=== forward_hazard_unit_flat ===
**config.mk**
```make
export PLATFORM = sky130hd
export DESIGN_NAME = forward_hazard_unit_flat
export DESIGN_NICKNAME = d
export VERILOG_FILES = /design/src/rtl/forward_hazard_unit_if.sv /design/src/rtl/forward_hazard_unit.sv /design/src/flat_wrapper.sv
export SDC_FILE = /design/constraint.sdc
export NUM_CORES = 1
export LEC_CHECK = 0
export ABC_AREA = 1
export ABC_CLOCK_PERIOD_IN_PS = 3600
export CORE_UTILIZATION = 55
export DETAILED_ROUTE_END_ITERATION = 10
export GPL_TIMING_DRIVEN = 1
export PLACE_DENSITY = 0.83
export SYNTH_ARGS = -nofsm -noshare
export SYNTH_HDL_FRONTEND = slang
export SYNTH_SLANG_ARGS = --single-unit
```
**constraint.sdc**
```tcl
create_clock -name clk -period 3.6 [get_ports clk]
set_input_delay 0.72 -clock clk [delete_from_list [all_inputs] [get_ports clk]]
set_output_delay 0.72 -clock clk [all_outputs]
set_load 0.05 [all_outputs]
```
**src/rtl/forward_hazard_unit_if.sv**
```systemverilog
// rtl/forward_hazard_unit_if.sv - ID-stage decode/flush inputs and forward/stall outputs of the hazard unit
interface forward_hazard_unit_if #(
    parameter int REG_NUM_BITWIDTH = 5,
    parameter int CNT_BITWIDTH     = 16
);
    logic                        id_valid;
    logic [REG_NUM_BITWIDTH-1:0] id_rs1;
    logic [REG_NUM_BITWIDTH-1:0] id_rs2;
    logic                        id_use_rs1;
    logic                        id_use_rs2;
    logic [REG_NUM_BITWIDTH-1:0] id_rd;
    logic                        id_reg_write;
    logic                        id_mem_read;
    logic                        flush;

    logic [1:0]                  forwardA;
    logic [1:0]                  forwardB;
    logic                        stall;
    logic                        pc_write;
    logic                        ifid_write;
    logic [CNT_BITWIDTH-1:0]     stall_count;
    logic [CNT_BITWIDTH-1:0]     flush_count;

    // Pipeline control side: presents decode fields, consumes selects/stall.
    modport master (
        output id_valid, id_rs1, id_rs2, id_use_rs1, id_use_rs2,
               id_rd, id_reg_write, id_mem_read, flush,
        input  forwardA, forwardB, stall, pc_write, ifid_write,
               stall_count, flush_count
    );

    modport slave (
        input  id_valid, id_rs1, id_rs2, id_use_rs1, id_use_rs2,
               id_rd, id_reg_write, id_mem_read, flush,
        output forwardA, forwardB, stall, pc_write, ifid_write,
               stall_count, flush_count
    );
endinterface

```
**src/rtl/forward_hazard_unit.sv**
```systemverilog
// rtl/forward_hazard_unit.sv - forwarding selects and load-use stall from a shadow EX/MEM/WB pipeline
module forward_hazard_unit #(
    parameter int REG_NUM_BITWIDTH = 5,
    parameter int CNT_BITWIDTH     = 16
) (
    input  logic                  clk,
    input  logic                  rst_n,
    forward_hazard_unit_if.slave  bus
);
    localparam logic [1:0] FWD_RF  = 2'b00;
    localparam logic [1:0] FWD_MEM = 2'b10;
    localparam logic [1:0] FWD_WB  = 2'b01;

    typedef logic [REG_NUM_BITWIDTH-1:0] reg_idx_t;

    typedef struct packed {
        logic     valid;
        reg_idx_t rs1;
        reg_idx_t rs2;
        logic     use_rs1;
        logic     use_rs2;
        reg_idx_t rd;
        logic     reg_write;
        logic     mem_read;
    } ex_stage_t;

    typedef struct packed {
        logic     valid;
        reg_idx_t rd;
        logic     reg_write;
    } wr_stage_t;

    ex_stage_t ex_q,  ex_d;
    wr_stage_t mem_q, mem_d;
    wr_stage_t wb_q,  wb_d;

    logic [CNT_BITWIDTH-1:0] stall_cnt_q, stall_cnt_d;
    logic [CNT_BITWIDTH-1:0] flush_cnt_q, flush_cnt_d;

    logic load_use;
    logic stall;

    // x0 is hardwired zero, so a write to it is never a real producer.
    function automatic logic writes_reg(input wr_stage_t s, input reg_idx_t x);
        return s.valid && s.reg_write && (s.rd != '0) && (s.rd == x);
    endfunction

    function automatic logic [1:0] fwd_sel(input logic use_op, input reg_idx_t src,
                                           input wr_stage_t mem_s, input wr_stage_t wb_s);
        logic [1:0] sel;
        sel = FWD_RF;
        if (use_op) begin
            if (writes_reg(mem_s, src)) begin
                sel = FWD_MEM;
            end else if (writes_reg(wb_s, src)) begin
                sel = FWD_WB;
            end
        end
        return sel;
    endfunction

    always_comb begin
        bus.forwardA = FWD_RF;
        bus.forwardB = FWD_RF;
        if (ex_q.valid) begin
            bus.forwardA = fwd_sel(ex_q.use_rs1, ex_q.rs1, mem_q, wb_q);
            bus.forwardB = fwd_sel(ex_q.use_rs2, ex_q.rs2, mem_q, wb_q);
        end
    end

    // Stall depends only on ID inputs, flush and the registered EX shadow.
    always_comb begin
        load_use = 1'b0;
        if (bus.id_valid && ex_q.valid && ex_q.mem_read && ex_q.reg_write && (ex_q.rd != '0)) begin
            load_use = (bus.id_use_rs1 && (bus.id_rs1 == ex_q.rd)) ||
                       (bus.id_use_rs2 && (bus.id_rs2 == ex_q.rd));
        end
        stall = load_use && !bus.flush;
    end

    assign bus.stall       = stall;
    assign bus.pc_write    = ~stall;
    assign bus.ifid_write  = ~stall;
    assign bus.stall_count = stall_cnt_q;
    assign bus.flush_count = flush_cnt_q;

    always_comb begin
        ex_d = '0;
        if (!(stall || bus.flush)) begin
            ex_d.valid     = bus.id_valid;
            ex_d.rs1       = bus.id_rs1;
            ex_d.rs2       = bus.id_rs2;
            ex_d.use_rs1   = bus.id_use_rs1;
            ex_d.use_rs2   = bus.id_use_rs2;
            ex_d.rd        = bus.id_rd;
            ex_d.reg_write = bus.id_reg_write;
            ex_d.mem_read  = bus.id_mem_read;
        end
        mem_d.valid     = ex_q.valid;
        mem_d.rd        = ex_q.rd;
        mem_d.reg_write = ex_q.reg_write;
        wb_d            = mem_q;
    end

    // Event counters stick at all-ones rather than wrapping.
    always_comb begin
        stall_cnt_d = stall_cnt_q;
        flush_cnt_d = flush_cnt_q;
        if (stall && (stall_cnt_q != '1)) begin
            stall_cnt_d = stall_cnt_q + CNT_BITWIDTH'(1);
        end
        if (bus.flush && (flush_cnt_q != '1)) begin
            flush_cnt_d = flush_cnt_q + CNT_BITWIDTH'(1);
        end
    end

    always_ff @(posedge clk or negedge rst_n) begin
        if (!rst_n) begin
            ex_q        <= '0;
            mem_q       <= '0;
            wb_q        <= '0;
            stall_cnt_q <= '0;
            flush_cnt_q <= '0;
        end else begin
            ex_q        <= ex_d;
            mem_q       <= mem_d;
            wb_q        <= wb_d;
            stall_cnt_q <= stall_cnt_d;
            flush_cnt_q <= flush_cnt_d;
        end
    end
endmodule

```
**src/flat_wrapper.sv**
```systemverilog
// flat-port wrapper written by rule: the top's interface ports become plain ports
module forward_hazard_unit_flat 
#(
    parameter int REG_NUM_BITWIDTH = 5,
    parameter int CNT_BITWIDTH     = 16
)
  (clk, rst_n, bus_id_valid, bus_id_rs1, bus_id_rs2, bus_id_use_rs1, bus_id_use_rs2, bus_id_rd, bus_id_reg_write, bus_id_mem_read, bus_flush, bus_forwardA, bus_forwardB, bus_stall, bus_pc_write, bus_ifid_write, bus_stall_count, bus_flush_count);
  forward_hazard_unit_if #(.REG_NUM_BITWIDTH(REG_NUM_BITWIDTH), .CNT_BITWIDTH(CNT_BITWIDTH)) bus_i ();
  input  logic clk;
  input  logic rst_n;
  input wire logic [$bits(bus_i.id_valid)-1:0] bus_id_valid;
  input wire logic [$bits(bus_i.id_rs1)-1:0] bus_id_rs1;
  input wire logic [$bits(bus_i.id_rs2)-1:0] bus_id_rs2;
  input wire logic [$bits(bus_i.id_use_rs1)-1:0] bus_id_use_rs1;
  input wire logic [$bits(bus_i.id_use_rs2)-1:0] bus_id_use_rs2;
  input wire logic [$bits(bus_i.id_rd)-1:0] bus_id_rd;
  input wire logic [$bits(bus_i.id_reg_write)-1:0] bus_id_reg_write;
  input wire logic [$bits(bus_i.id_mem_read)-1:0] bus_id_mem_read;
  input wire logic [$bits(bus_i.flush)-1:0] bus_flush;
  output wire logic [$bits(bus_i.forwardA)-1:0] bus_forwardA;
  output wire logic [$bits(bus_i.forwardB)-1:0] bus_forwardB;
  output wire logic [$bits(bus_i.stall)-1:0] bus_stall;
  output wire logic [$bits(bus_i.pc_write)-1:0] bus_pc_write;
  output wire logic [$bits(bus_i.ifid_write)-1:0] bus_ifid_write;
  output wire logic [$bits(bus_i.stall_count)-1:0] bus_stall_count;
  output wire logic [$bits(bus_i.flush_count)-1:0] bus_flush_count;
  assign bus_i.id_valid = bus_id_valid;
  assign bus_i.id_rs1 = bus_id_rs1;
  assign bus_i.id_rs2 = bus_id_rs2;
  assign bus_i.id_use_rs1 = bus_id_use_rs1;
  assign bus_i.id_use_rs2 = bus_id_use_rs2;
  assign bus_i.id_rd = bus_id_rd;
  assign bus_i.id_reg_write = bus_id_reg_write;
  assign bus_i.id_mem_read = bus_id_mem_read;
  assign bus_i.flush = bus_flush;
  assign bus_forwardA = bus_i.forwardA;
  assign bus_forwardB = bus_i.forwardB;
  assign bus_stall = bus_i.stall;
  assign bus_pc_write = bus_i.pc_write;
  assign bus_ifid_write = bus_i.ifid_write;
  assign bus_stall_count = bus_i.stall_count;
  assign bus_flush_count = bus_i.flush_count;
  forward_hazard_unit #(.REG_NUM_BITWIDTH(REG_NUM_BITWIDTH), .CNT_BITWIDTH(CNT_BITWIDTH)) u_core (.clk(clk), .rst_n(rst_n), .bus(bus_i));
endmodule
```
=== koa_divider ===
File: src/rtl/koa_pkg.sv
// Shared arithmetic-datapath types: operand widths and the divider state encoding.
package koa_pkg;

    localparam int DATA_WIDTH = 128;

    typedef logic [DATA_WIDTH-1:0]   operand_t;
    typedef logic [2*DATA_WIDTH-1:0] product_t;

    typedef enum logic [1:0] {
        IDLE = 2'd0,
        CALC = 2'd1,
        DONE = 2'd2
    } div_state_e;

endpackage

File: src/rtl/koa_div_step.sv
// One radix-2 restoring step: shift in the next dividend bit, subtract the divisor if it fits.
module koa_div_step #(
    parameter int DW = 128
) (
    input  logic [DW-1:0] rem_in,
    input  logic          bit_in,
    input  logic [DW-1:0] dvsr,
    output logic [DW-1:0] rem_out,
    output logic          q_bit
);

    logic [DW:0] t;

    // t needs DW+1 bits; once reduced below dvsr the result fits back into DW bits.
    always_comb begin
        t       = {rem_in, bit_in};
        q_bit   = (t >= {1'b0, dvsr});
        rem_out = q_bit ? DW'(t - {1'b0, dvsr}) : t[DW-1:0];
    end

endmodule

File: src/rtl/koa_divider.sv
// Sequential unsigned divider, 2*DW / DW, one quotient bit per clock, valid/ready both sides.
//   state | meaning
//   IDLE  | waiting for a request, div_ready=1
//   CALC  | one restoring step per cycle, DW steps total
//   DONE  | result presented, held until quo_ready
module koa_divider
    import koa_pkg::*;
#(
    parameter int DATA_WIDTH = koa_pkg::DATA_WIDTH
) (
    input  logic                      clk,
    input  logic                      rst,
    input  logic                      div_valid,
    output logic                      div_ready,
    input  logic [2*DATA_WIDTH-1:0]   div_n,
    input  logic [DATA_WIDTH-1:0]     div_d,
    output logic                      quo_valid,
    input  logic                      quo_ready,
    output logic [DATA_WIDTH-1:0]     quo_q,
    output logic [DATA_WIDTH-1:0]     quo_r,
    output logic                      quo_ovf
);

    localparam int DW = DATA_WIDTH;
    localparam int CW = $clog2(DW);

    div_state_e     state_q, state_d;
    logic [DW-1:0]  rem_q, rem_d;
    logic [DW-1:0]  shift_q, shift_d;
    logic [DW-1:0]  dvsr_q, dvsr_d;
    logic [CW-1:0]  cnt_q, cnt_d;
    logic           ovf_q, ovf_d;

    logic [DW-1:0]  n_hi;
    logic [DW-1:0]  step_rem;
    logic           step_bit;

    assign n_hi = div_n[2*DW-1:DW];

    koa_div_step #(.DW(DW)) u_step (
        .rem_in  (rem_q),
        .bit_in  (shift_q[DW-1]),
        .dvsr    (dvsr_q),
        .rem_out (step_rem),
        .q_bit   (step_bit)
    );

    always_ff @(posedge clk) begin
        if (rst) begin
            state_q <= IDLE;
            rem_q   <= '0;
            shift_q <= '0;
            dvsr_q  <= '0;
            cnt_q   <= '0;
            ovf_q   <= 1'b0;
        end else begin
            state_q <= state_d;
            rem_q   <= rem_d;
            shift_q <= shift_d;
            dvsr_q  <= dvsr_d;
            cnt_q   <= cnt_d;
            ovf_q   <= ovf_d;
        end
    end

    always_comb begin
        state_d = state_q;
        rem_d   = rem_q;
        shift_d = shift_q;
        dvsr_d  = dvsr_q;
        cnt_d   = cnt_q;
        ovf_d   = ovf_q;
        unique case (state_q)
            IDLE: begin
                if (div_valid) begin
                    dvsr_d = div_d;
                    if (div_d == '0) begin
                        shift_d = '1;
                        rem_d   = div_n[DW-1:0];
                        ovf_d   = 1'b1;
                        state_d = DONE;
                    end else if (n_hi >= div_d) begin
                        // quotient would need more than DW bits
                        shift_d = '1;
                        rem_d   = '0;
                        ovf_d   = 1'b1;
                        state_d = DONE;
                    end else begin
                        rem_d   = n_hi;
                        shift_d = div_n[DW-1:0];
                        cnt_d   = CW'(DW - 1);
                        ovf_d   = 1'b0;
                        state_d = CALC;
                    end
                end
            end
            CALC: begin
                // quotient bits fill the shift register from the bottom as dividend bits leave the top
                shift_d = {shift_q[DW-2:0], step_bit};
                rem_d   = step_rem;
                cnt_d   = cnt_q - 1'b1;
                if (cnt_q == '0) state_d = DONE;
            end
            DONE: begin
                if (quo_ready) state_d = IDLE;
            end
            default: state_d = IDLE;
        endcase
    end

    assign div_ready = (state_q == IDLE);
    assign quo_valid = (state_q == DONE);
    assign quo_q     = shift_q;
    assign quo_r     = rem_q;
    assign quo_ovf   = ovf_q;

endmodule

File: config.mk
export PLATFORM = sky130hd
export DESIGN_NAME = koa_divider
export DESIGN_NICKNAME = d
export VERILOG_FILES = /design/src/rtl/koa_pkg.sv /design/src/rtl/koa_div_step.sv /design/src/rtl/koa_divider.sv
export SDC_FILE = /design/constraint.sdc
export NUM_CORES = 2
export LEC_CHECK = 0
export ABC_AREA = 1
export CAP_MARGIN = 20
export CORE_MARGIN = 4
export CORE_UTILIZATION = 25
export DETAILED_ROUTE_END_ITERATION = 12
export GPL_ROUTABILITY_DRIVEN = 0
export SLEW_MARGIN = 20
export SYNTH_ARGS = -nofsm -noshare
export SYNTH_HDL_FRONTEND = slang
export SYNTH_SLANG_ARGS = --single-unit
File: constraint.sdc
create_clock -name clk -period 4.8 [get_ports clk]
set_input_delay 0.72 -clock clk [delete_from_list [all_inputs] [get_ports clk]]
set_output_delay 0.72 -clock clk [all_outputs]
set_load 0.1 [all_outputs]
=== wallace_acc_seq ===
**src/rtl/wallace_acc_seq.sv**
```systemverilog
// wallace: carry-save compressor. Reduces D_N unsigned operands to a redundant
// (sum, carry) pair whose modulo-2^DO_W total equals the operand total.
//   i_data  : D_N operands, operand k at [k*DI_W +: DI_W], zero-extended to DO_W
//   o_sum   : partial sum vector
//   o_carry : carry vector, already shifted to its arithmetic weight
module wallace #(
    parameter int unsigned D_N  = 6,
    parameter int unsigned DI_W = 24,
    parameter int unsigned DO_W = 24
) (
    input  logic [D_N*DI_W-1:0] i_data,
    output logic [DO_W-1:0]     o_sum,
    output logic [DO_W-1:0]     o_carry
);

    logic [DO_W-1:0] s, c, x, maj;

    // Chain of 3:2 counters: each operand beyond the first two is folded into
    // the running (s, c) pair without any carry propagation.
    always_comb begin
        x   = '0;
        maj = '0;
        s   = DO_W'(i_data[0 +: DI_W]);
        c   = DO_W'(i_data[DI_W +: DI_W]);
        for (int i = 2; i < D_N; i++) begin
            x   = DO_W'(i_data[i*DI_W +: DI_W]);
            maj = (s & c) | (s & x) | (c & x);
            s   = s ^ c ^ x;
            c   = maj << 1;
        end
    end

    assign o_sum   = s;
    assign o_carry = c;

endmodule

// wallace_acc_seq: multi-beat accumulation sequencer. Accumulates up to LANES
// operands per accepted beat into a redundant (sum, carry) accumulator, then
// resolves it with a single carry-propagate add at end of list.
//   i_clk, i_rst        : clock, asynchronous active-high reset
//   i_vld/o_rdy         : input beat handshake
//   i_data, i_lane_en   : operands and per-lane enable (disabled lane adds 0)
//   i_last              : last beat of the list
//   i_abort             : synchronous abort, drops list and any pending result
//   o_vld/i_rdy         : result handshake
//   o_sum, o_cnt        : result (mod 2^DO_W) and saturating beat count
module wallace_acc_seq #(
    parameter int unsigned DI_W  = 16,
    parameter int unsigned DO_W  = 24,
    parameter int unsigned LANES = 4,
    parameter int unsigned CNT_W = 8
) (
    input  logic                  i_clk,
    input  logic                  i_rst,
    input  logic                  i_vld,
    output logic                  o_rdy,
    input  logic [LANES*DI_W-1:0] i_data,
    input  logic [LANES-1:0]      i_lane_en,
    input  logic                  i_last,
    input  logic                  i_abort,
    output logic                  o_vld,
    input  logic                  i_rdy,
    output logic [DO_W-1:0]       o_sum,
    output logic [CNT_W-1:0]      o_cnt
);

    typedef enum logic [1:0] {StAcc, StFinal, StOut} state_e;

    state_e state_q, state_d;

    logic [DO_W-1:0]  acc_s_q, acc_s_d;
    logic [DO_W-1:0]  acc_c_q, acc_c_d;
    logic [CNT_W-1:0] cnt_q, cnt_d;
    logic [DO_W-1:0]  sum_q, sum_d;
    logic [CNT_W-1:0] ocnt_q, ocnt_d;
    logic             vld_q, vld_d;

    logic                        accept;
    logic [(LANES+2)*DO_W-1:0]   csa_in;
    logic [DO_W-1:0]             csa_s, csa_c;

    assign accept = i_vld && o_rdy;

    // Masked lanes first, then the two accumulator halves.
    always_comb begin
        csa_in = '0;
        for (int k = 0; k < LANES; k++) begin
            csa_in[k*DO_W +: DO_W] = i_lane_en[k] ? DO_W'(i_data[k*DI_W +: DI_W]) : '0;
        end
        csa_in[LANES*DO_W +: DO_W]     = acc_s_q;
        csa_in[(LANES+1)*DO_W +: DO_W] = acc_c_q;
    end

    wallace #(
        .D_N  (LANES + 2),
        .DI_W (DO_W),
        .DO_W (DO_W)
    ) u_wallace (
        .i_data  (csa_in),
        .o_sum   (csa_s),
        .o_carry (csa_c)
    );

    // State register and datapath registers.
    always_ff @(posedge i_clk or posedge i_rst) begin
        if (i_rst) begin
            state_q <= StAcc;
            acc_s_q <= '0;
            acc_c_q <= '0;
            cnt_q   <= '0;
            sum_q   <= '0;
            ocnt_q  <= '0;
            vld_q   <= 1'b0;
        end else begin
            state_q <= state_d;
            acc_s_q <= acc_s_d;
            acc_c_q <= acc_c_d;
            cnt_q   <= cnt_d;
            sum_q   <= sum_d;
            ocnt_q  <= ocnt_d;
            vld_q   <= vld_d;
        end
    end

    // Next-state logic; abort overrides everything.
    always_comb begin
        state_d = state_q;
        if (i_abort) begin
            state_d = StAcc;
        end else begin
            unique case (state_q)
                StAcc:   if (accept && i_last) state_d = StFinal;
                StFinal: state_d = StOut;
                StOut:   if (i_rdy) state_d = StAcc;
                default: state_d = StAcc;
            endcase
        end
    end

    // Datapath next values.
    always_comb begin
        acc_s_d = acc_s_q;
        acc_c_d = acc_c_q;
        cnt_d   = cnt_q;
        sum_d   = sum_q;
        ocnt_d  = ocnt_q;
        if (i_abort) begin
            acc_s_d = '0;
            acc_c_d = '0;
            cnt_d   = '0;
        end else begin
            unique case (state_q)
                StAcc: begin
                    if (accept) begin
                        acc_s_d = csa_s;
                        acc_c_d = csa_c;
                        cnt_d   = (cnt_q == '1) ? cnt_q : cnt_q + CNT_W'(1);
                    end
                end
                StFinal: begin
                    sum_d   = acc_s_q + acc_c_q;
                    ocnt_d  = cnt_q;
                    acc_s_d = '0;
                    acc_c_d = '0;
                    cnt_d   = '0;
                end
                default: ;
            endcase
        end
    end

    // Outputs: valid tracks the registered OUT state; ready decodes state only.
    always_comb begin
        vld_d = (state_d == StOut);
        o_rdy = (state_q == StAcc);
        o_vld = vld_q;
        o_sum = sum_q;
        o_cnt = ocnt_q;
    end

endmodule

```
**config.mk**
```make
export PLATFORM = sky130hd
export DESIGN_NAME = wallace_acc_seq
export DESIGN_NICKNAME = d
export VERILOG_FILES = /design/src/rtl/wallace_acc_seq.sv
export SDC_FILE = /design/constraint.sdc
export NUM_CORES = 1
export LEC_CHECK = 0
export CORE_MARGIN = 3
export CORE_UTILIZATION = 59
export CTS_CLUSTER_DIAMETER = 40
export DETAILED_ROUTE_END_ITERATION = 6
export PLACE_DENSITY = 0.95
export SKIP_CTS_REPAIR_TIMING = 1
export SYNTH_ARGS = -nofsm -noshare
export SYNTH_HDL_FRONTEND = slang
export SYNTH_SLANG_ARGS = --single-unit
export TNS_END_PERCENT = 1
```
**constraint.sdc**
```tcl
create_clock -name i_clk -period 5.7 [get_ports i_clk]
set_clock_uncertainty 0.2 [all_clocks]
set_input_delay 1.71 -clock i_clk [delete_from_list [all_inputs] [get_ports i_clk]]
set_output_delay 1.71 -clock i_clk [all_outputs]
set_load 0.005 [all_outputs]
```

==> screenshots <==
Cell area per tile.
picture 1
8 x 8 tiles, from black (low) to pale yellow (high), 0 to 100% covered.
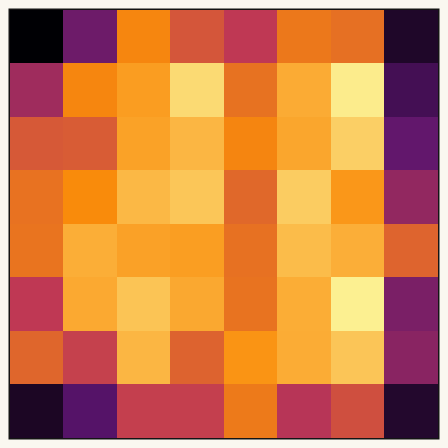
picture 2
11 x 11 tiles, from black (low) to pale yellow (high), 0 to 100% covered.
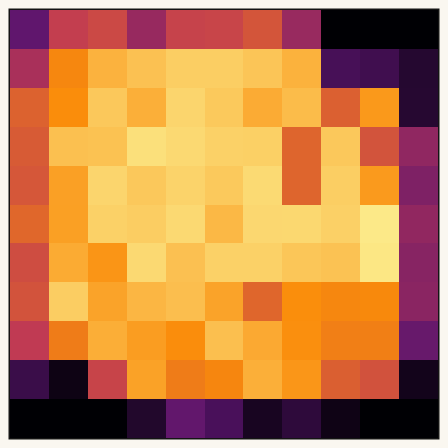
picture 3
39 x 39 tiles, from black (low) to pale yellow (high), 0 to 100% covered.
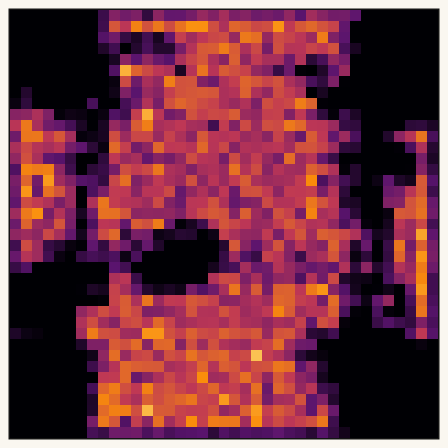
Picture 2 is wallace_acc_seq.
Picture 3 is koa_divider.
Picture 1 is forward_hazard_unit_flat.
- lowest utilization: picture 3

Key to picture 1:
nearly empty tiles: 1.6%
tiles over 75% full: 41%
fullest tile: 97%
mean over tiles: 64%

Figure 1. The metal 3 layer (forward_hazard_unit_flat).
The bar under the picture is 20 um long.
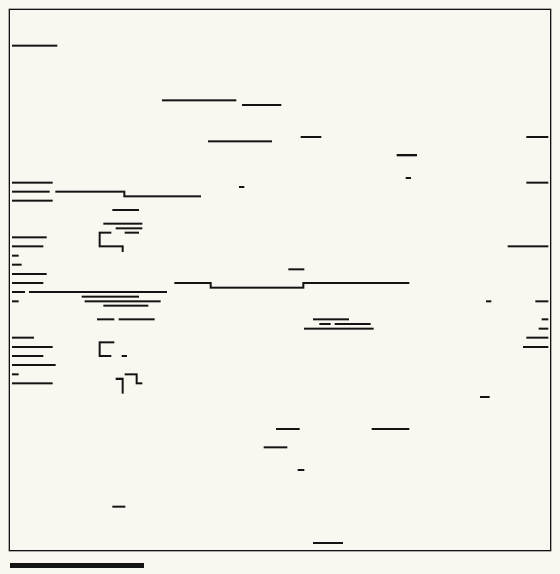
wire length on this layer: 315 um
longest straight run: 20.2 um
share of all routed wire: 4.2%

==> reports/metrics.cfg, forward_hazard_unit_flat <==
[status]
status=complete, no violations

[cells_and_area]
flops=66
inverters_excl_clock=52
diodes=0
largest_reg_flops=20
n_clock_buffer=14
seq_share_pct=39.0
nonClkBufAreaFrac_pct=14.4
logic_area_um2=1490

[final_timing]
finalSetupViolations=0
skew_ns=0.00692
max_freq_mhz=302
tns_ns=0
finalCriticalPeriod_ns=3.31
slew_headroom_pct=46.9
final_max_slew_viol_count=0

[global_route]
grt_max_degree=67
grt_overflow=0
grt_pass1_wl_um=12200

[clocking]
path_clk_slew_ns=0.07
cts_resized=0
clockBufferDepth=2
cts_buffers=9

[synthesis]
edf_count=0
yosys_cells=418
ys_types=31
yosysWarnings=0
fp_nets=443
async_flop_share_pct=100
ff_type=dfrtp_1
xor_share_pct=11.1
yosys-top-cells-count=nand2_1, nor2_1, dfrtp_1

[die]
pin_count=62
die_h_um=80.4

[power_and_ir_drop]
power_leakage_uw=0.00208

[detailed_routing]
drt_iter0_markers=124
via_per_inst=5.17
routed-via-count=2922
drc=0
wire_per_inst_um=13.2

[worst_setup_path]
path_cells=clkdlybuf4s50_1 > inv_1 > nand2_1 > nand2_1 > nor2_1 > nand3_1 > nand2_2 > nand3_4 > clkdlybuf4s50_1
cp_max_fo=4
arrival_ns=2.59
ff2ff_setup_slack_ns=1.62
setup.worst_path.end=bus_pc_write

[placement]
gp_congestion=0.934

forward_hazard_unit_flat: through the flow:
step	utilization (%)	cell area, um^2	instances	hold WS (ns)	setup WS [ns]
finish	71.6	4240	565	0.375	0.294
global route	71.6	4240	565	0.392	0.157
CTS	71.6	4240	565	0.376	0.288
detailed placement	68.3	4040	549	0.361	0.290
global placement	68.3	4040	549	0.360	0.344
floorplan	-	3380	418	0.354	0.741
forward_hazard_unit_flat: power breakdown:
group          internal (uW)  switching [uW]
Sequential               801            82.9
Combinational            148             260
Clock                    358             255
forward_hazard_unit_flat: layout by cell type, fill, tap and decap left out, types with 2 or more instances in the layout:
cell type / instances
buf_4: 2
nor2_1: 67
xor2_1: 27
o21ai_0: 5
inv_2: 2
xnor2_1: 16
nor4_1: 2
nand3_1: 20
clkbuf_1: 3
inv_1: 50
dfrtp_1: 66
ha_1: 2
clkbuf_8: 11
clkdlybuf4s50_1: 59
nand2_1: 122
nor3_1: 8
nand4_1: 10
forward_hazard_unit_flat: routing by layer:
metal / track usage, % / wire length, um / up-vias
met3: 4.20 / 314 / 13
met2: 41.9 / 3650 / 91
met5: 0 / 0 / -
li1: - / - / 1418
met1: 32.8 / 3340 / 1400
met4: 9.64 / 139 / 0
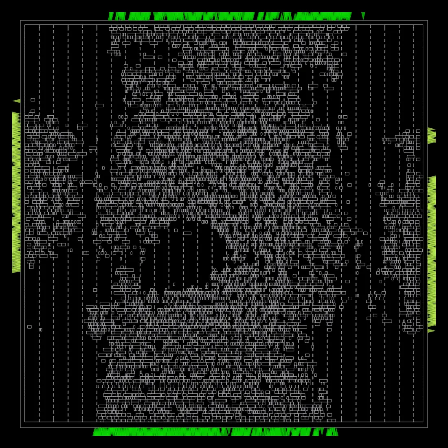
Figure 2: koa_divider, placement view.
Non-Filler Instances: 8992
Util after Layout: 32.3%
Fill cells: 16200
Flops: 394
flop share of the area: 16.8%

==> reports/metrics.cfg, koa_divider <==
[status]
status=complete, no violations

[synthesis]
synthSimpleGateAreaFrac_pct=37.3
synth.yosys.seq_area_share_pct=21.6
yosys_cells=6535
logic_family=simple AND/OR/NAND/NOR gates

[detailed_routing]
wirelength_um=181000
drt_iter0_markers=4391

[worst_setup_path]
arrival_ns=4.78
ff2ff_setup_slack_ns=0.54
cp_common_cell=nand2_1

[global_route]
grt_pass1_wl_um=264000
grt_util_met1_pct=28.0

[clocking]
root_buffer=clkbuf_16

[power_and_ir_drop]
finalPower_uw=24500
seq_cell_power_uw=4360

[placement]
placed_cells=8886

[cells_and_area]
nonClkBufAreaFrac_pct=15.0

[final_timing]
hold_slack_ns=0.460

[die]
rows=140

==> koa_divider: cell usage in the layout (no fill, tap or decap), drive strengths merged <==
| master | netlist | layout |
|---|---|---|
| nor2 | 608 | 608 |
| clkbuf | 216 | 71 |
| nand2 | 2192 | 2192 |
| nand4 | 70 | 70 |
| and3 | 1 | 1 |
| nand3b | 17 | 17 |
| buf | 58 | 86 |
| xor2 | 58 | 58 |
| a21boi | 4 | 4 |
| o21ai | 224 | 224 |
| a31oi | 21 | 21 |
| clkinvlp | 0 | 9 |
| and2 | 4 | 4 |
| o211ai | 128 | 128 |
| o21bai | 21 | 21 |
| or2 | 6 | 6 |
| a21oi | 758 | 758 |
| a21o | 10 | 10 |
| nor3 | 39 | 39 |
| nor4 | 6 | 6 |
| clkdlybuf4s50 | 0 | 622 |
| o2111ai | 1 | 1 |
| bufinv | 0 | 8 |
| xnor2 | 5 | 5 |
| fa | 1 | 1 |
| clkinv | 2 | 9 |
| diode | 0 | 2 |
| inv | 989 | 998 |
| dfxtp | 394 | 394 |
| ha | 258 | 258 |
| o21a | 9 | 9 |
| nand3 | 435 | 435 |
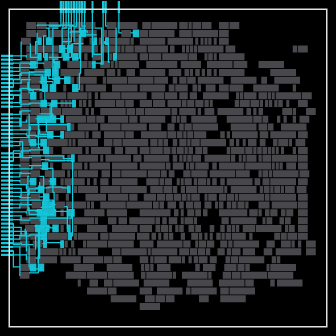
Figure 3: wallace_acc_seq, port wiring.
| port | color | direction | end cells | buffers | wire |
|---|---|---|---|---|---|
| `i_data` | cyan | input | 64 | 64 | 1170 um |

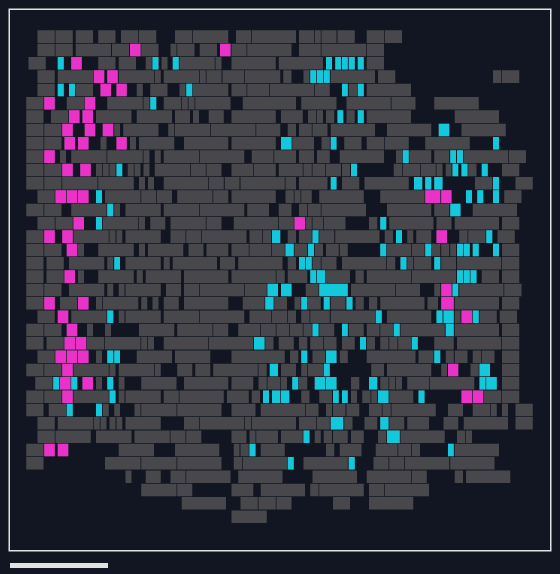
Figure 4: wallace_acc_seq, selected gate families.
The bar under the picture is 20 um long.
| family | color | cells | most used |
|---|---|---|---|
| AND and OR gates | magenta | 53 | and2_1 |
| NAND gates | cyan | 121 | nand2_1 |

==> reports/metrics.cfg, wallace_acc_seq <==
[status]
status=complete, no violations

[synthesis]
logic_family=adder cells
aoi_share_pct=16.4
synth.ff_latch_count=89
async_flop_share_pct=100
ys_types=55
ys_area_um2=6400
synthSimpleGateAreaFrac_pct=15.5
netlist_area_um2=6400
synth-adder-area-share_pct=24.9

[detailed_routing]
drc=0
met2WireLength_um=7370

[final_timing]
hold_violations=0
slew_headroom_pct=37.0
max_freq_mhz=204

[cells_and_area]
drive_gt1_share_pct=4.86
nets=899
final_util_pct=74.7

[worst_setup_path]
start_kind=input pin
regToRegEndpoint=o_sum[20]$_DFFE_PP0P_
cp_max_fo=16
ff2ff_setup_slack_ns=2.78
cp_data_required_time_ns=5.74
crit_type=in -> reg
cp_slowest_stage_delay_ns=0.61

[clocking]
htree_levels=3
path_clk_slew_ns=0.08
clockBufferDepth=2

[placement]
placed_cell_area_um2=7560

[flow_run]
drv_cap=0

[global_route]
track_usage_pct=25.7
grt_pass1_vias=5298
grt_max_degree=58
grt_overflow=0

[power_and_ir_drop]
clock_power_uw=474
p_switching_uw=692
ir_drop_uv=128

[die]
dieWidth_um=110

wallace_acc_seq: worst max path at each step:
stage | slack [ns] | startpoint | end
floorplan | 1.17 | i_lane_en[0] | acc_s_q[4]$_DFFE_PP0P_
global placement | 0.50 | i_lane_en[0] | acc_s_q[2]$_DFFE_PP0P_
detailed placement | 0.39 | i_lane_en[0] | acc_s_q[2]$_DFFE_PP0P_
CTS | 0.77 | i_lane_en[0] | acc_s_q[2]$_DFFE_PP0P_
global route | 0.65 | i_lane_en[0] | acc_s_q[3]$_DFFE_PP0P_
finish | 0.79 | i_lane_en[0] | acc_s_q[2]$_DFFE_PP0P_
wallace_acc_seq: flip-flops by register name, summed over array words and instances, names as in the netlist:
| register | cells |
|---|---|
| acc_s_q | 24 |
| o_cnt | 8 |
| acc_c_q | 22 |
| o_sum | 24 |
| cnt_q | 8 |
| state_q | 2 |
| o_vld | 1 |
wallace_acc_seq: layout make-up:
cell class,instances,area (um^2),share of cell area [%]
Multi-Input combinational cell,450,3780,48.6
Clock inverter,5,78.8,1.01
Timing Repair Buffer,111,1100,14.2
Tap cell,136,170,2.19
Sequential cell,89,2230,28.6
Clock buffer,10,138,1.77
Inverter,75,283,3.63

=== prbs7_gen ===
Figure 5. Wiring by layer (prbs7_gen).
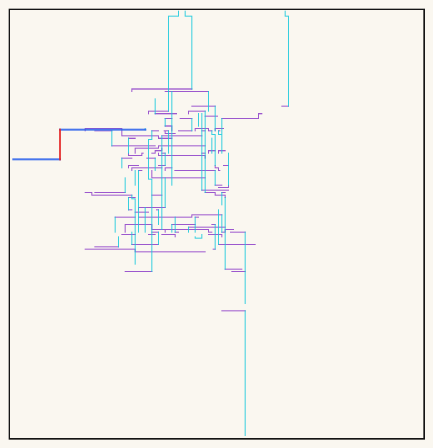

--- config.mk ---
export PLATFORM = sky130hd
export DESIGN_NAME = prbs7_gen
export DESIGN_NICKNAME = d
export VERILOG_FILES = /design/src/rtl/onenet_chk_pkg.sv /design/src/rtl/prbs7_gen.sv
export SDC_FILE = /design/constraint.sdc
export NUM_CORES = 1
export LEC_CHECK = 0
export ABC_AREA = 1
export ABC_CLOCK_PERIOD_IN_PS = 1040
export CAP_MARGIN = 20
export CORE_AREA = 10 10 47 49
export DETAILED_ROUTE_END_ITERATION = 8
export DIE_AREA = 0 0 57 59
export GPL_TIMING_DRIVEN = 0
export SLEW_MARGIN = 20
export SYNTH_ARGS = -nofsm -noshare
export SYNTH_HDL_FRONTEND = slang
export SYNTH_SLANG_ARGS = --single-unit
export TNS_END_PERCENT = 10
--- constraint.sdc ---
create_clock -name clk -period 1.04 [get_ports clk]
set_input_delay 0.104 -clock clk [delete_from_list [all_inputs] [get_ports clk]]
set_output_delay 0.104 -clock clk [all_outputs]
set_load 0.005 [all_outputs]
--- src/rtl/onenet_chk_pkg.sv ---
// Shared constants for the one-net loopback checker: FSM encodings and PRBS7 definition.
// No timing or flow control of its own; the package holds declarations only.
package onenet_chk_pkg;

  typedef logic [1:0] state_t;

  localparam state_t ST_IDLE  = 2'd0;
  localparam state_t ST_RUN   = 2'd1;
  localparam state_t ST_DRAIN = 2'd2;
  localparam state_t ST_DONE  = 2'd3;

  // x^7 + x^6 + 1: feedback is lfsr[6] ^ lfsr[5], output taken from lfsr[6]
  localparam logic [6:0] PRBS7_SEED   = 7'h7F;
  localparam int         PRBS7_TAP_HI = 6;
  localparam int         PRBS7_TAP_LO = 5;

  localparam int LATENCY_MAX = 7;

endpackage

--- src/rtl/prbs7_gen.sv ---
// PRBS7 LFSR; bit_out is the current bit, next bit appears the cycle after en.
// No backpressure: load reseeds and wins over en, en advances one step per cycle.
module prbs7_gen
  import onenet_chk_pkg::*;
(
  input  logic clk,
  input  logic rst_n,
  input  logic load,
  input  logic en,
  output logic bit_out
);

  logic [6:0] lfsr;

  always_ff @(posedge clk) begin
    if (!rst_n) begin
      lfsr <= PRBS7_SEED;
    end else if (load) begin
      lfsr <= PRBS7_SEED;
    end else if (en) begin
      lfsr <= {lfsr[5:0], lfsr[PRBS7_TAP_HI] ^ lfsr[PRBS7_TAP_LO]};
    end
  end

  assign bit_out = lfsr[PRBS7_TAP_HI];

endmodule

=== sap_controller_sequencer ===
<file path="src/rtl/sap_controller_sequencer.sv">
// Control sequencer for the 8-bit SAP datapath: a one-hot T1..T6 ring counter
// plus a combinational control-word decode of the ring state and the current opcode.
module sap_controller_sequencer #(
   parameter logic [3:0] OP_LDA = 4'b0000,
   parameter logic [3:0] OP_ADD = 4'b0001,
   parameter logic [3:0] OP_SUB = 4'b0010,
   parameter logic [3:0] OP_OUT = 4'b1110,
   parameter logic [3:0] OP_HLT = 4'b1111
) (
   input  logic       clk,
   input  logic       rst,
   input  logic [3:0] opcode,
   output logic       cp,
   output logic       ep,
   output logic       lm_n,
   output logic       ce_n,
   output logic       li_n,
   output logic       ei_n,
   output logic       la_n,
   output logic       ea,
   output logic       su,
   output logic       eu,
   output logic       lb_n,
   output logic       lo_n,
   output logic       hlt,
   output logic [5:0] t_state
);

   typedef enum logic [5:0] {
      T1 = 6'b000001,
      T2 = 6'b000010,
      T3 = 6'b000100,
      T4 = 6'b001000,
      T5 = 6'b010000,
      T6 = 6'b100000
   } t_state_e;

   t_state_e state, state_next;
   logic     halted, halted_next;
   logic     freeze;

   // Once HLT is seen at T4 the halted flag holds the ring there, even if the
   // opcode input later changes, until rst.
   assign freeze = (state == T4) && (halted || opcode == OP_HLT);

   always_comb begin
      state_next  = T1;
      halted_next = freeze;
      case (state)
         T1:      state_next = T2;
         T2:      state_next = T3;
         T3:      state_next = T4;
         T4:      state_next = freeze ? T4 : T5;
         T5:      state_next = T6;
         T6:      state_next = T1;
         default: state_next = T1;  // non-one-hot value recovers to T1
      endcase
   end

   // NOTE: sequential state uses non-blocking assignments so every register
   // samples pre-edge values; the comb block above uses blocking.
   always_ff @(posedge clk) begin
      if (rst) begin
         state  <= T1;
         halted <= 1'b0;
      end else begin
         state  <= state_next;
         halted <= halted_next;
      end
   end

   assign t_state = state;

   always_comb begin
      // NOTE: every output gets its idle value first so no path infers a latch.
      cp   = 1'b0;
      ep   = 1'b0;
      lm_n = 1'b1;
      ce_n = 1'b1;
      li_n = 1'b1;
      ei_n = 1'b1;
      la_n = 1'b1;
      ea   = 1'b0;
      su   = 1'b0;
      eu   = 1'b0;
      lb_n = 1'b1;
      lo_n = 1'b1;
      hlt  = 1'b0;
      // rst gates the decode so a reset mid-instruction never leaks a partial strobe.
      if (!rst) begin
         if (freeze) begin
            hlt = 1'b1;
         end else begin
            case (state)
               T1: begin
                  ep   = 1'b1;
                  lm_n = 1'b0;
               end
               T2: cp = 1'b1;
               T3: begin
                  ce_n = 1'b0;
                  li_n = 1'b0;
               end
               T4: begin
                  if (opcode == OP_LDA || opcode == OP_ADD || opcode == OP_SUB) begin
                     ei_n = 1'b0;
                     lm_n = 1'b0;
                  end else if (opcode == OP_OUT) begin
                     ea   = 1'b1;
                     lo_n = 1'b0;
                  end
               end
               T5: begin
                  if (opcode == OP_LDA) begin
                     ce_n = 1'b0;
                     la_n = 1'b0;
                  end else if (opcode == OP_ADD || opcode == OP_SUB) begin
                     ce_n = 1'b0;
                     lb_n = 1'b0;
                  end
               end
               T6: begin
                  if (opcode == OP_ADD || opcode == OP_SUB) begin
                     eu   = 1'b1;
                     la_n = 1'b0;
                     su   = (opcode == OP_SUB);
                  end
               end
               default: ;
            endcase
         end
      end
   end

endmodule

</file>
<file path="config.mk">
export PLATFORM = sky130hd
export DESIGN_NAME = sap_controller_sequencer
export DESIGN_NICKNAME = d
export VERILOG_FILES = /design/src/rtl/sap_controller_sequencer.sv
export SDC_FILE = /design/constraint.sdc
export NUM_CORES = 1
export LEC_CHECK = 0
export ABC_AREA = 1
export CORE_AREA = 2 2 39 41
export CTS_BUF_LIST = sky130_fd_sc_hd__clkbuf_4 sky130_fd_sc_hd__clkbuf_8
export CTS_CLUSTER_SIZE = 10
export DETAILED_ROUTE_END_ITERATION = 7
export DIE_AREA = 0 0 41 43
export GPL_TIMING_DRIVEN = 0
export PLACE_DENSITY = 0.74
export SYNTH_ARGS = -nofsm -noshare
export SYNTH_HDL_FRONTEND = slang
export SYNTH_SLANG_ARGS = --single-unit
</file>
<file path="constraint.sdc">
create_clock -name clk -period 1.5 [get_ports clk]
set_input_delay 0.225 -clock clk [delete_from_list [all_inputs] [get_ports clk]]
set_output_delay 0.225 -clock clk [all_outputs]
set_load 0.01 [all_outputs]
</file>
=== line_fill_arbiter ===
**src/rtl/line_fill_arbiter.sv**
```systemverilog
// line_fill_arbiter
//   Single owner of the shared pipelined main memory. Arbitrates an I-cache line
//   fill, a D-cache line fill and a single-word D-side write-through. A fill is
//   issued as a burst of LINE_WORDS back-to-back reads; returned words are
//   streamed to the owning cache together with their index in the line.
//
// Ports
//   clk, rst_n                     clock (rising edge), synchronous active-low reset
//   i_req/i_addr, i_ack            I fill request (level), any address in the line, ack pulse
//   d_req/d_addr, d_ack            D fill request (level), any address in the line, ack pulse
//   wr_req/wr_addr/wr_data, wr_ack write-through request, byte address, data, ack pulse
//   mem_en/mem_wr/mem_addr/mem_wdata  memory request side
//   mem_rdata/mem_rvalid           memory return side, one pulse per read, in order
//   fill_valid/fill_sel/fill_idx/fill_data  fill word stream (sel: 0 = I, 1 = D)
//
// ARB_MODE 0: write > D fill > I fill. ARB_MODE 1: write first, then the fill not
// served last wins when both fills are pending.
module line_fill_arbiter #(
    parameter int unsigned ADDR_W     = 16,
    parameter int unsigned DATA_W     = 16,
    parameter int unsigned LINE_WORDS = 8,
    parameter int unsigned ARB_MODE   = 0
) (
    input  logic                          clk,
    input  logic                          rst_n,
    input  logic                          i_req,
    input  logic [ADDR_W-1:0]             i_addr,
    input  logic                          d_req,
    input  logic [ADDR_W-1:0]             d_addr,
    input  logic                          wr_req,
    input  logic [ADDR_W-1:0]             wr_addr,
    input  logic [DATA_W-1:0]             wr_data,
    output logic                          i_ack,
    output logic                          d_ack,
    output logic                          wr_ack,
    output logic                          mem_en,
    output logic                          mem_wr,
    output logic [ADDR_W-1:0]             mem_addr,
    output logic [DATA_W-1:0]             mem_wdata,
    input  logic [DATA_W-1:0]             mem_rdata,
    input  logic                          mem_rvalid,
    output logic                          fill_valid,
    output logic                          fill_sel,
    output logic [$clog2(LINE_WORDS)-1:0] fill_idx,
    output logic [DATA_W-1:0]             fill_data
);

    localparam int unsigned IDX_W = $clog2(LINE_WORDS);
    localparam int unsigned CNT_W = IDX_W + 1;

    // Byte offset bits inside one line (words are 2 bytes).
    localparam logic [ADDR_W-1:0] OFF_MASK  = ADDR_W'((2 * LINE_WORDS) - 1);
    localparam logic [ADDR_W-1:0] WORD_MASK = ADDR_W'(1);
    localparam logic [CNT_W-1:0]  ISSUE_END = CNT_W'(LINE_WORDS);
    localparam logic [CNT_W-1:0]  ISSUE_ONE = CNT_W'(1);
    localparam logic [IDX_W-1:0]  RET_LAST  = IDX_W'(LINE_WORDS - 1);
    localparam logic [IDX_W-1:0]  RET_ONE   = IDX_W'(1);

    typedef enum logic [1:0] {StIdle, StWrite, StFillI, StFillD} state_e;

    state_e              state_q, state_d;
    logic [CNT_W-1:0]    issue_cnt_q, issue_cnt_d;
    logic [IDX_W-1:0]    ret_cnt_q, ret_cnt_d;
    logic [ADDR_W-1:0]   base_q, base_d;
    logic                rr_last_q, rr_last_d;  // 0 = I served last, 1 = D served last

    logic                pick_d;
    logic                owner;
    logic [ADDR_W-1:0]   req_addr;

    always_ff @(posedge clk) begin
        if (!rst_n) begin
            state_q     <= StIdle;
            issue_cnt_q <= '0;
            ret_cnt_q   <= '0;
            base_q      <= '0;
            rr_last_q   <= 1'b0;
        end else begin
            state_q     <= state_d;
            issue_cnt_q <= issue_cnt_d;
            ret_cnt_q   <= ret_cnt_d;
            base_q      <= base_d;
            rr_last_q   <= rr_last_d;
        end
    end

    always_comb begin
        state_d     = state_q;
        issue_cnt_d = issue_cnt_q;
        ret_cnt_d   = ret_cnt_q;
        base_d      = base_q;
        rr_last_d   = rr_last_q;
        pick_d      = 1'b0;
        owner       = 1'b0;
        req_addr    = '0;

        i_ack      = 1'b0;
        d_ack      = 1'b0;
        wr_ack     = 1'b0;
        mem_en     = 1'b0;
        mem_wr     = 1'b0;
        mem_addr   = '0;
        mem_wdata  = '0;
        fill_valid = 1'b0;
        fill_sel   = 1'b0;
        fill_idx   = '0;
        fill_data  = '0;

        unique case (state_q)
            StIdle: begin
                issue_cnt_d = '0;
                ret_cnt_d   = '0;
                if (wr_req) begin
                    state_d = StWrite;
                end else if (d_req || i_req) begin
                    if (d_req && i_req) begin
                        pick_d = (ARB_MODE == 0) ? 1'b1 : !rr_last_q;
                    end else begin
                        pick_d = d_req;
                    end
                    req_addr  = pick_d ? d_addr : i_addr;
                    state_d   = pick_d ? StFillD : StFillI;
                    rr_last_d = pick_d;
                    base_d    = req_addr & ~OFF_MASK;
                end
            end

            StWrite: begin
                mem_en    = 1'b1;
                mem_wr    = 1'b1;
                mem_addr  = wr_addr & ~WORD_MASK;
                mem_wdata = wr_data;
                wr_ack    = 1'b1;
                state_d   = StIdle;
            end

            StFillI, StFillD: begin
                owner = (state_q == StFillD);
                if (issue_cnt_q != ISSUE_END) begin
                    mem_en      = 1'b1;
                    // base has the offset bits cleared, so OR never carries out of the line
                    mem_addr    = base_q | ADDR_W'({issue_cnt_q[IDX_W-1:0], 1'b0});
                    issue_cnt_d = issue_cnt_q + ISSUE_ONE;
                end
                if (mem_rvalid) begin
                    fill_valid = 1'b1;
                    fill_sel   = owner;
                    fill_idx   = ret_cnt_q;
                    fill_data  = mem_rdata;
                    ret_cnt_d  = ret_cnt_q + RET_ONE;
                    if (ret_cnt_q == RET_LAST) begin
                        i_ack   = !owner;
                        d_ack   = owner;
                        state_d = StIdle;
                    end
                end
            end

            default: state_d = StIdle;
        endcase
    end

endmodule

```
**config.mk**
```make
export PLATFORM = sky130hd
export DESIGN_NAME = line_fill_arbiter
export DESIGN_NICKNAME = d
export VERILOG_FILES = /design/src/rtl/line_fill_arbiter.sv
export SDC_FILE = /design/constraint.sdc
export NUM_CORES = 1
export LEC_CHECK = 0
export ABC_AREA = 1
export CORE_MARGIN = 2
export CORE_UTILIZATION = 34
export DETAILED_ROUTE_END_ITERATION = 16
export GPL_ROUTABILITY_DRIVEN = 1
export PLACE_DENSITY = 0.95
export REMOVE_ABC_BUFFERS = 1
export SLEW_MARGIN = 20
export SYNTH_ARGS = -nofsm -noshare
export SYNTH_HDL_FRONTEND = slang
export SYNTH_SLANG_ARGS = --single-unit
```
**constraint.sdc**
```tcl
create_clock -name clk -period 4.4 [get_ports clk]
set_input_delay 0.88 -clock clk [delete_from_list [all_inputs] [get_ports clk]]
set_output_delay 0.88 -clock clk [all_outputs]
set_load 0.02 [all_outputs]
```
=== serial_tx ===
`src/rtl/serial_pkg.sv`:
```
// Shared types and line levels for the serial transmit path.
package serial_pkg;

    typedef enum logic [2:0] {
        IDLE,
        START,
        DATA,
        PARITY,
        STOP
    } tx_state_t;

    localparam logic LINE_IDLE = 1'b1;
    localparam logic START_BIT = 1'b0;
    localparam logic STOP_BIT  = 1'b1;

endpackage

```
`src/rtl/serial_bit_timer.sv`:
```
// Bit-period timer: pulses bit_end once every CLKS_PER_BIT clocks while run is high.
module serial_bit_timer #(
    parameter int CLKS_PER_BIT = 4
) (
    input  logic clk,
    input  logic rst,
    input  logic run,
    output logic bit_end
);

    localparam int CW = (CLKS_PER_BIT > 1) ? $clog2(CLKS_PER_BIT) : 1;
    localparam logic [CW-1:0] LAST = CW'(CLKS_PER_BIT - 1);

    logic [CW-1:0] cnt;

    assign bit_end = run && (cnt == LAST);

    // Counter restarts at every bit boundary so consecutive bits line up without gaps.
    always_ff @(posedge clk or posedge rst) begin
        if (rst) begin
            cnt <= '0;
        end else if (!run || bit_end) begin
            cnt <= '0;
        end else begin
            cnt <= cnt + 1'b1;
        end
    end

endmodule

```
`src/rtl/serial_tx.sv`:
```
// Serial transmitter: start bit, DATA_W data bits LSB first, optional even parity, stop bit.
// Define SERIAL_TX_PARITY_EN to include the parity bit in every frame.
module serial_tx
    import serial_pkg::*;
#(
    parameter int DATA_W       = 9,
    parameter int CLKS_PER_BIT = 4
) (
    input  logic              clk,
    input  logic              rst,
    input  logic [DATA_W-1:0] tx_data,
    input  logic              tx_valid,
    output logic              tx_ready,
    output logic              tx,
    output logic              busy
);

    localparam int BW = (DATA_W > 1) ? $clog2(DATA_W) : 1;
    localparam logic [BW-1:0] LAST_BIT = BW'(DATA_W - 1);

    // Handshake: a word is taken on a posedge where tx_valid && tx_ready; tx_ready is
    // high only in IDLE, and tx_valid may be raised or dropped at any time without effect
    // until that edge.
    tx_state_t         state, state_nx;
    logic [DATA_W-1:0] shreg;
    logic [BW-1:0]     bit_cnt;
    logic              bit_end;
    logic              accept;
    logic              line_nx;
    logic              data_bit_end;
`ifdef SERIAL_TX_PARITY_EN
    logic              par;
`endif

    assign tx_ready     = (state == IDLE);
    assign busy         = (state != IDLE);
    assign accept       = tx_valid && tx_ready;
    assign data_bit_end = (state == DATA) && bit_end;

    serial_bit_timer #(
        .CLKS_PER_BIT(CLKS_PER_BIT)
    ) u_timer (
        .clk    (clk),
        .rst    (rst),
        .run    (busy),
        .bit_end(bit_end)
    );

    // line_nx is the level for the current state; tx registers it, so the line trails
    // the state by one clock and the start bit begins one clock after acceptance.
    always_comb begin
        state_nx = state;
        line_nx  = LINE_IDLE;
        case (state)
            IDLE: begin
                if (accept) state_nx = START;
            end
            START: begin
                line_nx = START_BIT;
                if (bit_end) state_nx = DATA;
            end
            DATA: begin
                line_nx = shreg[0];
                if (bit_end && (bit_cnt == LAST_BIT)) begin
`ifdef SERIAL_TX_PARITY_EN
                    state_nx = PARITY;
`else
                    state_nx = STOP;
`endif
                end
            end
`ifdef SERIAL_TX_PARITY_EN
            PARITY: begin
                line_nx = par;
                if (bit_end) state_nx = STOP;
            end
`endif
            STOP: begin
                line_nx = STOP_BIT;
                if (bit_end) state_nx = IDLE;
            end
            default: begin
                state_nx = IDLE;
            end
        endcase
    end

    always_ff @(posedge clk or posedge rst) begin
        if (rst) begin
            state   <= IDLE;
            tx      <= LINE_IDLE;
            shreg   <= '0;
            bit_cnt <= '0;
        end else begin
            state <= state_nx;
            tx    <= line_nx;
            if (accept) begin
                shreg <= tx_data;
            end else if (data_bit_end) begin
                shreg <= shreg >> 1;
            end
            if (data_bit_end) begin
                bit_cnt <= (bit_cnt == LAST_BIT) ? '0 : bit_cnt + 1'b1;
            end
        end
    end

`ifdef SERIAL_TX_PARITY_EN
    // Parity is taken from the word at acceptance, since the shift register is consumed.
    always_ff @(posedge clk or posedge rst) begin
        if (rst) begin
            par <= 1'b0;
        end else if (accept) begin
            par <= ^tx_data;
        end
    end
`endif

endmodule

```
`config.mk`:
```
export PLATFORM = sky130hd
export DESIGN_NAME = serial_tx
export DESIGN_NICKNAME = d
export VERILOG_FILES = /design/src/rtl/serial_pkg.sv /design/src/rtl/serial_bit_timer.sv /design/src/rtl/serial_tx.sv
export SDC_FILE = /design/constraint.sdc
export NUM_CORES = 1
export LEC_CHECK = 0
export CORE_MARGIN = 2
export CORE_UTILIZATION = 44
export DETAILED_ROUTE_END_ITERATION = 10
export HOLD_SLACK_MARGIN = 0.12
export PLACE_DENSITY = 0.66
export SLEW_MARGIN = 20
export SYNTH_ARGS = -nofsm -noshare
export SYNTH_HDL_FRONTEND = slang
export SYNTH_HIERARCHICAL = 1
export SYNTH_SLANG_ARGS = --single-unit
```
`constraint.sdc`:
```
create_clock -name clk -period 1.9 [get_ports clk]
set_input_delay 0.285 -clock clk [delete_from_list [all_inputs] [get_ports clk]]
set_output_delay 0.285 -clock clk [all_outputs]
set_load 0.02 [all_outputs]
```
Figure 6. Port wiring (prbs7_gen).
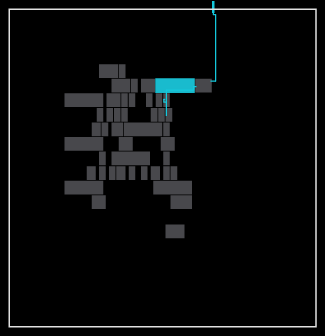
| port | color | direction | end cells | buffers | wire |
|---|---|---|---|---|---|
| `bit_out` | cyan | output | 1 | 1 | 26.6 um |

Notes on Figure 5 above:
| layer | color | wire length |
|---|---|---|
| met1 | purple | 252 um |
| met3 | blue | 18.2 um |
| met2 | cyan | 249 um |
| met4 | red | 4.10 um |

==> reports/metrics.cfg, prbs7_gen <==
[synthesis]
postSynthCellCount=38
async_flop_share_pct=0
edf_count=0
netlist_area_um2=279
fp_nets=42
ys_types=8
ys_area_um2=279
yosysWarnings=0
synthSimpleGateAreaFrac_pct=32.3
ff_type=dfxtp_1
yosysTopAreaCellShare_pct=50.2

[detailed_routing]
drt_pass1_iterations=4
wirelength_um=523
drc=0

[flow_run]
drv_cap=0

[die]
fp_util_pct=19.9
pin_count=5

[clocking]
clkSinkCount=7
path_clk_slew_ns=0.06
clockBufferDepth=2

[global_route]
track_usage_pct=3.37
antenna_found_initial=0
grt_pass1_vias=211

[worst_setup_path]
cp_slowest_cell=dfxtp_1
crit_type=reg -> out
cp_slowest_stage_delay_ns=0.34
cp.buffers_inverters=1
critical-path-top-delay-family=flip-flops

[power_and_ir_drop]
clock_power_uw=250
finalPower_uw=587

[cells_and_area]
final_util_pct=26.0
area_growth_pct=30.5
final_layout_top_logic_cell=nand2_1
largest_reg_flops=7
layout.cells.non_filler=62
final_cell_mix=nand2_1, dfxtp_1, inv_1

[final_timing]
max_freq_mhz=1070
final_max_slew_viol_count=0
slew_headroom_pct=87.4
rsz0062_at_grt=false

[status]
status=complete, no violations

[placement]
port_buffers=4
placed_cell_area_um2=339

[worst_hold_path]
hp-class=in -> reg

[prbs7_gen: worst paths after layout]
| path | cells past startpoint | start | end | slack, ns |
|---|---|---|---|---|
| setup / recovery | 1 | lfsr[6]$_SDFFE_PP1P_ | bit_out | 0.11 |
| hold / removal | 4 | rst_n | lfsr[0]$_SDFFE_PP1P_ | 0.47 |
| hold reg to reg | 2 | lfsr[2]$_SDFFE_PP1P_ | lfsr[3]$_SDFFE_PP1P_ | 0.47 |
| setup reg to reg | 5 | lfsr[6]$_SDFFE_PP1P_ | lfsr[0]$_SDFFE_PP1P_ | 0.34 |
[prbs7_gen: layout make-up]
class                      count  area (um^2)
timing repair buffer           4         38.8
buffer                         1         11.3
tap                           16         20.0
clock buffer                   4         26.3
multi-input combinational     24          105
fill                         160         1040
sequential                     7          140
inverter                       6         22.5
[prbs7_gen: layer usage]
metal  share of wire [%]  wire, um  GRT usage, %
met3                 3.4        18          1.93
met1                  48       251          3.55
met5                   0         0             0
met2                  48       249          4.65
met4                0.76         4          3.02
[prbs7_gen: timing repair]
item | CTS | global route
endpoints found under the setup margin | 1 | 0
hold buffers | 0 | 0
gates resized | 1 | 0
buffers inserted | 0 | 0
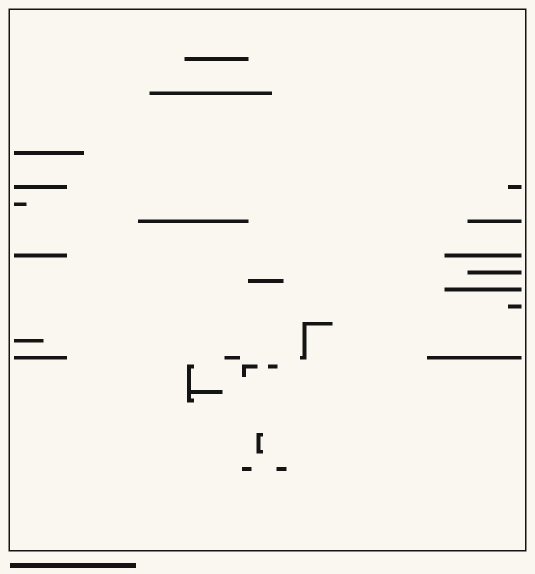
Figure 7: sap_controller_sequencer, the metal 3 layer.
The bar under the picture is 10 um long.
share of all routed wire: 4.3%
longest straight run: 9.40 um
nets with wire on the layer: 21
main direction: horizontal
wire length on this layer: 89.5 um

==> reports/metrics.cfg, sap_controller_sequencer <==
[final_timing]
hold_violations=0
finalSetupViolations=13
slew_headroom_pct=84.1
final_max_slew_viol_count=0
layout_setup_ws_ns=-0.186
rsz0062_at_grt=true
finalCriticalPeriod_ns=1.69
max_slew.worst_pin.slew_ns=0.236

[synthesis]
fp_nets=87
aoi_share_pct=5.43
ys_area_um2=484
yosys_cells=81
logic_family=simple AND/OR/NAND/NOR gates
ys_types=18

[status]
violations=setup timing
status=finished, violations left

[clocking]
cts_buffers=3
hold_buffers=0
clockBufferDepth=2
root_buffer=clkbuf_4

[cells_and_area]
final_layout_top_logic_cell=buf_4
n_clock_buffer=4
seq_share_pct=14.8
num-fill-cells=91
drive_gt1_share_pct=59.3
area_growth_pct=124
logic_area_um2=404
ff_latch_area_um2=160
flops=7
inverters_excl_clock=13

[global_route]
grt_pass1_wl_um=2840

[worst_hold_path]
hold_depth=2

[power_and_ir_drop]
p_per_area_nw_per_um2=649
finalPower_uw=703

[worst_setup_path]
setup.worst_path.end=ce_n
crit_type=reg -> out

[die]
dieWidth_um=41
die-area_um2=1760

[placement]
gp_congestion=0.813
dp_hpwl_um=945

sap_controller_sequencer: cell usage after synthesis:
cell type | count | area [um^2]
nor4_1 | 1 | 6.26
nand3_1 | 9 | 45.0
buf_2 | 1 | 5.00
nand4_1 | 3 | 18.8
dfxtp_1 | 7 | 140
nor2_1 | 23 | 86.3
inv_2 | 1 | 3.75
o21bai_2 | 1 | 11.3
nor2_2 | 2 | 12.5
nand3_2 | 1 | 10.0
nor3_1 | 1 | 5.00
nor2b_1 | 1 | 6.26
a21oi_1 | 1 | 5.00
nand2_1 | 12 | 45.0
nor2_4 | 2 | 22.5
o21ai_1 | 2 | 10.0
inv_1 | 12 | 45.0
nand2_2 | 1 | 6.26
sap_controller_sequencer: metal layers:
metal	wire, um	global-route usage (%)
met5	0	0
met1	890	28.2
met4	69	14.0
met2	1060	39.1
met3	89	3.66
sap_controller_sequencer: flip-flops by register name (all words and copies together) (netlist names):
signal   cells
t_state      6
halted       1
sap_controller_sequencer: timing repair:
item                       CTS  global route
resized                     91            17
pin swaps                   17             9
setup buffers               24             3
setup endpoints to repair   13            17
sap_controller_sequencer: report_power, final:
group          switching, uW  total, uW  internal, uW
Clock                   92.2        213           121
Sequential              14.4        211           196
Combinational            130        279           149
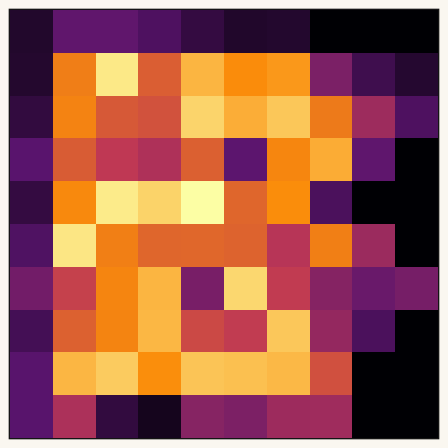
Figure 8: serial_tx, cell area per tile.
10 x 10 tiles, from black (low) to pale yellow (high), 0 to 100% covered.
mean over tiles: 46%
nearly empty tiles: 12%
tiles over 75% full: 23%
densest ninth of the die: center

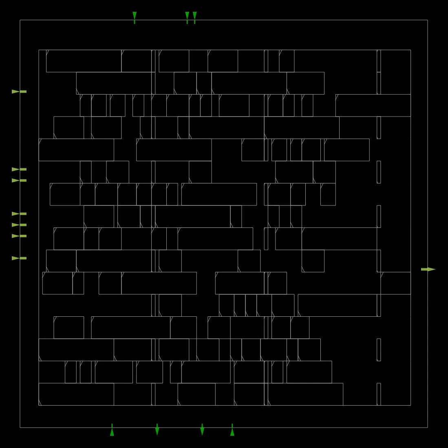
Figure 9: serial_tx, placement view.
Tapcells: 27
Fill cells: 170

==> reports/metrics.cfg, serial_tx <==
[global_route]
grt_pass1_wl_um=2870
grt_pass1_vias=671
grt_overflow=0

[cells_and_area]
drive_gt1_share_pct=17.7
ff_latch_area_um2=478

[final_timing]
hold_slack_ns=0.147
skew_ns=0.00497
final_max_slew_viol_count=0

[synthesis]
yosys_cells=91
avgSynthCellArea_um2=10.2

[worst_setup_path]
cp_num_cells=3
critical-path-top-delay-family=buffers and inverters

[clocking]
root_buffer=clkbuf_4
path_clk_slew_ns=0.11
hold_buffers=0

[detailed_routing]
drt_iter0_markers=9
drt_pass1_iterations=4

[status]
status=complete, no violations

[placement]
dp_hpwl_um=1300

serial_tx: Yosys cell counts, drive strengths merged:
cell type	number	share of area, %
mux2i	2	2.2
o21bai	1	0.81
nand2b	1	0.68
inv	14	5.7
or2	1	0.68
o32a	1	1.1
a22oi	6	4.9
dfstp	1	2.8
nand3	2	1.1
ha	3	4.0
a21oi	2	1.1
mux2	1	1.6
nand2	7	3.1
nor3b	1	1.3
a21boi	1	0.81
nor2	3	1.2
nor2b	2	1.3
o21ai	12	6.5
and3b	1	0.94
o2bb2ai	1	0.94
and2	2	1.5
nor4b	1	1.6
nor3	1	0.54
nor4bb	1	1.1
a2111oi	1	0.94
buf	3	2.2
dfrtp	18	49
nand3b	1	0.81
serial_tx: power by group through the flow:
stage	Sequential (uW)	Combinational, uW	Clock, uW
2_1_floorplan	669	305	0
3_3_place_gp	656	511	0
3_5_place_dp	656	517	0
4_1_cts	650	517	212
5_1_grt	664	578	230
6_report	649	506	203
serial_tx: final cells by class:
type	instances	share of cell area, %
repair buffers	21	16.5
well taps	27	2.86
clock buffers	4	2.22
multi-input cells	55	33.5
inverters	14	4.44
flip-flops and latches	19	40.4
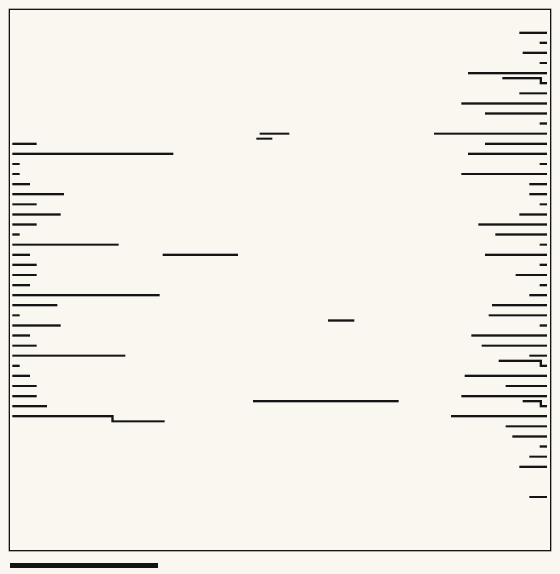
Figure 10: line_fill_arbiter, the metal 3 layer.
The bar under the picture is 20 um long.
main direction: horizontal
share of all routed wire: 8.8%
wire length on this layer: 434 um
longest straight run: 21.4 um
nets with wire on the layer: 77

==> reports/metrics.cfg, line_fill_arbiter <==
[status]
status=complete, no violations

[clocking]
cts_resized=0
root_buffer=clkbuf_8
htree_levels=1
clockBufferDepth=2
hold_buffers=0
path_clk_slew_ns=0.08

[worst_setup_path]
crit_type=in -> out
cp_slowest_stage_delay_ns=0.65
regToRegStartpoint=state_q[1]$_SDFFE_PN0P_
cp-end-kind=output port
regToRegEndpoint=base_q[6]$_SDFFE_PN0P_
cp_data_required_time_ns=3.52

[cells_and_area]
final_layout_top_logic_cell=clkdlybuf4s50_1
largestRegisters=base_q (12), issue_cnt_q (4), ret_cnt_q (3)
inverters_excl_clock=59
final_cell_mix=clkdlybuf4s50_1, inv_1, nor2_1
comb_area_share_pct=29.0
largest_reg_flops=12
nonClkBufAreaFrac_pct=45.4
flops=21
final_area_um2=2950
num-fill-cells=418
num-nonclk-buffers=134
final-clk-cell-share_pct=1.53
final_util_pct=63.7

[synthesis]
logic_family=simple AND/OR/NAND/NOR gates
synthMuxAreaShare_pct=0
synth.ff_latch_count=21
synth.yosys.seq_area_share_pct=26.1
xor_share_pct=0.545
synth-adder-area-share_pct=3.11
yosys_cells=261
aoi_share_pct=18.5

[final_timing]
layout_setup_ws_ns=0.988
slew_headroom_pct=66.5
timing.final.crit_share_pct=77.5
final_max_slew_viol_count=0
max_slew.worst_pin.slew_ns=0.502
skew_ns=0.00475

[worst_hold_path]
hold_depth=2
min_from=ret_cnt_q[2]$_SDFFE_PN0P_

[flow_run]
warnings=35

[power_and_ir_drop]
clock_power_uw=124
finalPower_uw=617
combPwrFrac_pct=44.8

[global_route]
track_usage_pct=18.6
grt_pass1_wl_um=7950

[die]
rows=25
tap_cells=54
fp_util_pct=34.7

[placement]
gp_congestion=0.719
port_buffers=133
place_ws_ns=0.989

[detailed_routing]
drt_pass1_iterations=4
routed-via-count=2023

line_fill_arbiter: synth_stat cells:
cell      number  area, um^2
ha_1           4        50.1
buf_4          3        22.5
nor3_1         2        10.0
inv_2          3        11.3
o21ai_0       19        95.1
o21ai_1       10        50.1
buf_2          1        5.00
nand2_2        3        18.8
nand3_1        5        25.0
xor2_1         1        8.76
a21oi_2        2        17.5
nor2_1        56         210
nand2_1       32         120
clkbuf_1       4        15.0
nor2_4         2        22.5
buf_6          6        67.6
nand4_1        2        12.5
a21oi_1        6        30.0
nor2_8         1        20.0
inv_1         56         210
dfxtp_1       21         420
conb_1         1        3.75
a22o_1        12         105
nor2_2         9        56.3
line_fill_arbiter: per-layer routing:
layer	share of wire [%]	global-route usage, %	up-vias	routed length, um
li1	-	-	1035	-
met1	39	22.0	905	1940
met2	52	34.4	81	2550
met3	8.7	4.56	2	433
met4	0.44	2.47	0	22
met5	0	0	-	0
line_fill_arbiter: worst max-delay path, delay by kind of cell:
| family | cells | cell delay, ns |
|---|---|---|
| and+or+nand+nor | 2 | 0.50 |
| buffers and inverters | 2 | 1.14 |

=== mem_rr_arbiter ===
Figure 11. Selected gate families (mem_rr_arbiter).
The bar under the picture is 50 um long.
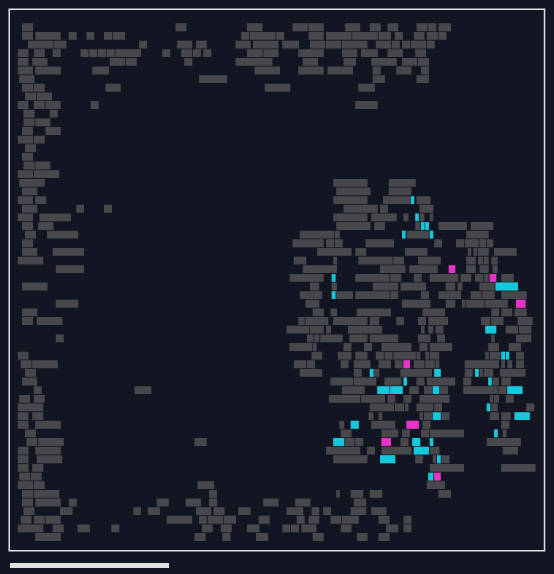

[src/rtl/mem_rr_arbiter_pkg.sv]
// Shared memory-request types and arbiter FSM encoding for the round-robin
// memory arbiter and its id queue.
package mem_rr_arbiter_pkg;

  localparam int ADDR_W      = 16;
  localparam int DATA_W      = 32;
  localparam int DEFAULT_CNT = 4;

  typedef struct packed {
    logic              we;
    logic [ADDR_W-1:0] addr;
    logic [DATA_W-1:0] wdata;
  } mreq;

  typedef struct packed {
    logic [DATA_W-1:0] rdata;
    logic              err;
  } mresp;

  typedef logic [$clog2(DEFAULT_CNT)-1:0] master_idx;

  typedef enum logic {
    ARB_IDLE   = 1'b0,
    ARB_LOCKED = 1'b1
  } arb_state_e;

endpackage

[src/rtl/mem_rr_arbiter_queue.sv]
// Circular id queue; FALLTHROUGH=1 shows the head entry combinationally,
// FALLTHROUGH=0 registers the entry on each pop.
module mem_rr_arbiter_queue #(
  parameter int DEPTH       = 8,
  parameter int WIDTH       = 2,
  parameter bit FALLTHROUGH = 1'b1
) (
  input  logic                       clk,
  input  logic                       rst,
  input  logic                       flush,
  input  logic                       push,
  input  logic [WIDTH-1:0]           push_data,
  input  logic                       pop,
  output logic [WIDTH-1:0]           pop_data,
  output logic                       empty,
  output logic                       full,
  output logic [$clog2(DEPTH+1)-1:0] count
);

  localparam int PW = (DEPTH > 1) ? $clog2(DEPTH) : 1;
  localparam int CW = $clog2(DEPTH + 1);

  logic [WIDTH-1:0] mem [DEPTH];
  logic [PW-1:0]    wr_ptr;
  logic [PW-1:0]    rd_ptr;
  logic             do_push;
  logic             do_pop;

  function automatic logic [PW-1:0] ptr_inc(input logic [PW-1:0] p);
    return (p == PW'(DEPTH - 1)) ? '0 : p + PW'(1);
  endfunction

  assign empty   = (count == '0);
  assign full    = (count == CW'(DEPTH));
  assign do_pop  = pop && !empty;
  // A full queue still takes a push when the head leaves in the same cycle.
  assign do_push = push && (!full || do_pop);

  // NOTE: storage has no reset; only pointers and count define which entries
  // are live, so clearing the array would buy nothing but reset fan-out.
  always_ff @(posedge clk) begin
    if (do_push) mem[wr_ptr] <= push_data;
  end

  always_ff @(posedge clk) begin
    if (!rst || flush) begin
      wr_ptr <= '0;
      rd_ptr <= '0;
      count  <= '0;
    end else begin
      if (do_push) wr_ptr <= ptr_inc(wr_ptr);
      if (do_pop)  rd_ptr <= ptr_inc(rd_ptr);
      case ({do_push, do_pop})
        2'b10:   count <= count + CW'(1);
        2'b01:   count <= count - CW'(1);
        default: count <= count;
      endcase
    end
  end

  if (FALLTHROUGH) begin : g_fwft
    assign pop_data = mem[rd_ptr];
  end else begin : g_reg
    logic [WIDTH-1:0] pop_q;
    always_ff @(posedge clk) begin
      if (!rst || flush) pop_q <= '0;
      else if (do_pop)   pop_q <= mem[rd_ptr];
    end
    assign pop_data = pop_q;
  end

endmodule

[src/rtl/mem_rr_arbiter.sv]
// Round-robin arbiter sharing one in-order memory port among CNT masters;
// an id queue records grant order so responses route back to their owner.
module mem_rr_arbiter
  import mem_rr_arbiter_pkg::*;
#(
  parameter int CNT             = 4,
  parameter int QUEUE_DEPTH     = 8,
  parameter int MAX_OUTSTANDING = 2
) (
  input  logic                clk,
  input  logic                rst,
  input  mreq  [CNT-1:0]      master_req_data,
  input  logic [CNT-1:0]      master_req_valid,
  output logic [CNT-1:0]      master_req_ready,
  output mresp [CNT-1:0]      master_resp_data,
  output logic [CNT-1:0]      master_resp_valid,
  input  logic [CNT-1:0]      master_resp_ready,
  output mreq                 slave_req_data,
  output logic                slave_req_valid,
  input  logic                slave_req_ready,
  input  mresp                slave_resp_data,
  input  logic                slave_resp_valid,
  output logic                slave_resp_ready,
  output logic                busy
);

  localparam int IW = $clog2(CNT);
  localparam int OW = $clog2(MAX_OUTSTANDING + 1);
  localparam int QW = $clog2(QUEUE_DEPTH + 1);

  arb_state_e     state;
  logic [IW-1:0]  last_grant;
  logic [IW-1:0]  locked_idx;
  logic [IW-1:0]  rr_idx;
  logic [IW-1:0]  grant;
  logic [IW-1:0]  head;
  logic           rr_found;
  logic           grant_valid;
  logic           req_hs;
  logic           resp_hs;
  logic           q_empty;
  logic           q_full;
  logic [QW-1:0]  q_count;
  logic [OW-1:0]  outstanding [CNT];
  logic [CNT-1:0] eligible;
  logic [CNT-1:0] out_inc;
  logic [CNT-1:0] out_dec;

  // NOTE: every always_comb output gets a default before any conditional
  // assignment so no path leaves it unassigned and infers a latch.
  always_comb begin
    eligible = '0;
    for (int i = 0; i < CNT; i++)
      eligible[i] = master_req_valid[i] && (outstanding[i] < OW'(MAX_OUTSTANDING));
  end

  // Scan from the farthest candidate down so the nearest one after
  // last_grant is the one left standing.
  always_comb begin
    rr_found = 1'b0;
    rr_idx   = last_grant;
    for (int k = CNT; k >= 1; k--) begin
      if (eligible[(int'(last_grant) + k) % CNT]) begin
        rr_found = 1'b1;
        rr_idx   = IW'((int'(last_grant) + k) % CNT);
      end
    end
  end

  assign grant           = (state == ARB_LOCKED) ? locked_idx : rr_idx;
  assign grant_valid     = (state == ARB_LOCKED) || rr_found;
  assign slave_req_valid = rst && grant_valid && !q_full;
  assign slave_req_data  = master_req_data[grant];
  assign req_hs          = slave_req_valid && slave_req_ready;

  assign slave_resp_ready = rst && !q_empty && master_resp_ready[head];
  assign resp_hs          = slave_resp_valid && slave_resp_ready;
  assign busy             = rst && (q_count != '0);

  always_comb begin
    master_req_ready  = '0;
    master_resp_valid = '0;
    out_inc           = '0;
    out_dec           = '0;
    for (int i = 0; i < CNT; i++) begin
      master_req_ready[i]  = req_hs && (grant == IW'(i));
      master_resp_valid[i] = rst && slave_resp_valid && !q_empty && (head == IW'(i));
      master_resp_data[i]  = slave_resp_data;
      out_inc[i]           = req_hs && (grant == IW'(i));
      out_dec[i]           = resp_hs && (head == IW'(i));
    end
  end

  // NOTE: clocked state uses non-blocking assignments so every register
  // samples the pre-edge values regardless of statement order.
  always_ff @(posedge clk) begin
    if (!rst) begin
      state      <= ARB_IDLE;
      last_grant <= IW'(CNT - 1);
      locked_idx <= '0;
    end else begin
      unique case (state)
        ARB_IDLE: begin
          if (slave_req_valid && !slave_req_ready) begin
            state      <= ARB_LOCKED;
            locked_idx <= grant;
          end
        end
        ARB_LOCKED: begin
          if (req_hs) state <= ARB_IDLE;
        end
        default: state <= ARB_IDLE;
      endcase
      if (req_hs) last_grant <= grant;
    end
  end

  // A grant only reaches a master below its limit, and a decrement only
  // happens for an id still in the queue, so the counters stay in range.
  always_ff @(posedge clk) begin
    for (int i = 0; i < CNT; i++) begin
      if (!rst)                        outstanding[i] <= '0;
      else if (out_inc[i] && !out_dec[i]) outstanding[i] <= outstanding[i] + OW'(1);
      else if (out_dec[i] && !out_inc[i]) outstanding[i] <= outstanding[i] - OW'(1);
    end
  end

  mem_rr_arbiter_queue #(
    .DEPTH       (QUEUE_DEPTH),
    .WIDTH       (IW),
    .FALLTHROUGH (1'b1)
  ) u_id_queue (
    .clk       (clk),
    .rst       (rst),
    .flush     (1'b0),
    .push      (req_hs),
    .push_data (grant),
    .pop       (resp_hs),
    .pop_data  (head),
    .empty     (q_empty),
    .full      (q_full),
    .count     (q_count)
  );

endmodule

[config.mk]
export PLATFORM = sky130hd
export DESIGN_NAME = mem_rr_arbiter
export DESIGN_NICKNAME = d
export VERILOG_FILES = /design/src/rtl/mem_rr_arbiter_pkg.sv /design/src/rtl/mem_rr_arbiter_queue.sv /design/src/rtl/mem_rr_arbiter.sv
export SDC_FILE = /design/constraint.sdc
export NUM_CORES = 1
export LEC_CHECK = 0
export CORE_AREA = 2 2 166 168
export DETAILED_ROUTE_END_ITERATION = 10
export DIE_AREA = 0 0 168 170
export DONT_BUFFER_PORTS = 1
export HOLD_SLACK_MARGIN = 0.15
export PLACE_DENSITY = 0.43
export SETUP_SLACK_MARGIN = 0.4
export SKIP_LAST_GASP = 1
export SYNTH_ARGS = -nofsm -noshare
export SYNTH_HDL_FRONTEND = slang
export SYNTH_SLANG_ARGS = --single-unit
[constraint.sdc]
create_clock -name clk -period 2.83 [get_ports clk]
set_input_delay 0.7075 -clock clk [delete_from_list [all_inputs] [get_ports clk]]
set_output_delay 0.7075 -clock clk [all_outputs]
set_load 0.02 [all_outputs]
=== prog_delay_line ===
===== src/rtl/prog_delay_pkg.sv =====
// Shared constants and helpers for the programmable delay line.
package prog_delay_pkg;

  localparam int DEF_WIDTH     = 8;
  localparam int DEF_MAX_DEPTH = 90;
  localparam int DEF_DELAY     = 30;

  function automatic int calc_dly_w(input int max_depth);
    return $clog2(max_depth + 1);
  endfunction

  function automatic int calc_ptr_w(input int max_depth);
    return (max_depth > 1) ? $clog2(max_depth) : 1;
  endfunction

  function automatic int unsigned clamp_delay(input int unsigned value,
                                              input int unsigned max_val);
    if (value == 0)
      return 1;
    else if (value > max_val)
      return max_val;
    else
      return value;
  endfunction

  // offset must be below depth; result is wr_ptr - offset modulo depth.
  function automatic int unsigned ptr_sub(input int unsigned wr_ptr,
                                          input int unsigned offset,
                                          input int unsigned depth);
    return (wr_ptr + depth - offset) % depth;
  endfunction

endpackage


===== src/rtl/dl_sdp_ram.sv =====
// Simple dual-port sample store: synchronous write, combinational read.
module dl_sdp_ram #(
  parameter int WIDTH = 8,
  parameter int DEPTH = 90,
  parameter int AW    = 7
) (
  input  logic             clk,
  input  logic             i_we,
  input  logic [AW-1:0]    i_waddr,
  input  logic [WIDTH-1:0] i_wdata,
  input  logic [AW-1:0]    i_raddr,
  output logic [WIDTH-1:0] o_rdata
);

  logic [WIDTH-1:0] r_mem [DEPTH];

  always_ff @(posedge clk) begin
    if (i_we)
      r_mem[i_waddr] <= i_wdata;
  end

  assign o_rdata = r_mem[i_raddr];

endmodule


===== src/rtl/prog_delay_line.sv =====
// Runtime-programmable delay line built on a circular buffer; behaves like a
// D-stage shift register advanced only on en, with output gated until filled.
module prog_delay_line
  import prog_delay_pkg::*;
#(
  parameter  int WIDTH         = DEF_WIDTH,
  parameter  int MAX_DEPTH     = DEF_MAX_DEPTH,
  parameter  int DEFAULT_DELAY = DEF_DELAY,
  localparam int DLY_W         = calc_dly_w(MAX_DEPTH)
) (
  input  logic             clk,
  input  logic             rst_n,
  input  logic             en,
  input  logic [WIDTH-1:0] din,
  input  logic             cfg_load,
  input  logic [DLY_W-1:0] cfg_delay,
  output logic [WIDTH-1:0] dout,
  output logic             dout_valid,
  output logic [DLY_W-1:0] cur_delay,
  output logic             cfg_err
);

  localparam int PTR_W = calc_ptr_w(MAX_DEPTH);

  logic [PTR_W-1:0] r_wr_ptr;
  logic [PTR_W-1:0] w_wr_ptr_nxt;
  logic [PTR_W-1:0] w_rd_ptr;
  logic [DLY_W-1:0] r_fill;
  logic [DLY_W-1:0] r_cur_delay;
  logic [DLY_W-1:0] w_cfg_clamped;
  logic [DLY_W-1:0] w_dly_eff;
  logic [DLY_W-1:0] w_fill_base;
  logic [DLY_W-1:0] w_fill_nxt;
  logic [WIDTH-1:0] r_dout;
  logic [WIDTH-1:0] w_rd_data;
  logic [WIDTH-1:0] w_tap;
  logic             r_dout_valid;
  logic             r_cfg_err;
  logic             w_cfg_oor;

  assign w_cfg_clamped = DLY_W'(clamp_delay(32'(cfg_delay), MAX_DEPTH));
  assign w_cfg_oor     = (w_cfg_clamped != cfg_delay);

  // A load on the same edge as en takes effect immediately: the accepted
  // sample counts as the first one of the new configuration.
  assign w_dly_eff   = cfg_load ? w_cfg_clamped : r_cur_delay;
  assign w_fill_base = cfg_load ? '0 : r_fill;
  assign w_fill_nxt  = (w_fill_base >= w_dly_eff) ? w_dly_eff
                                                  : w_fill_base + DLY_W'(1);

  assign w_rd_ptr     = PTR_W'(ptr_sub(32'(r_wr_ptr), 32'(w_dly_eff) - 32'd1, MAX_DEPTH));
  assign w_wr_ptr_nxt = (r_wr_ptr == PTR_W'(MAX_DEPTH - 1)) ? '0 : r_wr_ptr + PTR_W'(1);

  // D=1 reads the slot being written this edge, so bypass the buffer.
  assign w_tap = (w_dly_eff == DLY_W'(1)) ? din : w_rd_data;

  dl_sdp_ram #(
    .WIDTH (WIDTH),
    .DEPTH (MAX_DEPTH),
    .AW    (PTR_W)
  ) u_ram (
    .clk     (clk),
    .i_we    (en && rst_n),
    .i_waddr (r_wr_ptr),
    .i_wdata (din),
    .i_raddr (w_rd_ptr),
    .o_rdata (w_rd_data)
  );

  always_ff @(posedge clk) begin
    if (!rst_n) begin
      r_wr_ptr     <= '0;
      r_fill       <= '0;
      r_cur_delay  <= DLY_W'(DEFAULT_DELAY);
      r_dout       <= '0;
      r_dout_valid <= 1'b0;
      r_cfg_err    <= 1'b0;
    end else begin
      r_cfg_err <= cfg_load && w_cfg_oor;
      if (cfg_load)
        r_cur_delay <= w_cfg_clamped;
      if (en) begin
        r_wr_ptr <= w_wr_ptr_nxt;
        r_fill   <= w_fill_nxt;
        if (w_fill_nxt == w_dly_eff) begin
          r_dout       <= w_tap;
          r_dout_valid <= 1'b1;
        end else begin
          r_dout       <= '0;
          r_dout_valid <= 1'b0;
        end
      end else if (cfg_load) begin
        r_fill       <= '0;
        r_dout       <= '0;
        r_dout_valid <= 1'b0;
      end
    end
  end

  assign dout       = r_dout;
  assign dout_valid = r_dout_valid;
  assign cur_delay  = r_cur_delay;
  assign cfg_err    = r_cfg_err;

endmodule


===== config.mk =====
export PLATFORM = sky130hd
export DESIGN_NAME = prog_delay_line
export DESIGN_NICKNAME = d
export VERILOG_FILES = /design/src/rtl/prog_delay_pkg.sv /design/src/rtl/dl_sdp_ram.sv /design/src/rtl/prog_delay_line.sv
export SDC_FILE = /design/constraint.sdc
export NUM_CORES = 1
export LEC_CHECK = 0
export ABC_AREA = 1
export ABC_CLOCK_PERIOD_IN_PS = 8700
export CAP_MARGIN = 20
export CORE_ASPECT_RATIO = 2
export CORE_UTILIZATION = 63
export DETAILED_ROUTE_END_ITERATION = 10
export PLACE_DENSITY_LB_ADDON = 0.05
export SLEW_MARGIN = 5
export SYNTH_ARGS = -nofsm -noshare
export SYNTH_HDL_FRONTEND = slang
export SYNTH_SLANG_ARGS = --single-unit
export TNS_END_PERCENT = 50

===== constraint.sdc =====
create_clock -name clk -period 8.7 [get_ports clk]
set_clock_uncertainty 0.15 [all_clocks]
set_input_delay 1.305 -clock clk [delete_from_list [all_inputs] [get_ports clk]]
set_output_delay 1.305 -clock clk [all_outputs]
set_load 0.05 [all_outputs]

=== c32_cpu ===
### config.mk
export PLATFORM = sky130hd
export DESIGN_NAME = c32_cpu
export DESIGN_NICKNAME = d
export VERILOG_FILES = /design/src/rtl/c32_pkg.sv /design/src/rtl/c32_alu.sv /design/src/rtl/c32_cpu.sv
export SDC_FILE = /design/constraint.sdc
export NUM_CORES = 2
export LEC_CHECK = 0
export ABC_AREA = 1
export CAP_MARGIN = 20
export CORE_ASPECT_RATIO = 1.75
export CORE_MARGIN = 4
export CORE_UTILIZATION = 48
export DETAILED_ROUTE_END_ITERATION = 8
export HOLD_SLACK_MARGIN = 0.05
export PLACE_DENSITY = 0.68
export RECOVER_POWER = 50
export SLEW_MARGIN = 20
export SYNTH_ARGS = -nofsm -noshare
export SYNTH_HDL_FRONTEND = slang
export SYNTH_SLANG_ARGS = --single-unit
### constraint.sdc
create_clock -name clock -period 4.9 [get_ports clock]
set_input_delay 0.49 -clock clock [delete_from_list [all_inputs] [get_ports clock]]
set_output_delay 0.49 -clock clock [all_outputs]
set_load 0.01 [all_outputs]
### src/rtl/c32_pkg.sv
// c32_pkg: shared definitions for the c32 multi-cycle core.
//   - opcode constants (8-bit op field, ir[31:24])
//   - 3-bit ALU operation encoding (selected by op[2:0] of the ALU groups)
//   - FSM state enum
//   - reset vector and a 16->32 sign-extension helper
package c32_pkg;

  localparam logic [31:0] RESET_VECTOR = 32'h0000_0000;

  localparam logic [7:0] OP_NOP = 8'h00;
  localparam logic [7:0] OP_LDI = 8'h01;
  localparam logic [7:0] OP_LUI = 8'h02;
  localparam logic [7:0] OP_LD  = 8'h20;
  localparam logic [7:0] OP_ST  = 8'h21;
  localparam logic [7:0] OP_JR  = 8'h30;
  localparam logic [7:0] OP_BEQ = 8'h31;
  localparam logic [7:0] OP_BNE = 8'h32;
  localparam logic [7:0] OP_JAL = 8'h33;
  localparam logic [7:0] OP_MUL = 8'h40;
  localparam logic [7:0] OP_HLT = 8'hFF;

  // op[7:3] group codes: 10..17 register ALU, 18..1F immediate ALU
  localparam logic [4:0] OP_GRP_ALU_R = 5'b00010;
  localparam logic [4:0] OP_GRP_ALU_I = 5'b00011;

  typedef enum logic [2:0] {
    ALU_ADD = 3'd0,
    ALU_SUB = 3'd1,
    ALU_AND = 3'd2,
    ALU_OR  = 3'd3,
    ALU_XOR = 3'd4,
    ALU_SHL = 3'd5,
    ALU_SHR = 3'd6,
    ALU_SLT = 3'd7
  } alu_op_e;

  typedef enum logic [1:0] {
    ST_FETCH = 2'd0,
    ST_EXEC  = 2'd1,
    ST_MEM   = 2'd2,
    ST_HALT  = 2'd3
  } state_e;

  function automatic logic [31:0] sext16(input logic [15:0] v);
    return {{16{v[15]}}, v};
  endfunction

endpackage

### src/rtl/c32_alu.sv
// c32_alu: combinational ALU of the c32 core.
// Ports:
//   op  in  3   operation (alu_op_e encoding)
//   x   in  32  first operand (rs)
//   y   in  32  second operand (rt or sign-extended immediate)
//   res out 32  result; shifts use y[4:0], SLT is signed and yields 1/0
module c32_alu
  import c32_pkg::*;
(
  input  logic [2:0]  op,
  input  logic [31:0] x,
  input  logic [31:0] y,
  output logic [31:0] res
);

  always_comb begin
    res = '0;
    case (alu_op_e'(op))
      ALU_ADD: res = x + y;
      ALU_SUB: res = x - y;
      ALU_AND: res = x & y;
      ALU_OR:  res = x | y;
      ALU_XOR: res = x ^ y;
      ALU_SHL: res = x << y[4:0];
      ALU_SHR: res = x >> y[4:0];
      ALU_SLT: res = {31'd0, ($signed(x) < $signed(y))};
      default: res = '0;
    endcase
  end

endmodule

### src/rtl/c32_cpu.sv
// c32_cpu: minimal 32-bit multi-cycle processor core.
// One word-wide memory port is shared by instruction fetch and load/store.
// The memory returns read data for address a within the same cycle and
// writes o to address a whenever w is high at a rising edge.
// Ports:
//   clock    in  1   system clock, rising edge
//   reset_n  in  1   synchronous active-low reset (priority over ce)
//   ce       in  1   clock enable; 0 freezes every register and output
//   a        out 32  registered byte address (a[1:0] always 00)
//   i        in  32  read data for the current a
//   o        out 32  registered store data
//   w        out 1   registered write strobe, high for the MEM cycle of a ST
// Optional feature: define C32_MUL_EN to make op 40 a single-cycle MUL
// (rd = low 32 bits of rs*rt); otherwise op 40 is a NOP.
// FSM: FETCH -> EXEC -> (MEM ->) FETCH; HLT parks in HALT until reset.
// The current state is held in state_q (state_e) for inspection.
module c32_cpu
  import c32_pkg::*;
(
  input  logic        clock,
  input  logic        reset_n,
  input  logic        ce,
  output logic [31:0] a,
  input  logic [31:0] i,
  output logic [31:0] o,
  output logic        w
);

  state_e      state_q, state_d;
  logic [31:0] pc_q, pc_d;
  logic [31:0] ir_q, ir_d;
  logic [31:0] a_q, a_d;
  logic [31:0] o_q, o_d;
  logic        w_q, w_d;
  logic [31:0] rf_q [16];
  logic [31:0] rf_d [16];

  // Instruction fields
  logic [7:0]  opc;
  logic [3:0]  rd_idx, rs_idx, rt_idx;
  logic [15:0] imm;
  logic [31:0] simm;
  assign opc    = ir_q[31:24];
  assign rd_idx = ir_q[23:20];
  assign rs_idx = ir_q[19:16];
  assign rt_idx = ir_q[3:0];
  assign imm    = ir_q[15:0];
  assign simm   = sext16(imm);

  // r0 is never written, so reading rf_q[0] always yields 0. Operands are
  // taken from rf_q, i.e. the values before the current instruction.
  logic [31:0] rd_val, rs_val, rt_val;
  assign rd_val = rf_q[rd_idx];
  assign rs_val = rf_q[rs_idx];
  assign rt_val = rf_q[rt_idx];

  logic [31:0] pc_plus4, br_target, ea;
  assign pc_plus4  = pc_q + 32'd4;
  assign br_target = pc_plus4 + (simm << 2);
  assign ea        = (rs_val + simm) & 32'hFFFF_FFFC;

  logic        is_alu_r, is_alu_i;
  logic [31:0] alu_b, alu_res;
  assign is_alu_r = (opc[7:3] == OP_GRP_ALU_R);
  assign is_alu_i = (opc[7:3] == OP_GRP_ALU_I);
  assign alu_b    = is_alu_i ? simm : rt_val;

  c32_alu u_alu (
    .op  (opc[2:0]),
    .x   (rs_val),
    .y   (alu_b),
    .res (alu_res)
  );

`ifdef C32_MUL_EN
  logic [31:0] mul_res;
  assign mul_res = rs_val * rt_val;
`endif

  // Register write-back request for this cycle
  logic        wb_en;
  logic [31:0] wb_data;

  always_comb begin
    state_d = state_q;
    pc_d    = pc_q;
    ir_d    = ir_q;
    a_d     = a_q;
    o_d     = o_q;
    w_d     = 1'b0;
    wb_en   = 1'b0;
    wb_data = '0;

    case (state_q)
      ST_FETCH: begin
        ir_d    = i;
        state_d = ST_EXEC;
      end

      ST_EXEC: begin
        // Default: straight-line instruction, fetch the next word.
        pc_d    = pc_plus4;
        a_d     = pc_plus4;
        state_d = ST_FETCH;
        if (is_alu_r || is_alu_i) begin
          wb_en   = 1'b1;
          wb_data = alu_res;
        end else begin
          case (opc)
            OP_NOP: ;
            OP_LDI: begin
              wb_en   = 1'b1;
              wb_data = simm;
            end
            OP_LUI: begin
              wb_en   = 1'b1;
              wb_data = {imm, 16'h0000};
            end
            // LD/ST keep pc; MEM advances it after the data access.
            OP_LD: begin
              pc_d    = pc_q;
              a_d     = ea;
              state_d = ST_MEM;
            end
            OP_ST: begin
              pc_d    = pc_q;
              a_d     = ea;
              o_d     = rd_val;
              w_d     = 1'b1;
              state_d = ST_MEM;
            end
            OP_JR: begin
              pc_d = ea;
              a_d  = ea;
            end
            OP_BEQ: begin
              if (rd_val == rs_val) begin
                pc_d = br_target;
                a_d  = br_target;
              end
            end
            OP_BNE: begin
              if (rd_val != rs_val) begin
                pc_d = br_target;
                a_d  = br_target;
              end
            end
            OP_JAL: begin
              wb_en   = 1'b1;
              wb_data = pc_plus4;
              pc_d    = br_target;
              a_d     = br_target;
            end
`ifdef C32_MUL_EN
            OP_MUL: begin
              wb_en   = 1'b1;
              wb_data = mul_res;
            end
`else
            OP_MUL: ;
`endif
            OP_HLT: begin
              pc_d    = pc_q;
              a_d     = a_q;
              state_d = ST_HALT;
            end
            default: ;
          endcase
        end
      end

      ST_MEM: begin
        pc_d    = pc_plus4;
        a_d     = pc_plus4;
        state_d = ST_FETCH;
        if (opc == OP_LD) begin
          wb_en   = 1'b1;
          wb_data = i;
        end
      end

      ST_HALT: ;

      default: state_d = ST_FETCH;
    endcase

    rf_d = rf_q;
    if (wb_en && (rd_idx != 4'd0)) rf_d[rd_idx] = wb_data;
  end

  always_ff @(posedge clock) begin
    if (!reset_n) begin
      state_q <= ST_FETCH;
      pc_q    <= RESET_VECTOR;
      ir_q    <= '0;
      a_q     <= RESET_VECTOR;
      o_q     <= '0;
      w_q     <= 1'b0;
      for (int k = 0; k < 16; k++) rf_q[k] <= '0;
    end else if (ce) begin
      state_q <= state_d;
      pc_q    <= pc_d;
      ir_q    <= ir_d;
      a_q     <= a_d;
      o_q     <= o_d;
      w_q     <= w_d;
      for (int k = 0; k < 16; k++) rf_q[k] <= rf_d[k];
    end
  end

  assign a = a_q;
  assign o = o_q;
  assign w = w_q;

endmodule

=== app_core_mfb_meta_joiner ===
### src/rtl/app_core_mfb_meta_joiner.sv
// app_core_mfb_meta_joiner
// Attaches each per-packet header (MVB, one item per word) to the SOF word of
// the matching packet on a single-region MFB stream. The header leaves as
// TX_MFB_META. The header length field is checked against the counted packet
// length, and every mismatch is reported.
//
// Ports
//   CLK, RESET          clock, synchronous active-high reset
//   RX_MVB_*            header input (DATA, VLD, SRC_RDY, DST_RDY)
//   RX_MFB_*            packet data input (DATA, SOF, EOF, SOF_POS, EOF_POS,
//                       SRC_RDY, DST_RDY)
//   TX_MFB_*            packet data output with META (header at SOF, else 0)
//   ERR_LEN             one-cycle pulse with the EOF word of a mismatched packet
//   ERR_CNT             wrapping count of length mismatches
module app_core_mfb_meta_joiner #(
  parameter int unsigned REGION_SIZE    = 8,
  parameter int unsigned BLOCK_SIZE     = 8,
  parameter int unsigned ITEM_WIDTH     = 8,
  parameter int unsigned META_WIDTH     = 64,
  parameter int unsigned LEN_WIDTH      = 14,
  parameter int unsigned HDR_FIFO_DEPTH = 16
) (
  input  logic                                       CLK,
  input  logic                                       RESET,
  input  logic [META_WIDTH-1:0]                      RX_MVB_DATA,
  input  logic                                       RX_MVB_VLD,
  input  logic                                       RX_MVB_SRC_RDY,
  output logic                                       RX_MVB_DST_RDY,
  input  logic [REGION_SIZE*BLOCK_SIZE*ITEM_WIDTH-1:0] RX_MFB_DATA,
  input  logic                                       RX_MFB_SOF,
  input  logic                                       RX_MFB_EOF,
  input  logic [$clog2(REGION_SIZE)-1:0]             RX_MFB_SOF_POS,
  input  logic [$clog2(REGION_SIZE*BLOCK_SIZE)-1:0]  RX_MFB_EOF_POS,
  input  logic                                       RX_MFB_SRC_RDY,
  output logic                                       RX_MFB_DST_RDY,
  output logic [REGION_SIZE*BLOCK_SIZE*ITEM_WIDTH-1:0] TX_MFB_DATA,
  output logic                                       TX_MFB_SOF,
  output logic                                       TX_MFB_EOF,
  output logic [$clog2(REGION_SIZE)-1:0]             TX_MFB_SOF_POS,
  output logic [$clog2(REGION_SIZE*BLOCK_SIZE)-1:0]  TX_MFB_EOF_POS,
  output logic [META_WIDTH-1:0]                      TX_MFB_META,
  output logic                                       TX_MFB_SRC_RDY,
  input  logic                                       TX_MFB_DST_RDY,
  output logic                                       ERR_LEN,
  output logic [31:0]                                ERR_CNT
);

  localparam int unsigned W  = REGION_SIZE * BLOCK_SIZE;
  localparam int unsigned AW = $clog2(HDR_FIFO_DEPTH);
  localparam int unsigned CW = LEN_WIDTH + 1;
  localparam logic [AW:0]   FULL_CNT = (AW+1)'(HDR_FIFO_DEPTH);
  localparam logic [CW-1:0] CNT_MAX  = '1;

  // ---------------------------------------------------------------- header FIFO
  logic [META_WIDTH-1:0] r_mem [HDR_FIFO_DEPTH];
  logic [AW-1:0]         r_wr_ptr;
  logic [AW-1:0]         r_rd_ptr;
  logic [AW:0]           r_count;

  logic                  w_full;
  logic                  w_empty;
  logic                  w_push;
  logic                  w_pop;
  logic                  w_acc;
  logic [META_WIDTH-1:0] w_hdr;
  logic [LEN_WIDTH-1:0]  w_hdr_len;

  assign w_full    = (r_count == FULL_CNT);
  assign w_empty   = (r_count == '0);
  // Full refuses a push even when a pop happens in the same cycle.
  assign w_push    = RX_MVB_SRC_RDY & RX_MVB_VLD & ~w_full;
  assign w_pop     = w_acc & RX_MFB_SOF;
  assign w_hdr     = r_mem[r_rd_ptr];
  assign w_hdr_len = w_hdr[LEN_WIDTH-1:0];

  assign RX_MVB_DST_RDY = ~w_full;

  always_ff @(posedge CLK) begin
    if (w_push) begin
      r_mem[r_wr_ptr] <= RX_MVB_DATA;
    end
  end

  always_ff @(posedge CLK) begin
    if (RESET) begin
      r_wr_ptr <= '0;
      r_rd_ptr <= '0;
      r_count  <= '0;
    end else begin
      if (w_push) r_wr_ptr <= r_wr_ptr + 1'b1;
      if (w_pop)  r_rd_ptr <= r_rd_ptr + 1'b1;
      case ({w_push, w_pop})
        2'b10:   r_count <= r_count + 1'b1;
        2'b01:   r_count <= r_count - 1'b1;
        default: r_count <= r_count;
      endcase
    end
  end

  // --------------------------------------------------------------- MFB accept
  logic r_tx_vld;
  logic w_out_free;

  assign w_out_free     = ~r_tx_vld | TX_MFB_DST_RDY;
  // A SOF word waits until its header is in the FIFO.
  assign RX_MFB_DST_RDY = w_out_free & (~RX_MFB_SOF | ~w_empty);
  assign w_acc          = RX_MFB_SRC_RDY & RX_MFB_DST_RDY;

  // ------------------------------------------------------------ length check
  logic                 r_in_pkt;
  logic [CW-1:0]        r_cnt;
  logic [LEN_WIDTH-1:0] r_exp;

  logic                 w_in_pkt_nxt;
  logic [CW-1:0]        w_cnt_nxt;
  logic [LEN_WIDTH-1:0] w_exp_nxt;
  logic                 w_chk;
  logic [CW-1:0]        w_final;
  logic [LEN_WIDTH-1:0] w_chk_exp;
  logic                 w_mismatch;
  logic [32:0]          w_sof_off;
  logic [32:0]          w_eof_items;

  function automatic logic [CW-1:0] sat(input logic [32:0] v);
    return (v > 33'(CNT_MAX)) ? CNT_MAX : v[CW-1:0];
  endfunction

  assign w_sof_off   = 33'(RX_MFB_SOF_POS) * 33'(BLOCK_SIZE);
  assign w_eof_items = 33'(RX_MFB_EOF_POS) + 33'd1;

  // EOF of the running packet is closed before a SOF in the same word opens
  // the next one, so an EOF-then-SOF word checks the old header and latches
  // the new one in one step.
  always_comb begin
    w_in_pkt_nxt = r_in_pkt;
    w_cnt_nxt    = r_cnt;
    w_exp_nxt    = r_exp;
    w_chk        = 1'b0;
    w_final      = '0;
    w_chk_exp    = r_exp;
    if (r_in_pkt) begin
      if (RX_MFB_EOF) begin
        w_chk        = 1'b1;
        w_final      = sat(33'(r_cnt) + w_eof_items);
        w_chk_exp    = r_exp;
        w_in_pkt_nxt = 1'b0;
        w_cnt_nxt    = '0;
      end else if (!RX_MFB_SOF) begin
        w_cnt_nxt = sat(33'(r_cnt) + 33'(W));
      end
      if (RX_MFB_SOF) begin
        w_in_pkt_nxt = 1'b1;
        w_cnt_nxt    = sat(33'(W) - w_sof_off);
        w_exp_nxt    = w_hdr_len;
      end
    end else if (RX_MFB_SOF) begin
      if (RX_MFB_EOF && (w_sof_off <= 33'(RX_MFB_EOF_POS))) begin
        w_chk     = 1'b1;
        w_final   = sat(w_eof_items - w_sof_off);
        w_chk_exp = w_hdr_len;
      end else begin
        w_in_pkt_nxt = 1'b1;
        w_cnt_nxt    = sat(33'(W) - w_sof_off);
        w_exp_nxt    = w_hdr_len;
      end
    end
  end

  assign w_mismatch = w_chk & (w_final != {1'b0, w_chk_exp});

  // ---------------------------------------------------------- output register
  always_ff @(posedge CLK) begin
    if (RESET) begin
      r_tx_vld       <= 1'b0;
      TX_MFB_DATA    <= '0;
      TX_MFB_SOF     <= 1'b0;
      TX_MFB_EOF     <= 1'b0;
      TX_MFB_SOF_POS <= '0;
      TX_MFB_EOF_POS <= '0;
      TX_MFB_META    <= '0;
      r_in_pkt       <= 1'b0;
      r_cnt          <= '0;
      r_exp          <= '0;
      ERR_LEN        <= 1'b0;
      ERR_CNT        <= '0;
    end else begin
      ERR_LEN <= 1'b0;
      if (w_acc) begin
        r_tx_vld       <= 1'b1;
        TX_MFB_DATA    <= RX_MFB_DATA;
        TX_MFB_SOF     <= RX_MFB_SOF;
        TX_MFB_EOF     <= RX_MFB_EOF;
        TX_MFB_SOF_POS <= RX_MFB_SOF_POS;
        TX_MFB_EOF_POS <= RX_MFB_EOF_POS;
        TX_MFB_META    <= RX_MFB_SOF ? w_hdr : '0;
        r_in_pkt       <= w_in_pkt_nxt;
        r_cnt          <= w_cnt_nxt;
        r_exp          <= w_exp_nxt;
        ERR_LEN        <= w_mismatch;
        if (w_mismatch) ERR_CNT <= ERR_CNT + 32'd1;
      end else if (TX_MFB_DST_RDY) begin
        r_tx_vld <= 1'b0;
      end
    end
  end

  assign TX_MFB_SRC_RDY = r_tx_vld;

endmodule

### config.mk
export PLATFORM = sky130hd
export DESIGN_NAME = app_core_mfb_meta_joiner
export DESIGN_NICKNAME = d
export VERILOG_FILES = /design/src/rtl/app_core_mfb_meta_joiner.sv
export SDC_FILE = /design/constraint.sdc
export NUM_CORES = 2
export LEC_CHECK = 0
export CORE_AREA = 3 3 473 475
export DETAILED_ROUTE_END_ITERATION = 6
export DIE_AREA = 0 0 476 478
export GPL_TIMING_DRIVEN = 1
export PLACE_DENSITY = 0.6
export SETUP_SLACK_MARGIN = 0.5
export SYNTH_ARGS = -nofsm -noshare
export SYNTH_HDL_FRONTEND = slang
export SYNTH_SLANG_ARGS = --single-unit
### constraint.sdc
create_clock -name CLK -period 8.8 [get_ports CLK]
set_clock_uncertainty 0.15 [all_clocks]
set_input_delay 0.88 -clock CLK [delete_from_list [all_inputs] [get_ports CLK]]
set_output_delay 0.88 -clock CLK [all_outputs]
set_load 0.01 [all_outputs]

==> notes/layouts.md <==
Pictures saved along the way, in no particular order.

The metal 3 layer.
(a)
The bar under the picture is 100 um long.
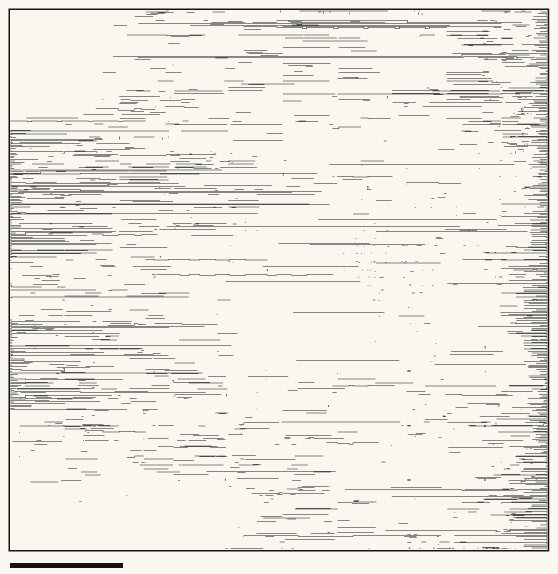
(b)
The bar under the picture is 50 um long.
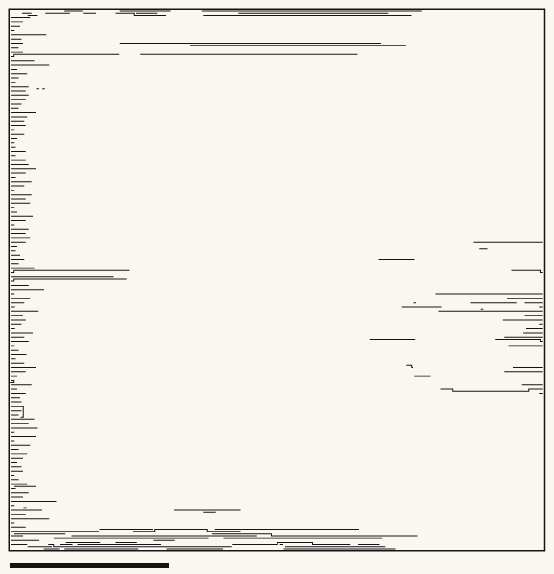
(c)
The bar under the picture is 100 um long.
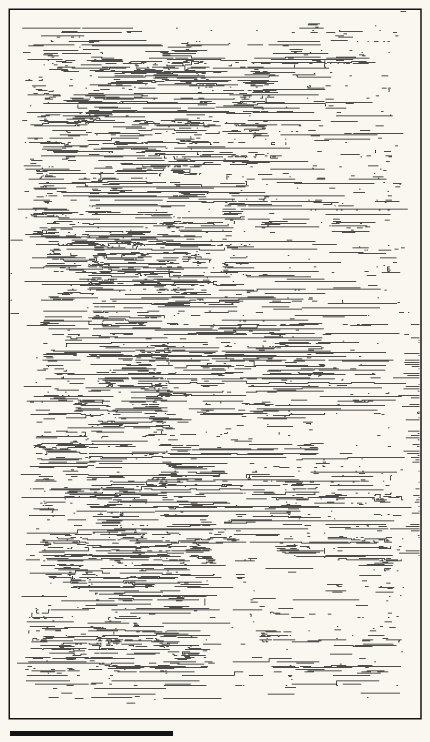
(d)
The bar under the picture is 50 um long.
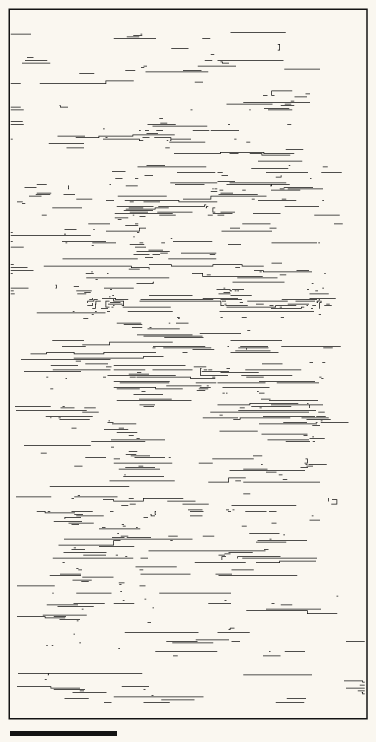
The one with the smallest die is (b).
- c32_cpu = (c)
- mem_rr_arbiter = (b)
- app_core_mfb_meta_joiner = (a)
- prog_delay_line = (d)

Figure 12. Cell area per tile (app_core_mfb_meta_joiner).
24 x 24 tiles, from black (low) to pale yellow (high), 0 to 100% covered.
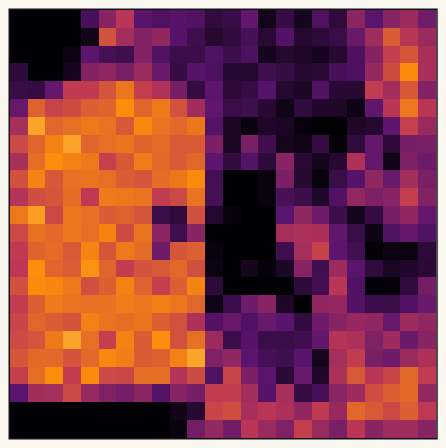
fullest tile: 80%
tiles over 75% full: 1.9%
nearly empty tiles: 9.9%
mean over tiles: 36%
densest ninth of the die: middle left

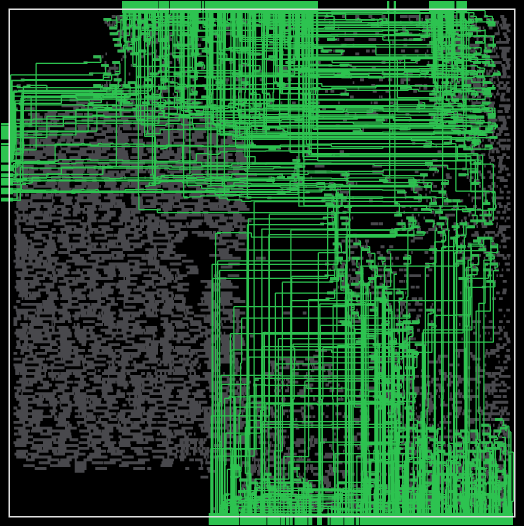
Figure 13: app_core_mfb_meta_joiner, port wiring.
| port | color | direction | end cells | buffers | wire |
|---|---|---|---|---|---|
| `TX_MFB_DATA` | green | output | 512 | 512 | 89.7 mm |

==> reports/metrics.cfg, app_core_mfb_meta_joiner <==
[status]
status=complete, no violations

[final_timing]
max_freq_mhz=173
finalCriticalPeriod_ns=5.78

[die]
tap_cells=2958

[cells_and_area]
inverters_excl_clock=30
final_layout_top_logic_cell=clkdlybuf4s50_1
final-clk-cell-share_pct=7.42
biggestCellCategory=sequential cells
n_clock_buffer=251

[synthesis]
ys_area_um2=63300
synth-adder-area-share_pct=0.668

[detailed_routing]
drt_pass1_iterations=7
via_per_inst=5.10
drt-met1-wl_um=143000

[worst_setup_path]
cp_slowest_stage_delay_ns=0.59
crit_type=in -> reg

[clocking]
clkSinkCount=1690
postCtsSetupBuffers=0

[flow_run]
warnings=55

## app_core_mfb_meta_joiner: through the flow
stage	cell area, um^2	worst slack (ns)
finish	85100	3.02
global route	85000	2.79
CTS	85000	3.18
detailed placement	78700	2.25
global placement	78700	2.24
floorplan	63300	2.28
## app_core_mfb_meta_joiner: synthesized netlist by cell type, types with 30 or more instances
cell type  instances  area [um^2]
a21oi_1          592         2960
inv_1             30          113
edfxtp_1        1024        30700
mux4_2           308         6940
dfxtp_1          666        13300
a22oi_1           71          533
nand2_1         1115         4190
buf_1             43          161
clkbuf_1         245          920
nor2_1           145          544
## app_core_mfb_meta_joiner: worst max-delay path, delay by kind of cell
kind	cells	cell delay [ns]
XOR/XNOR	1	0.41
AND/OR/NAND/NOR	3	1.11
AND-OR/OR-AND	7	1.91
adder cells (fa/ha/maj)	2	0.75
buffers and inverters	3	1.19
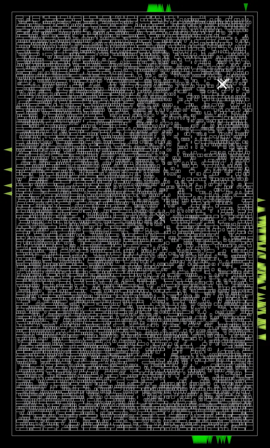
Figure 14: c32_cpu, placement view.
Flops: 640
Core Rows: 156
Non-Filler Instances: 9770

==> reports/metrics.cfg, c32_cpu <==
[status]
status=finished, violations left
violations=DRC, capacitance limit, slew limit, setup timing

[die]
pin_count=100
dieWidth_um=251
die_h_um=434

[final_timing]
max_freq_mhz=203
timing.final.crit_share_pct=101
layout_setup_ws_ns=-0.0308
final_max_slew_viol_count=421
finalSetupViolations=1
finalCriticalPeriod_ns=4.93

[worst_setup_path]
path_cells=inv_1 > nor2_4 > o21ai_0 > nand4_1 > buf_12 > inv_1 > nand2_1 > nand4_1 > buf_4 > nor3_1 > nand2_1 > nor2_4 > buf_12 > nand2_4 > buf_4 > nand2_1 > o21ai_4 > nand2_1 > nand2_1 > o21ai_0 > buf_4 > a21oi_1
cp-end-kind=register
cp_slowest_cell=nor2_4
cp_num_cells=22
ff2ff_setup_slack_ns=-0.03
crit_start=ir_q[22]$_SDFFE_PN0P_

[cells_and_area]
num-nonclk-buffers=753
comb_cells=6202
final_cell_mix=nand2_1, o21ai_0, a21oi_1
n_clock_buffer=88
nets=8565
num-fill-cells=10400

[placement]
dp_hpwl_um=193000
placed_cell_area_um2=55800

[synthesis]
synth.ff_latch_count=640
synthMuxAreaShare_pct=0
avgSynthCellArea_um2=6.07
yosys_cells=8187
xor_share_pct=1.48
top_cells_by_area=dfxtp_1, o21ai_0, a21oi_1

[detailed_routing]
wirelength_um=272000
drc=13

[flow_run]
drv_cap=7
warnings=99

[global_route]
grt_overflow=0
gr-max-usage-layer=met2

[clocking]
cts_tree=built
path_clk_slew_ns=0.06
root_buffer=clkbuf_16

[worst_hold_path]
hold_path_end=o[27]$_SDFFE_PN0P_
hold_depth=3

-- c32_cpu: layer usage --
metal	part of all wire (%)	wire length, um
met2	43	118000
met5	0.012	32
met3	11	30600
met4	12	31600
met1	34	91600
-- c32_cpu: sequential cells by signal (all words and copies together), names as in the netlist --
name     cells
rf_q       512
ir_q        32
o           32
a           31
pc_q        30
state_q      2
w            1
-- c32_cpu: cell usage after synthesis, drive strengths merged (32+ instances only) --
cell,n
nor3,41
a21oi,1286
a22oi,32
xor2,67
o21ai,1452
o211ai,143
clkbuf,392
inv,698
nor2,424
dfxtp,640
ha,160
buf,250
nand3,797
nand2,1449
o22ai,38
nand4,95
-- c32_cpu: metrics by stage --
step	TNS (ns)	hold WS, ns
2_1_floorplan	0	0.407
3_3_place_gp	-87.39	0.418
3_5_place_dp	-87.28	0.419
4_1_cts	0	0.389
5_1_grt	-1.56	0.417
6_report	-0.0308	0.357
-- c32_cpu: timing repair --
action,CTS,global route
setup endpoints to repair,241,413
cloned,1,5
gates resized,13,176
buffers inserted,1,11
pin swaps,3,14
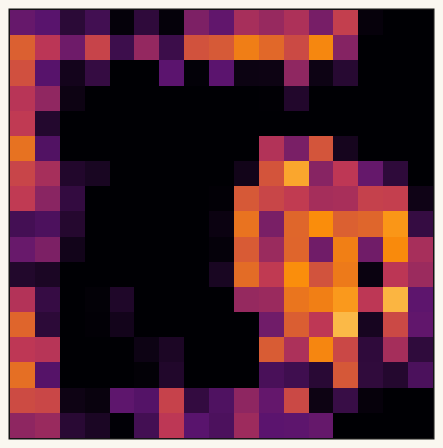
Figure 15: mem_rr_arbiter, cell area per tile.
17 x 17 tiles, from black (low) to pale yellow (high), 0 to 100% covered.
densest ninth of the die: middle right
fullest tile: 85%
nearly empty tiles: 40%
tiles over 75% full: 2.4%
mean over tiles: 22%

About Figure 11:
| family | color | cells | most used |
|---|---|---|---|
| AND and OR gates | magenta | 7 | or3_1 |
| NAND gates | cyan | 33 | nand2_1 |

==> reports/metrics.cfg, mem_rr_arbiter <==
[status]
status=finished, violations left
violations=setup timing

[detailed_routing]
drt_iter0_markers=120
routed-via-count=3634
drc=0
wirelength_um=18600

[global_route]
track_usage_pct=12.0
grt_overflow=0
use_met2_pct=19.0

[clocking]
clock.latency.late_pin_ns=0.29
cts_resized=95
clockBufferDepth=2
htree_levels=2

[final_timing]
hold_slack_ns=0.489
layout_setup_ws_ns=-0.280
slew_headroom_pct=70.8
timing.final.crit_share_pct=110
rsz0062_at_grt=true
finalSetupViolations=50

[worst_setup_path]
crit_start=outstanding[1][1]$_DFFE_PP_
critical-path-top-delay-family=buffers and inverters
setup.worst_path.end=slave_req_data[25]
start_kind=register
cp_slowest_cell=edfxtp_1
path_cells=nand2b_4 > and3_4 > o31ai_4 > nand2_4 > buf_16 > mux2i_1 > buf_4 > mux2i_4 > buf_6
ff2ff_setup_slack_ns=0.03
cp.buffers_inverters=3

[cells_and_area]
nonClkBufAreaFrac_pct=22.0
num-nonclk-buffers=136
final_util_pct=24.9
n_clock_buffer=5
comb_area_share_pct=52.0
area_growth_pct=34.7
logic_area_um2=3450

[synthesis]
yosys-top-cells-count=mux2i_1, buf_4, edfxtp_1
yosysWarnings=0
xor_share_pct=1.78
synthMuxAreaShare_pct=34.2
synth.yosys.seq_area_share_pct=22.0
ff_type=edfxtp_1
synth.ff_latch_count=42
avgSynthCellArea_um2=9.78
ys_area_um2=4920

[die]
coreArea_um2=26700
rows=60
die_h_um=170

[worst_hold_path]
hold_depth=2
min_from=u_id_queue.rd_ptr[2]$_SDFFE_PN0N_

[flow_run]
drv_cap=0
warnings=30

==> mem_rr_arbiter: state kept, by name (all words and copies together), names as in the netlist, named ones only <==
name	cells
u_id_queue.count	4
u_id_queue.rd_ptr	3
u_id_queue.mem	16
locked_idx	2
outstanding	8
u_id_queue.wr_ptr	3
last_grant	2
==> mem_rr_arbiter: stage by stage <==
stage	worst slack, ns	cells	TNS (ns)	cell area [um^2]
final	-0.280	834	-9.83	6630
after global routing	-0.353	834	-15.03	6630
after CTS	-0.262	819	-10.45	6350
after detailed placement	-0.509	785	-13.01	5420
after global placement	-0.492	785	-11.89	5420
after floorplan	-0.0414	503	-1.73	5440
==> mem_rr_arbiter: cell usage in the layout, fill, tap and decap left out, types with 4 or more instances in the layout <==
cell / n
buf_8: 9
buf_4: 81
ha_1: 5
dfxtp_1: 14
clkbuf_16: 7
nand2b_4: 4
mux2i_1: 78
a21oi_1: 5
buf_6: 30
nor2b_4: 4
inv_1: 5
nor3_1: 4
nor2b_1: 4
buf_16: 5
o21ai_1: 5
xnor2_1: 5
mux2i_4: 34
o21ai_0: 4
nor2_1: 15
xor2_1: 4
edfxtp_1: 24
buf_12: 8
nand2_1: 18
mux2i_2: 48
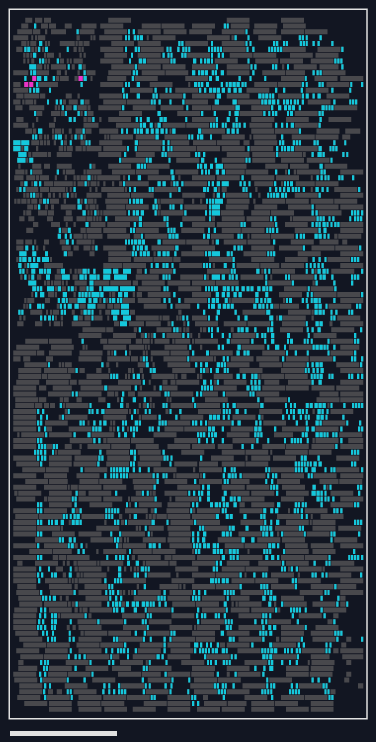
Figure 16: prog_delay_line, selected gate families.
The bar under the picture is 50 um long.
| family | color | cells | most used | where |
|---|---|---|---|---|
| NAND gates | cyan | 1883 | nand2_1 | spread over the die |
| AND and OR gates | magenta | 4 | or2_2 | upper left |

==> reports/metrics.cfg, prog_delay_line <==
[clocking]
clkSinkCount=751
path_clk_slew_ns=0.07

[detailed_routing]
drc=5

[worst_setup_path]
crit_start=cfg_load
arrival_ns=8.51
cp_slowest_stage_delay_ns=0.71

[worst_hold_path]
hp-class=reg -> reg
hold_path_end=dout[1]$_SDFFE_PN0P_

[global_route]
track_usage_pct=32.9

[cells_and_area]
drive_gt1_share_pct=7.78

[synthesis]
synth-adder-area-share_pct=0.909
aoi_share_pct=2.03
synth.yosys.seq_area_share_pct=65.7
logic_family=simple AND/OR/NAND/NOR gates

[placement]
gp_congestion=0.910

[die]
fp_util_pct=64.0
die_h_um=330

[status]
violations=DRC
status=finished, violations left

-- prog_delay_line: critical path, delay by kind of cell --
family | cells | cell delay, ns
xor gates and xnor gates | 1 | 0.25
and+or+nand+nor | 28 | 2.94
buffers and inverters | 9 | 2.11
adders and majority gates | 1 | 0.33
AOI/OAI and AO/OA | 8 | 1.49
-- prog_delay_line: repair_timing --
item                       4_1_cts  5_1_grt
setup buffers                    0        2
gates resized                    0        2
setup endpoints to repair        0        8
-- prog_delay_line: layout make-up --
| class | instances | share of cell area, % |
|---|---|---|
| inverter | 96 | 1.05 |
| clock inverter | 32 | 0.615 |
| timing repair buffer | 77 | 2.13 |
| clock buffer | 86 | 4.92 |
| sequential | 751 | 60.8 |
| tap | 665 | 2.27 |
| multi-input combinational | 2286 | 28.2 |
-- prog_delay_line: per-layer routing --
metal	global-route usage [%]	up-vias
met4	20.2	2
met2	59.0	1094
li1	-	11000
met5	0	-
met1	37.8	11300
met3	4.04	297


==> screenshots <==
Port wiring.
panel A
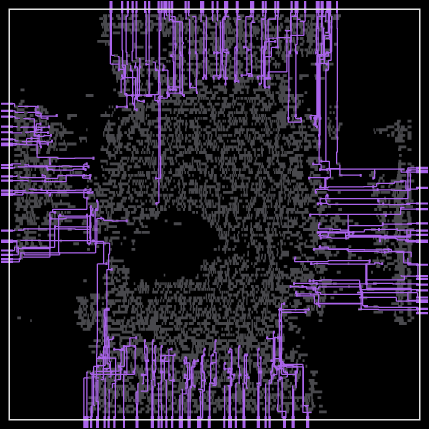
panel B
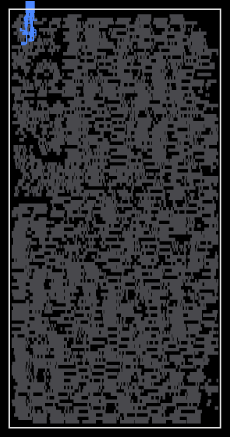
panel C
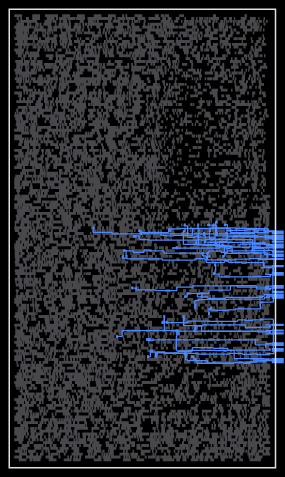
panel D
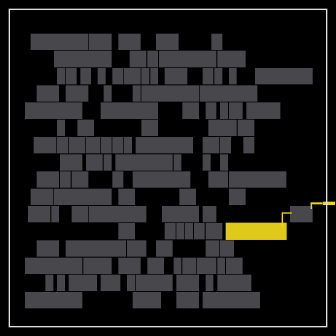
panel E
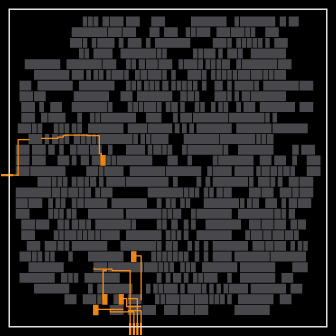
panel F
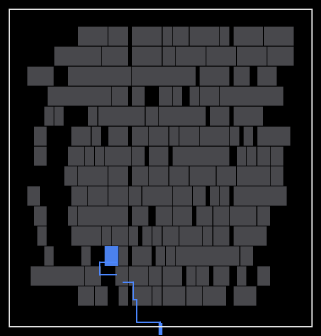
panel C -> c32_cpu
panel E -> forward_hazard_unit_flat
panel B -> prog_delay_line
panel A -> koa_divider
panel D -> serial_tx
panel F -> sap_controller_sequencer


## Gallery

Cell area per tile.
Plate I
11 x 12 tiles, from black (low) to pale yellow (high), 0 to 100% covered.
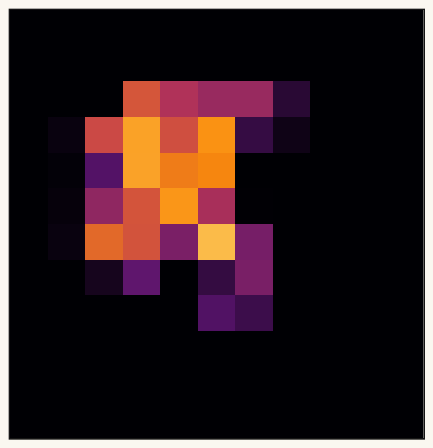
Plate II
17 x 33 tiles, from black (low) to pale yellow (high), 0 to 100% covered.
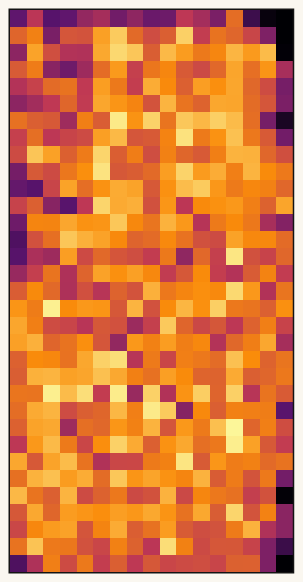
Plate III
13 x 22 tiles, from black (low) to pale yellow (high), 0 to 100% covered.
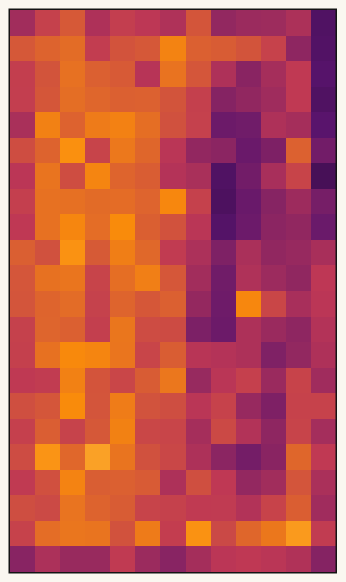
Plate IV
8 x 9 tiles, from black (low) to pale yellow (high), 0 to 100% covered.
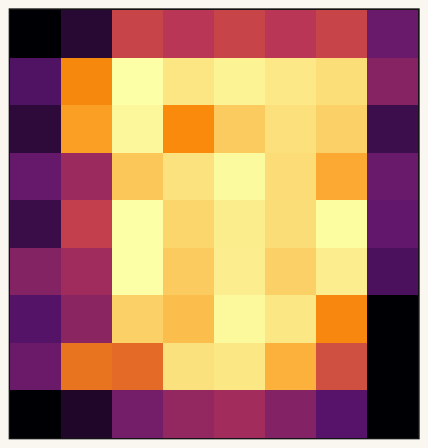
Plate V
7 x 7 tiles, from black (low) to pale yellow (high), 0 to 100% covered.
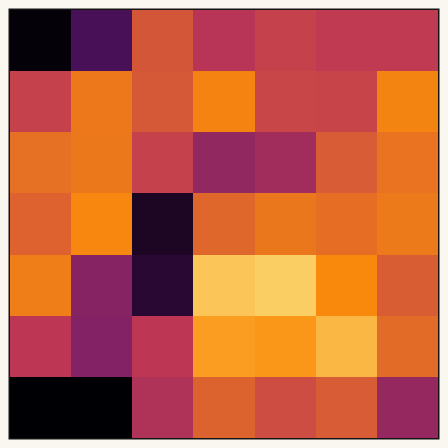
- prbs7_gen = Plate I
- sap_controller_sequencer = Plate IV
- prog_delay_line = Plate II
- c32_cpu = Plate III
- line_fill_arbiter = Plate V

Key to Plate I:
fullest tile: 85%
nearly empty tiles: 76%
densest ninth of the die: center
mean over tiles: 10%
tiles over 75% full: 3.8%

Power is estimated from default activity; no workload was simulated.
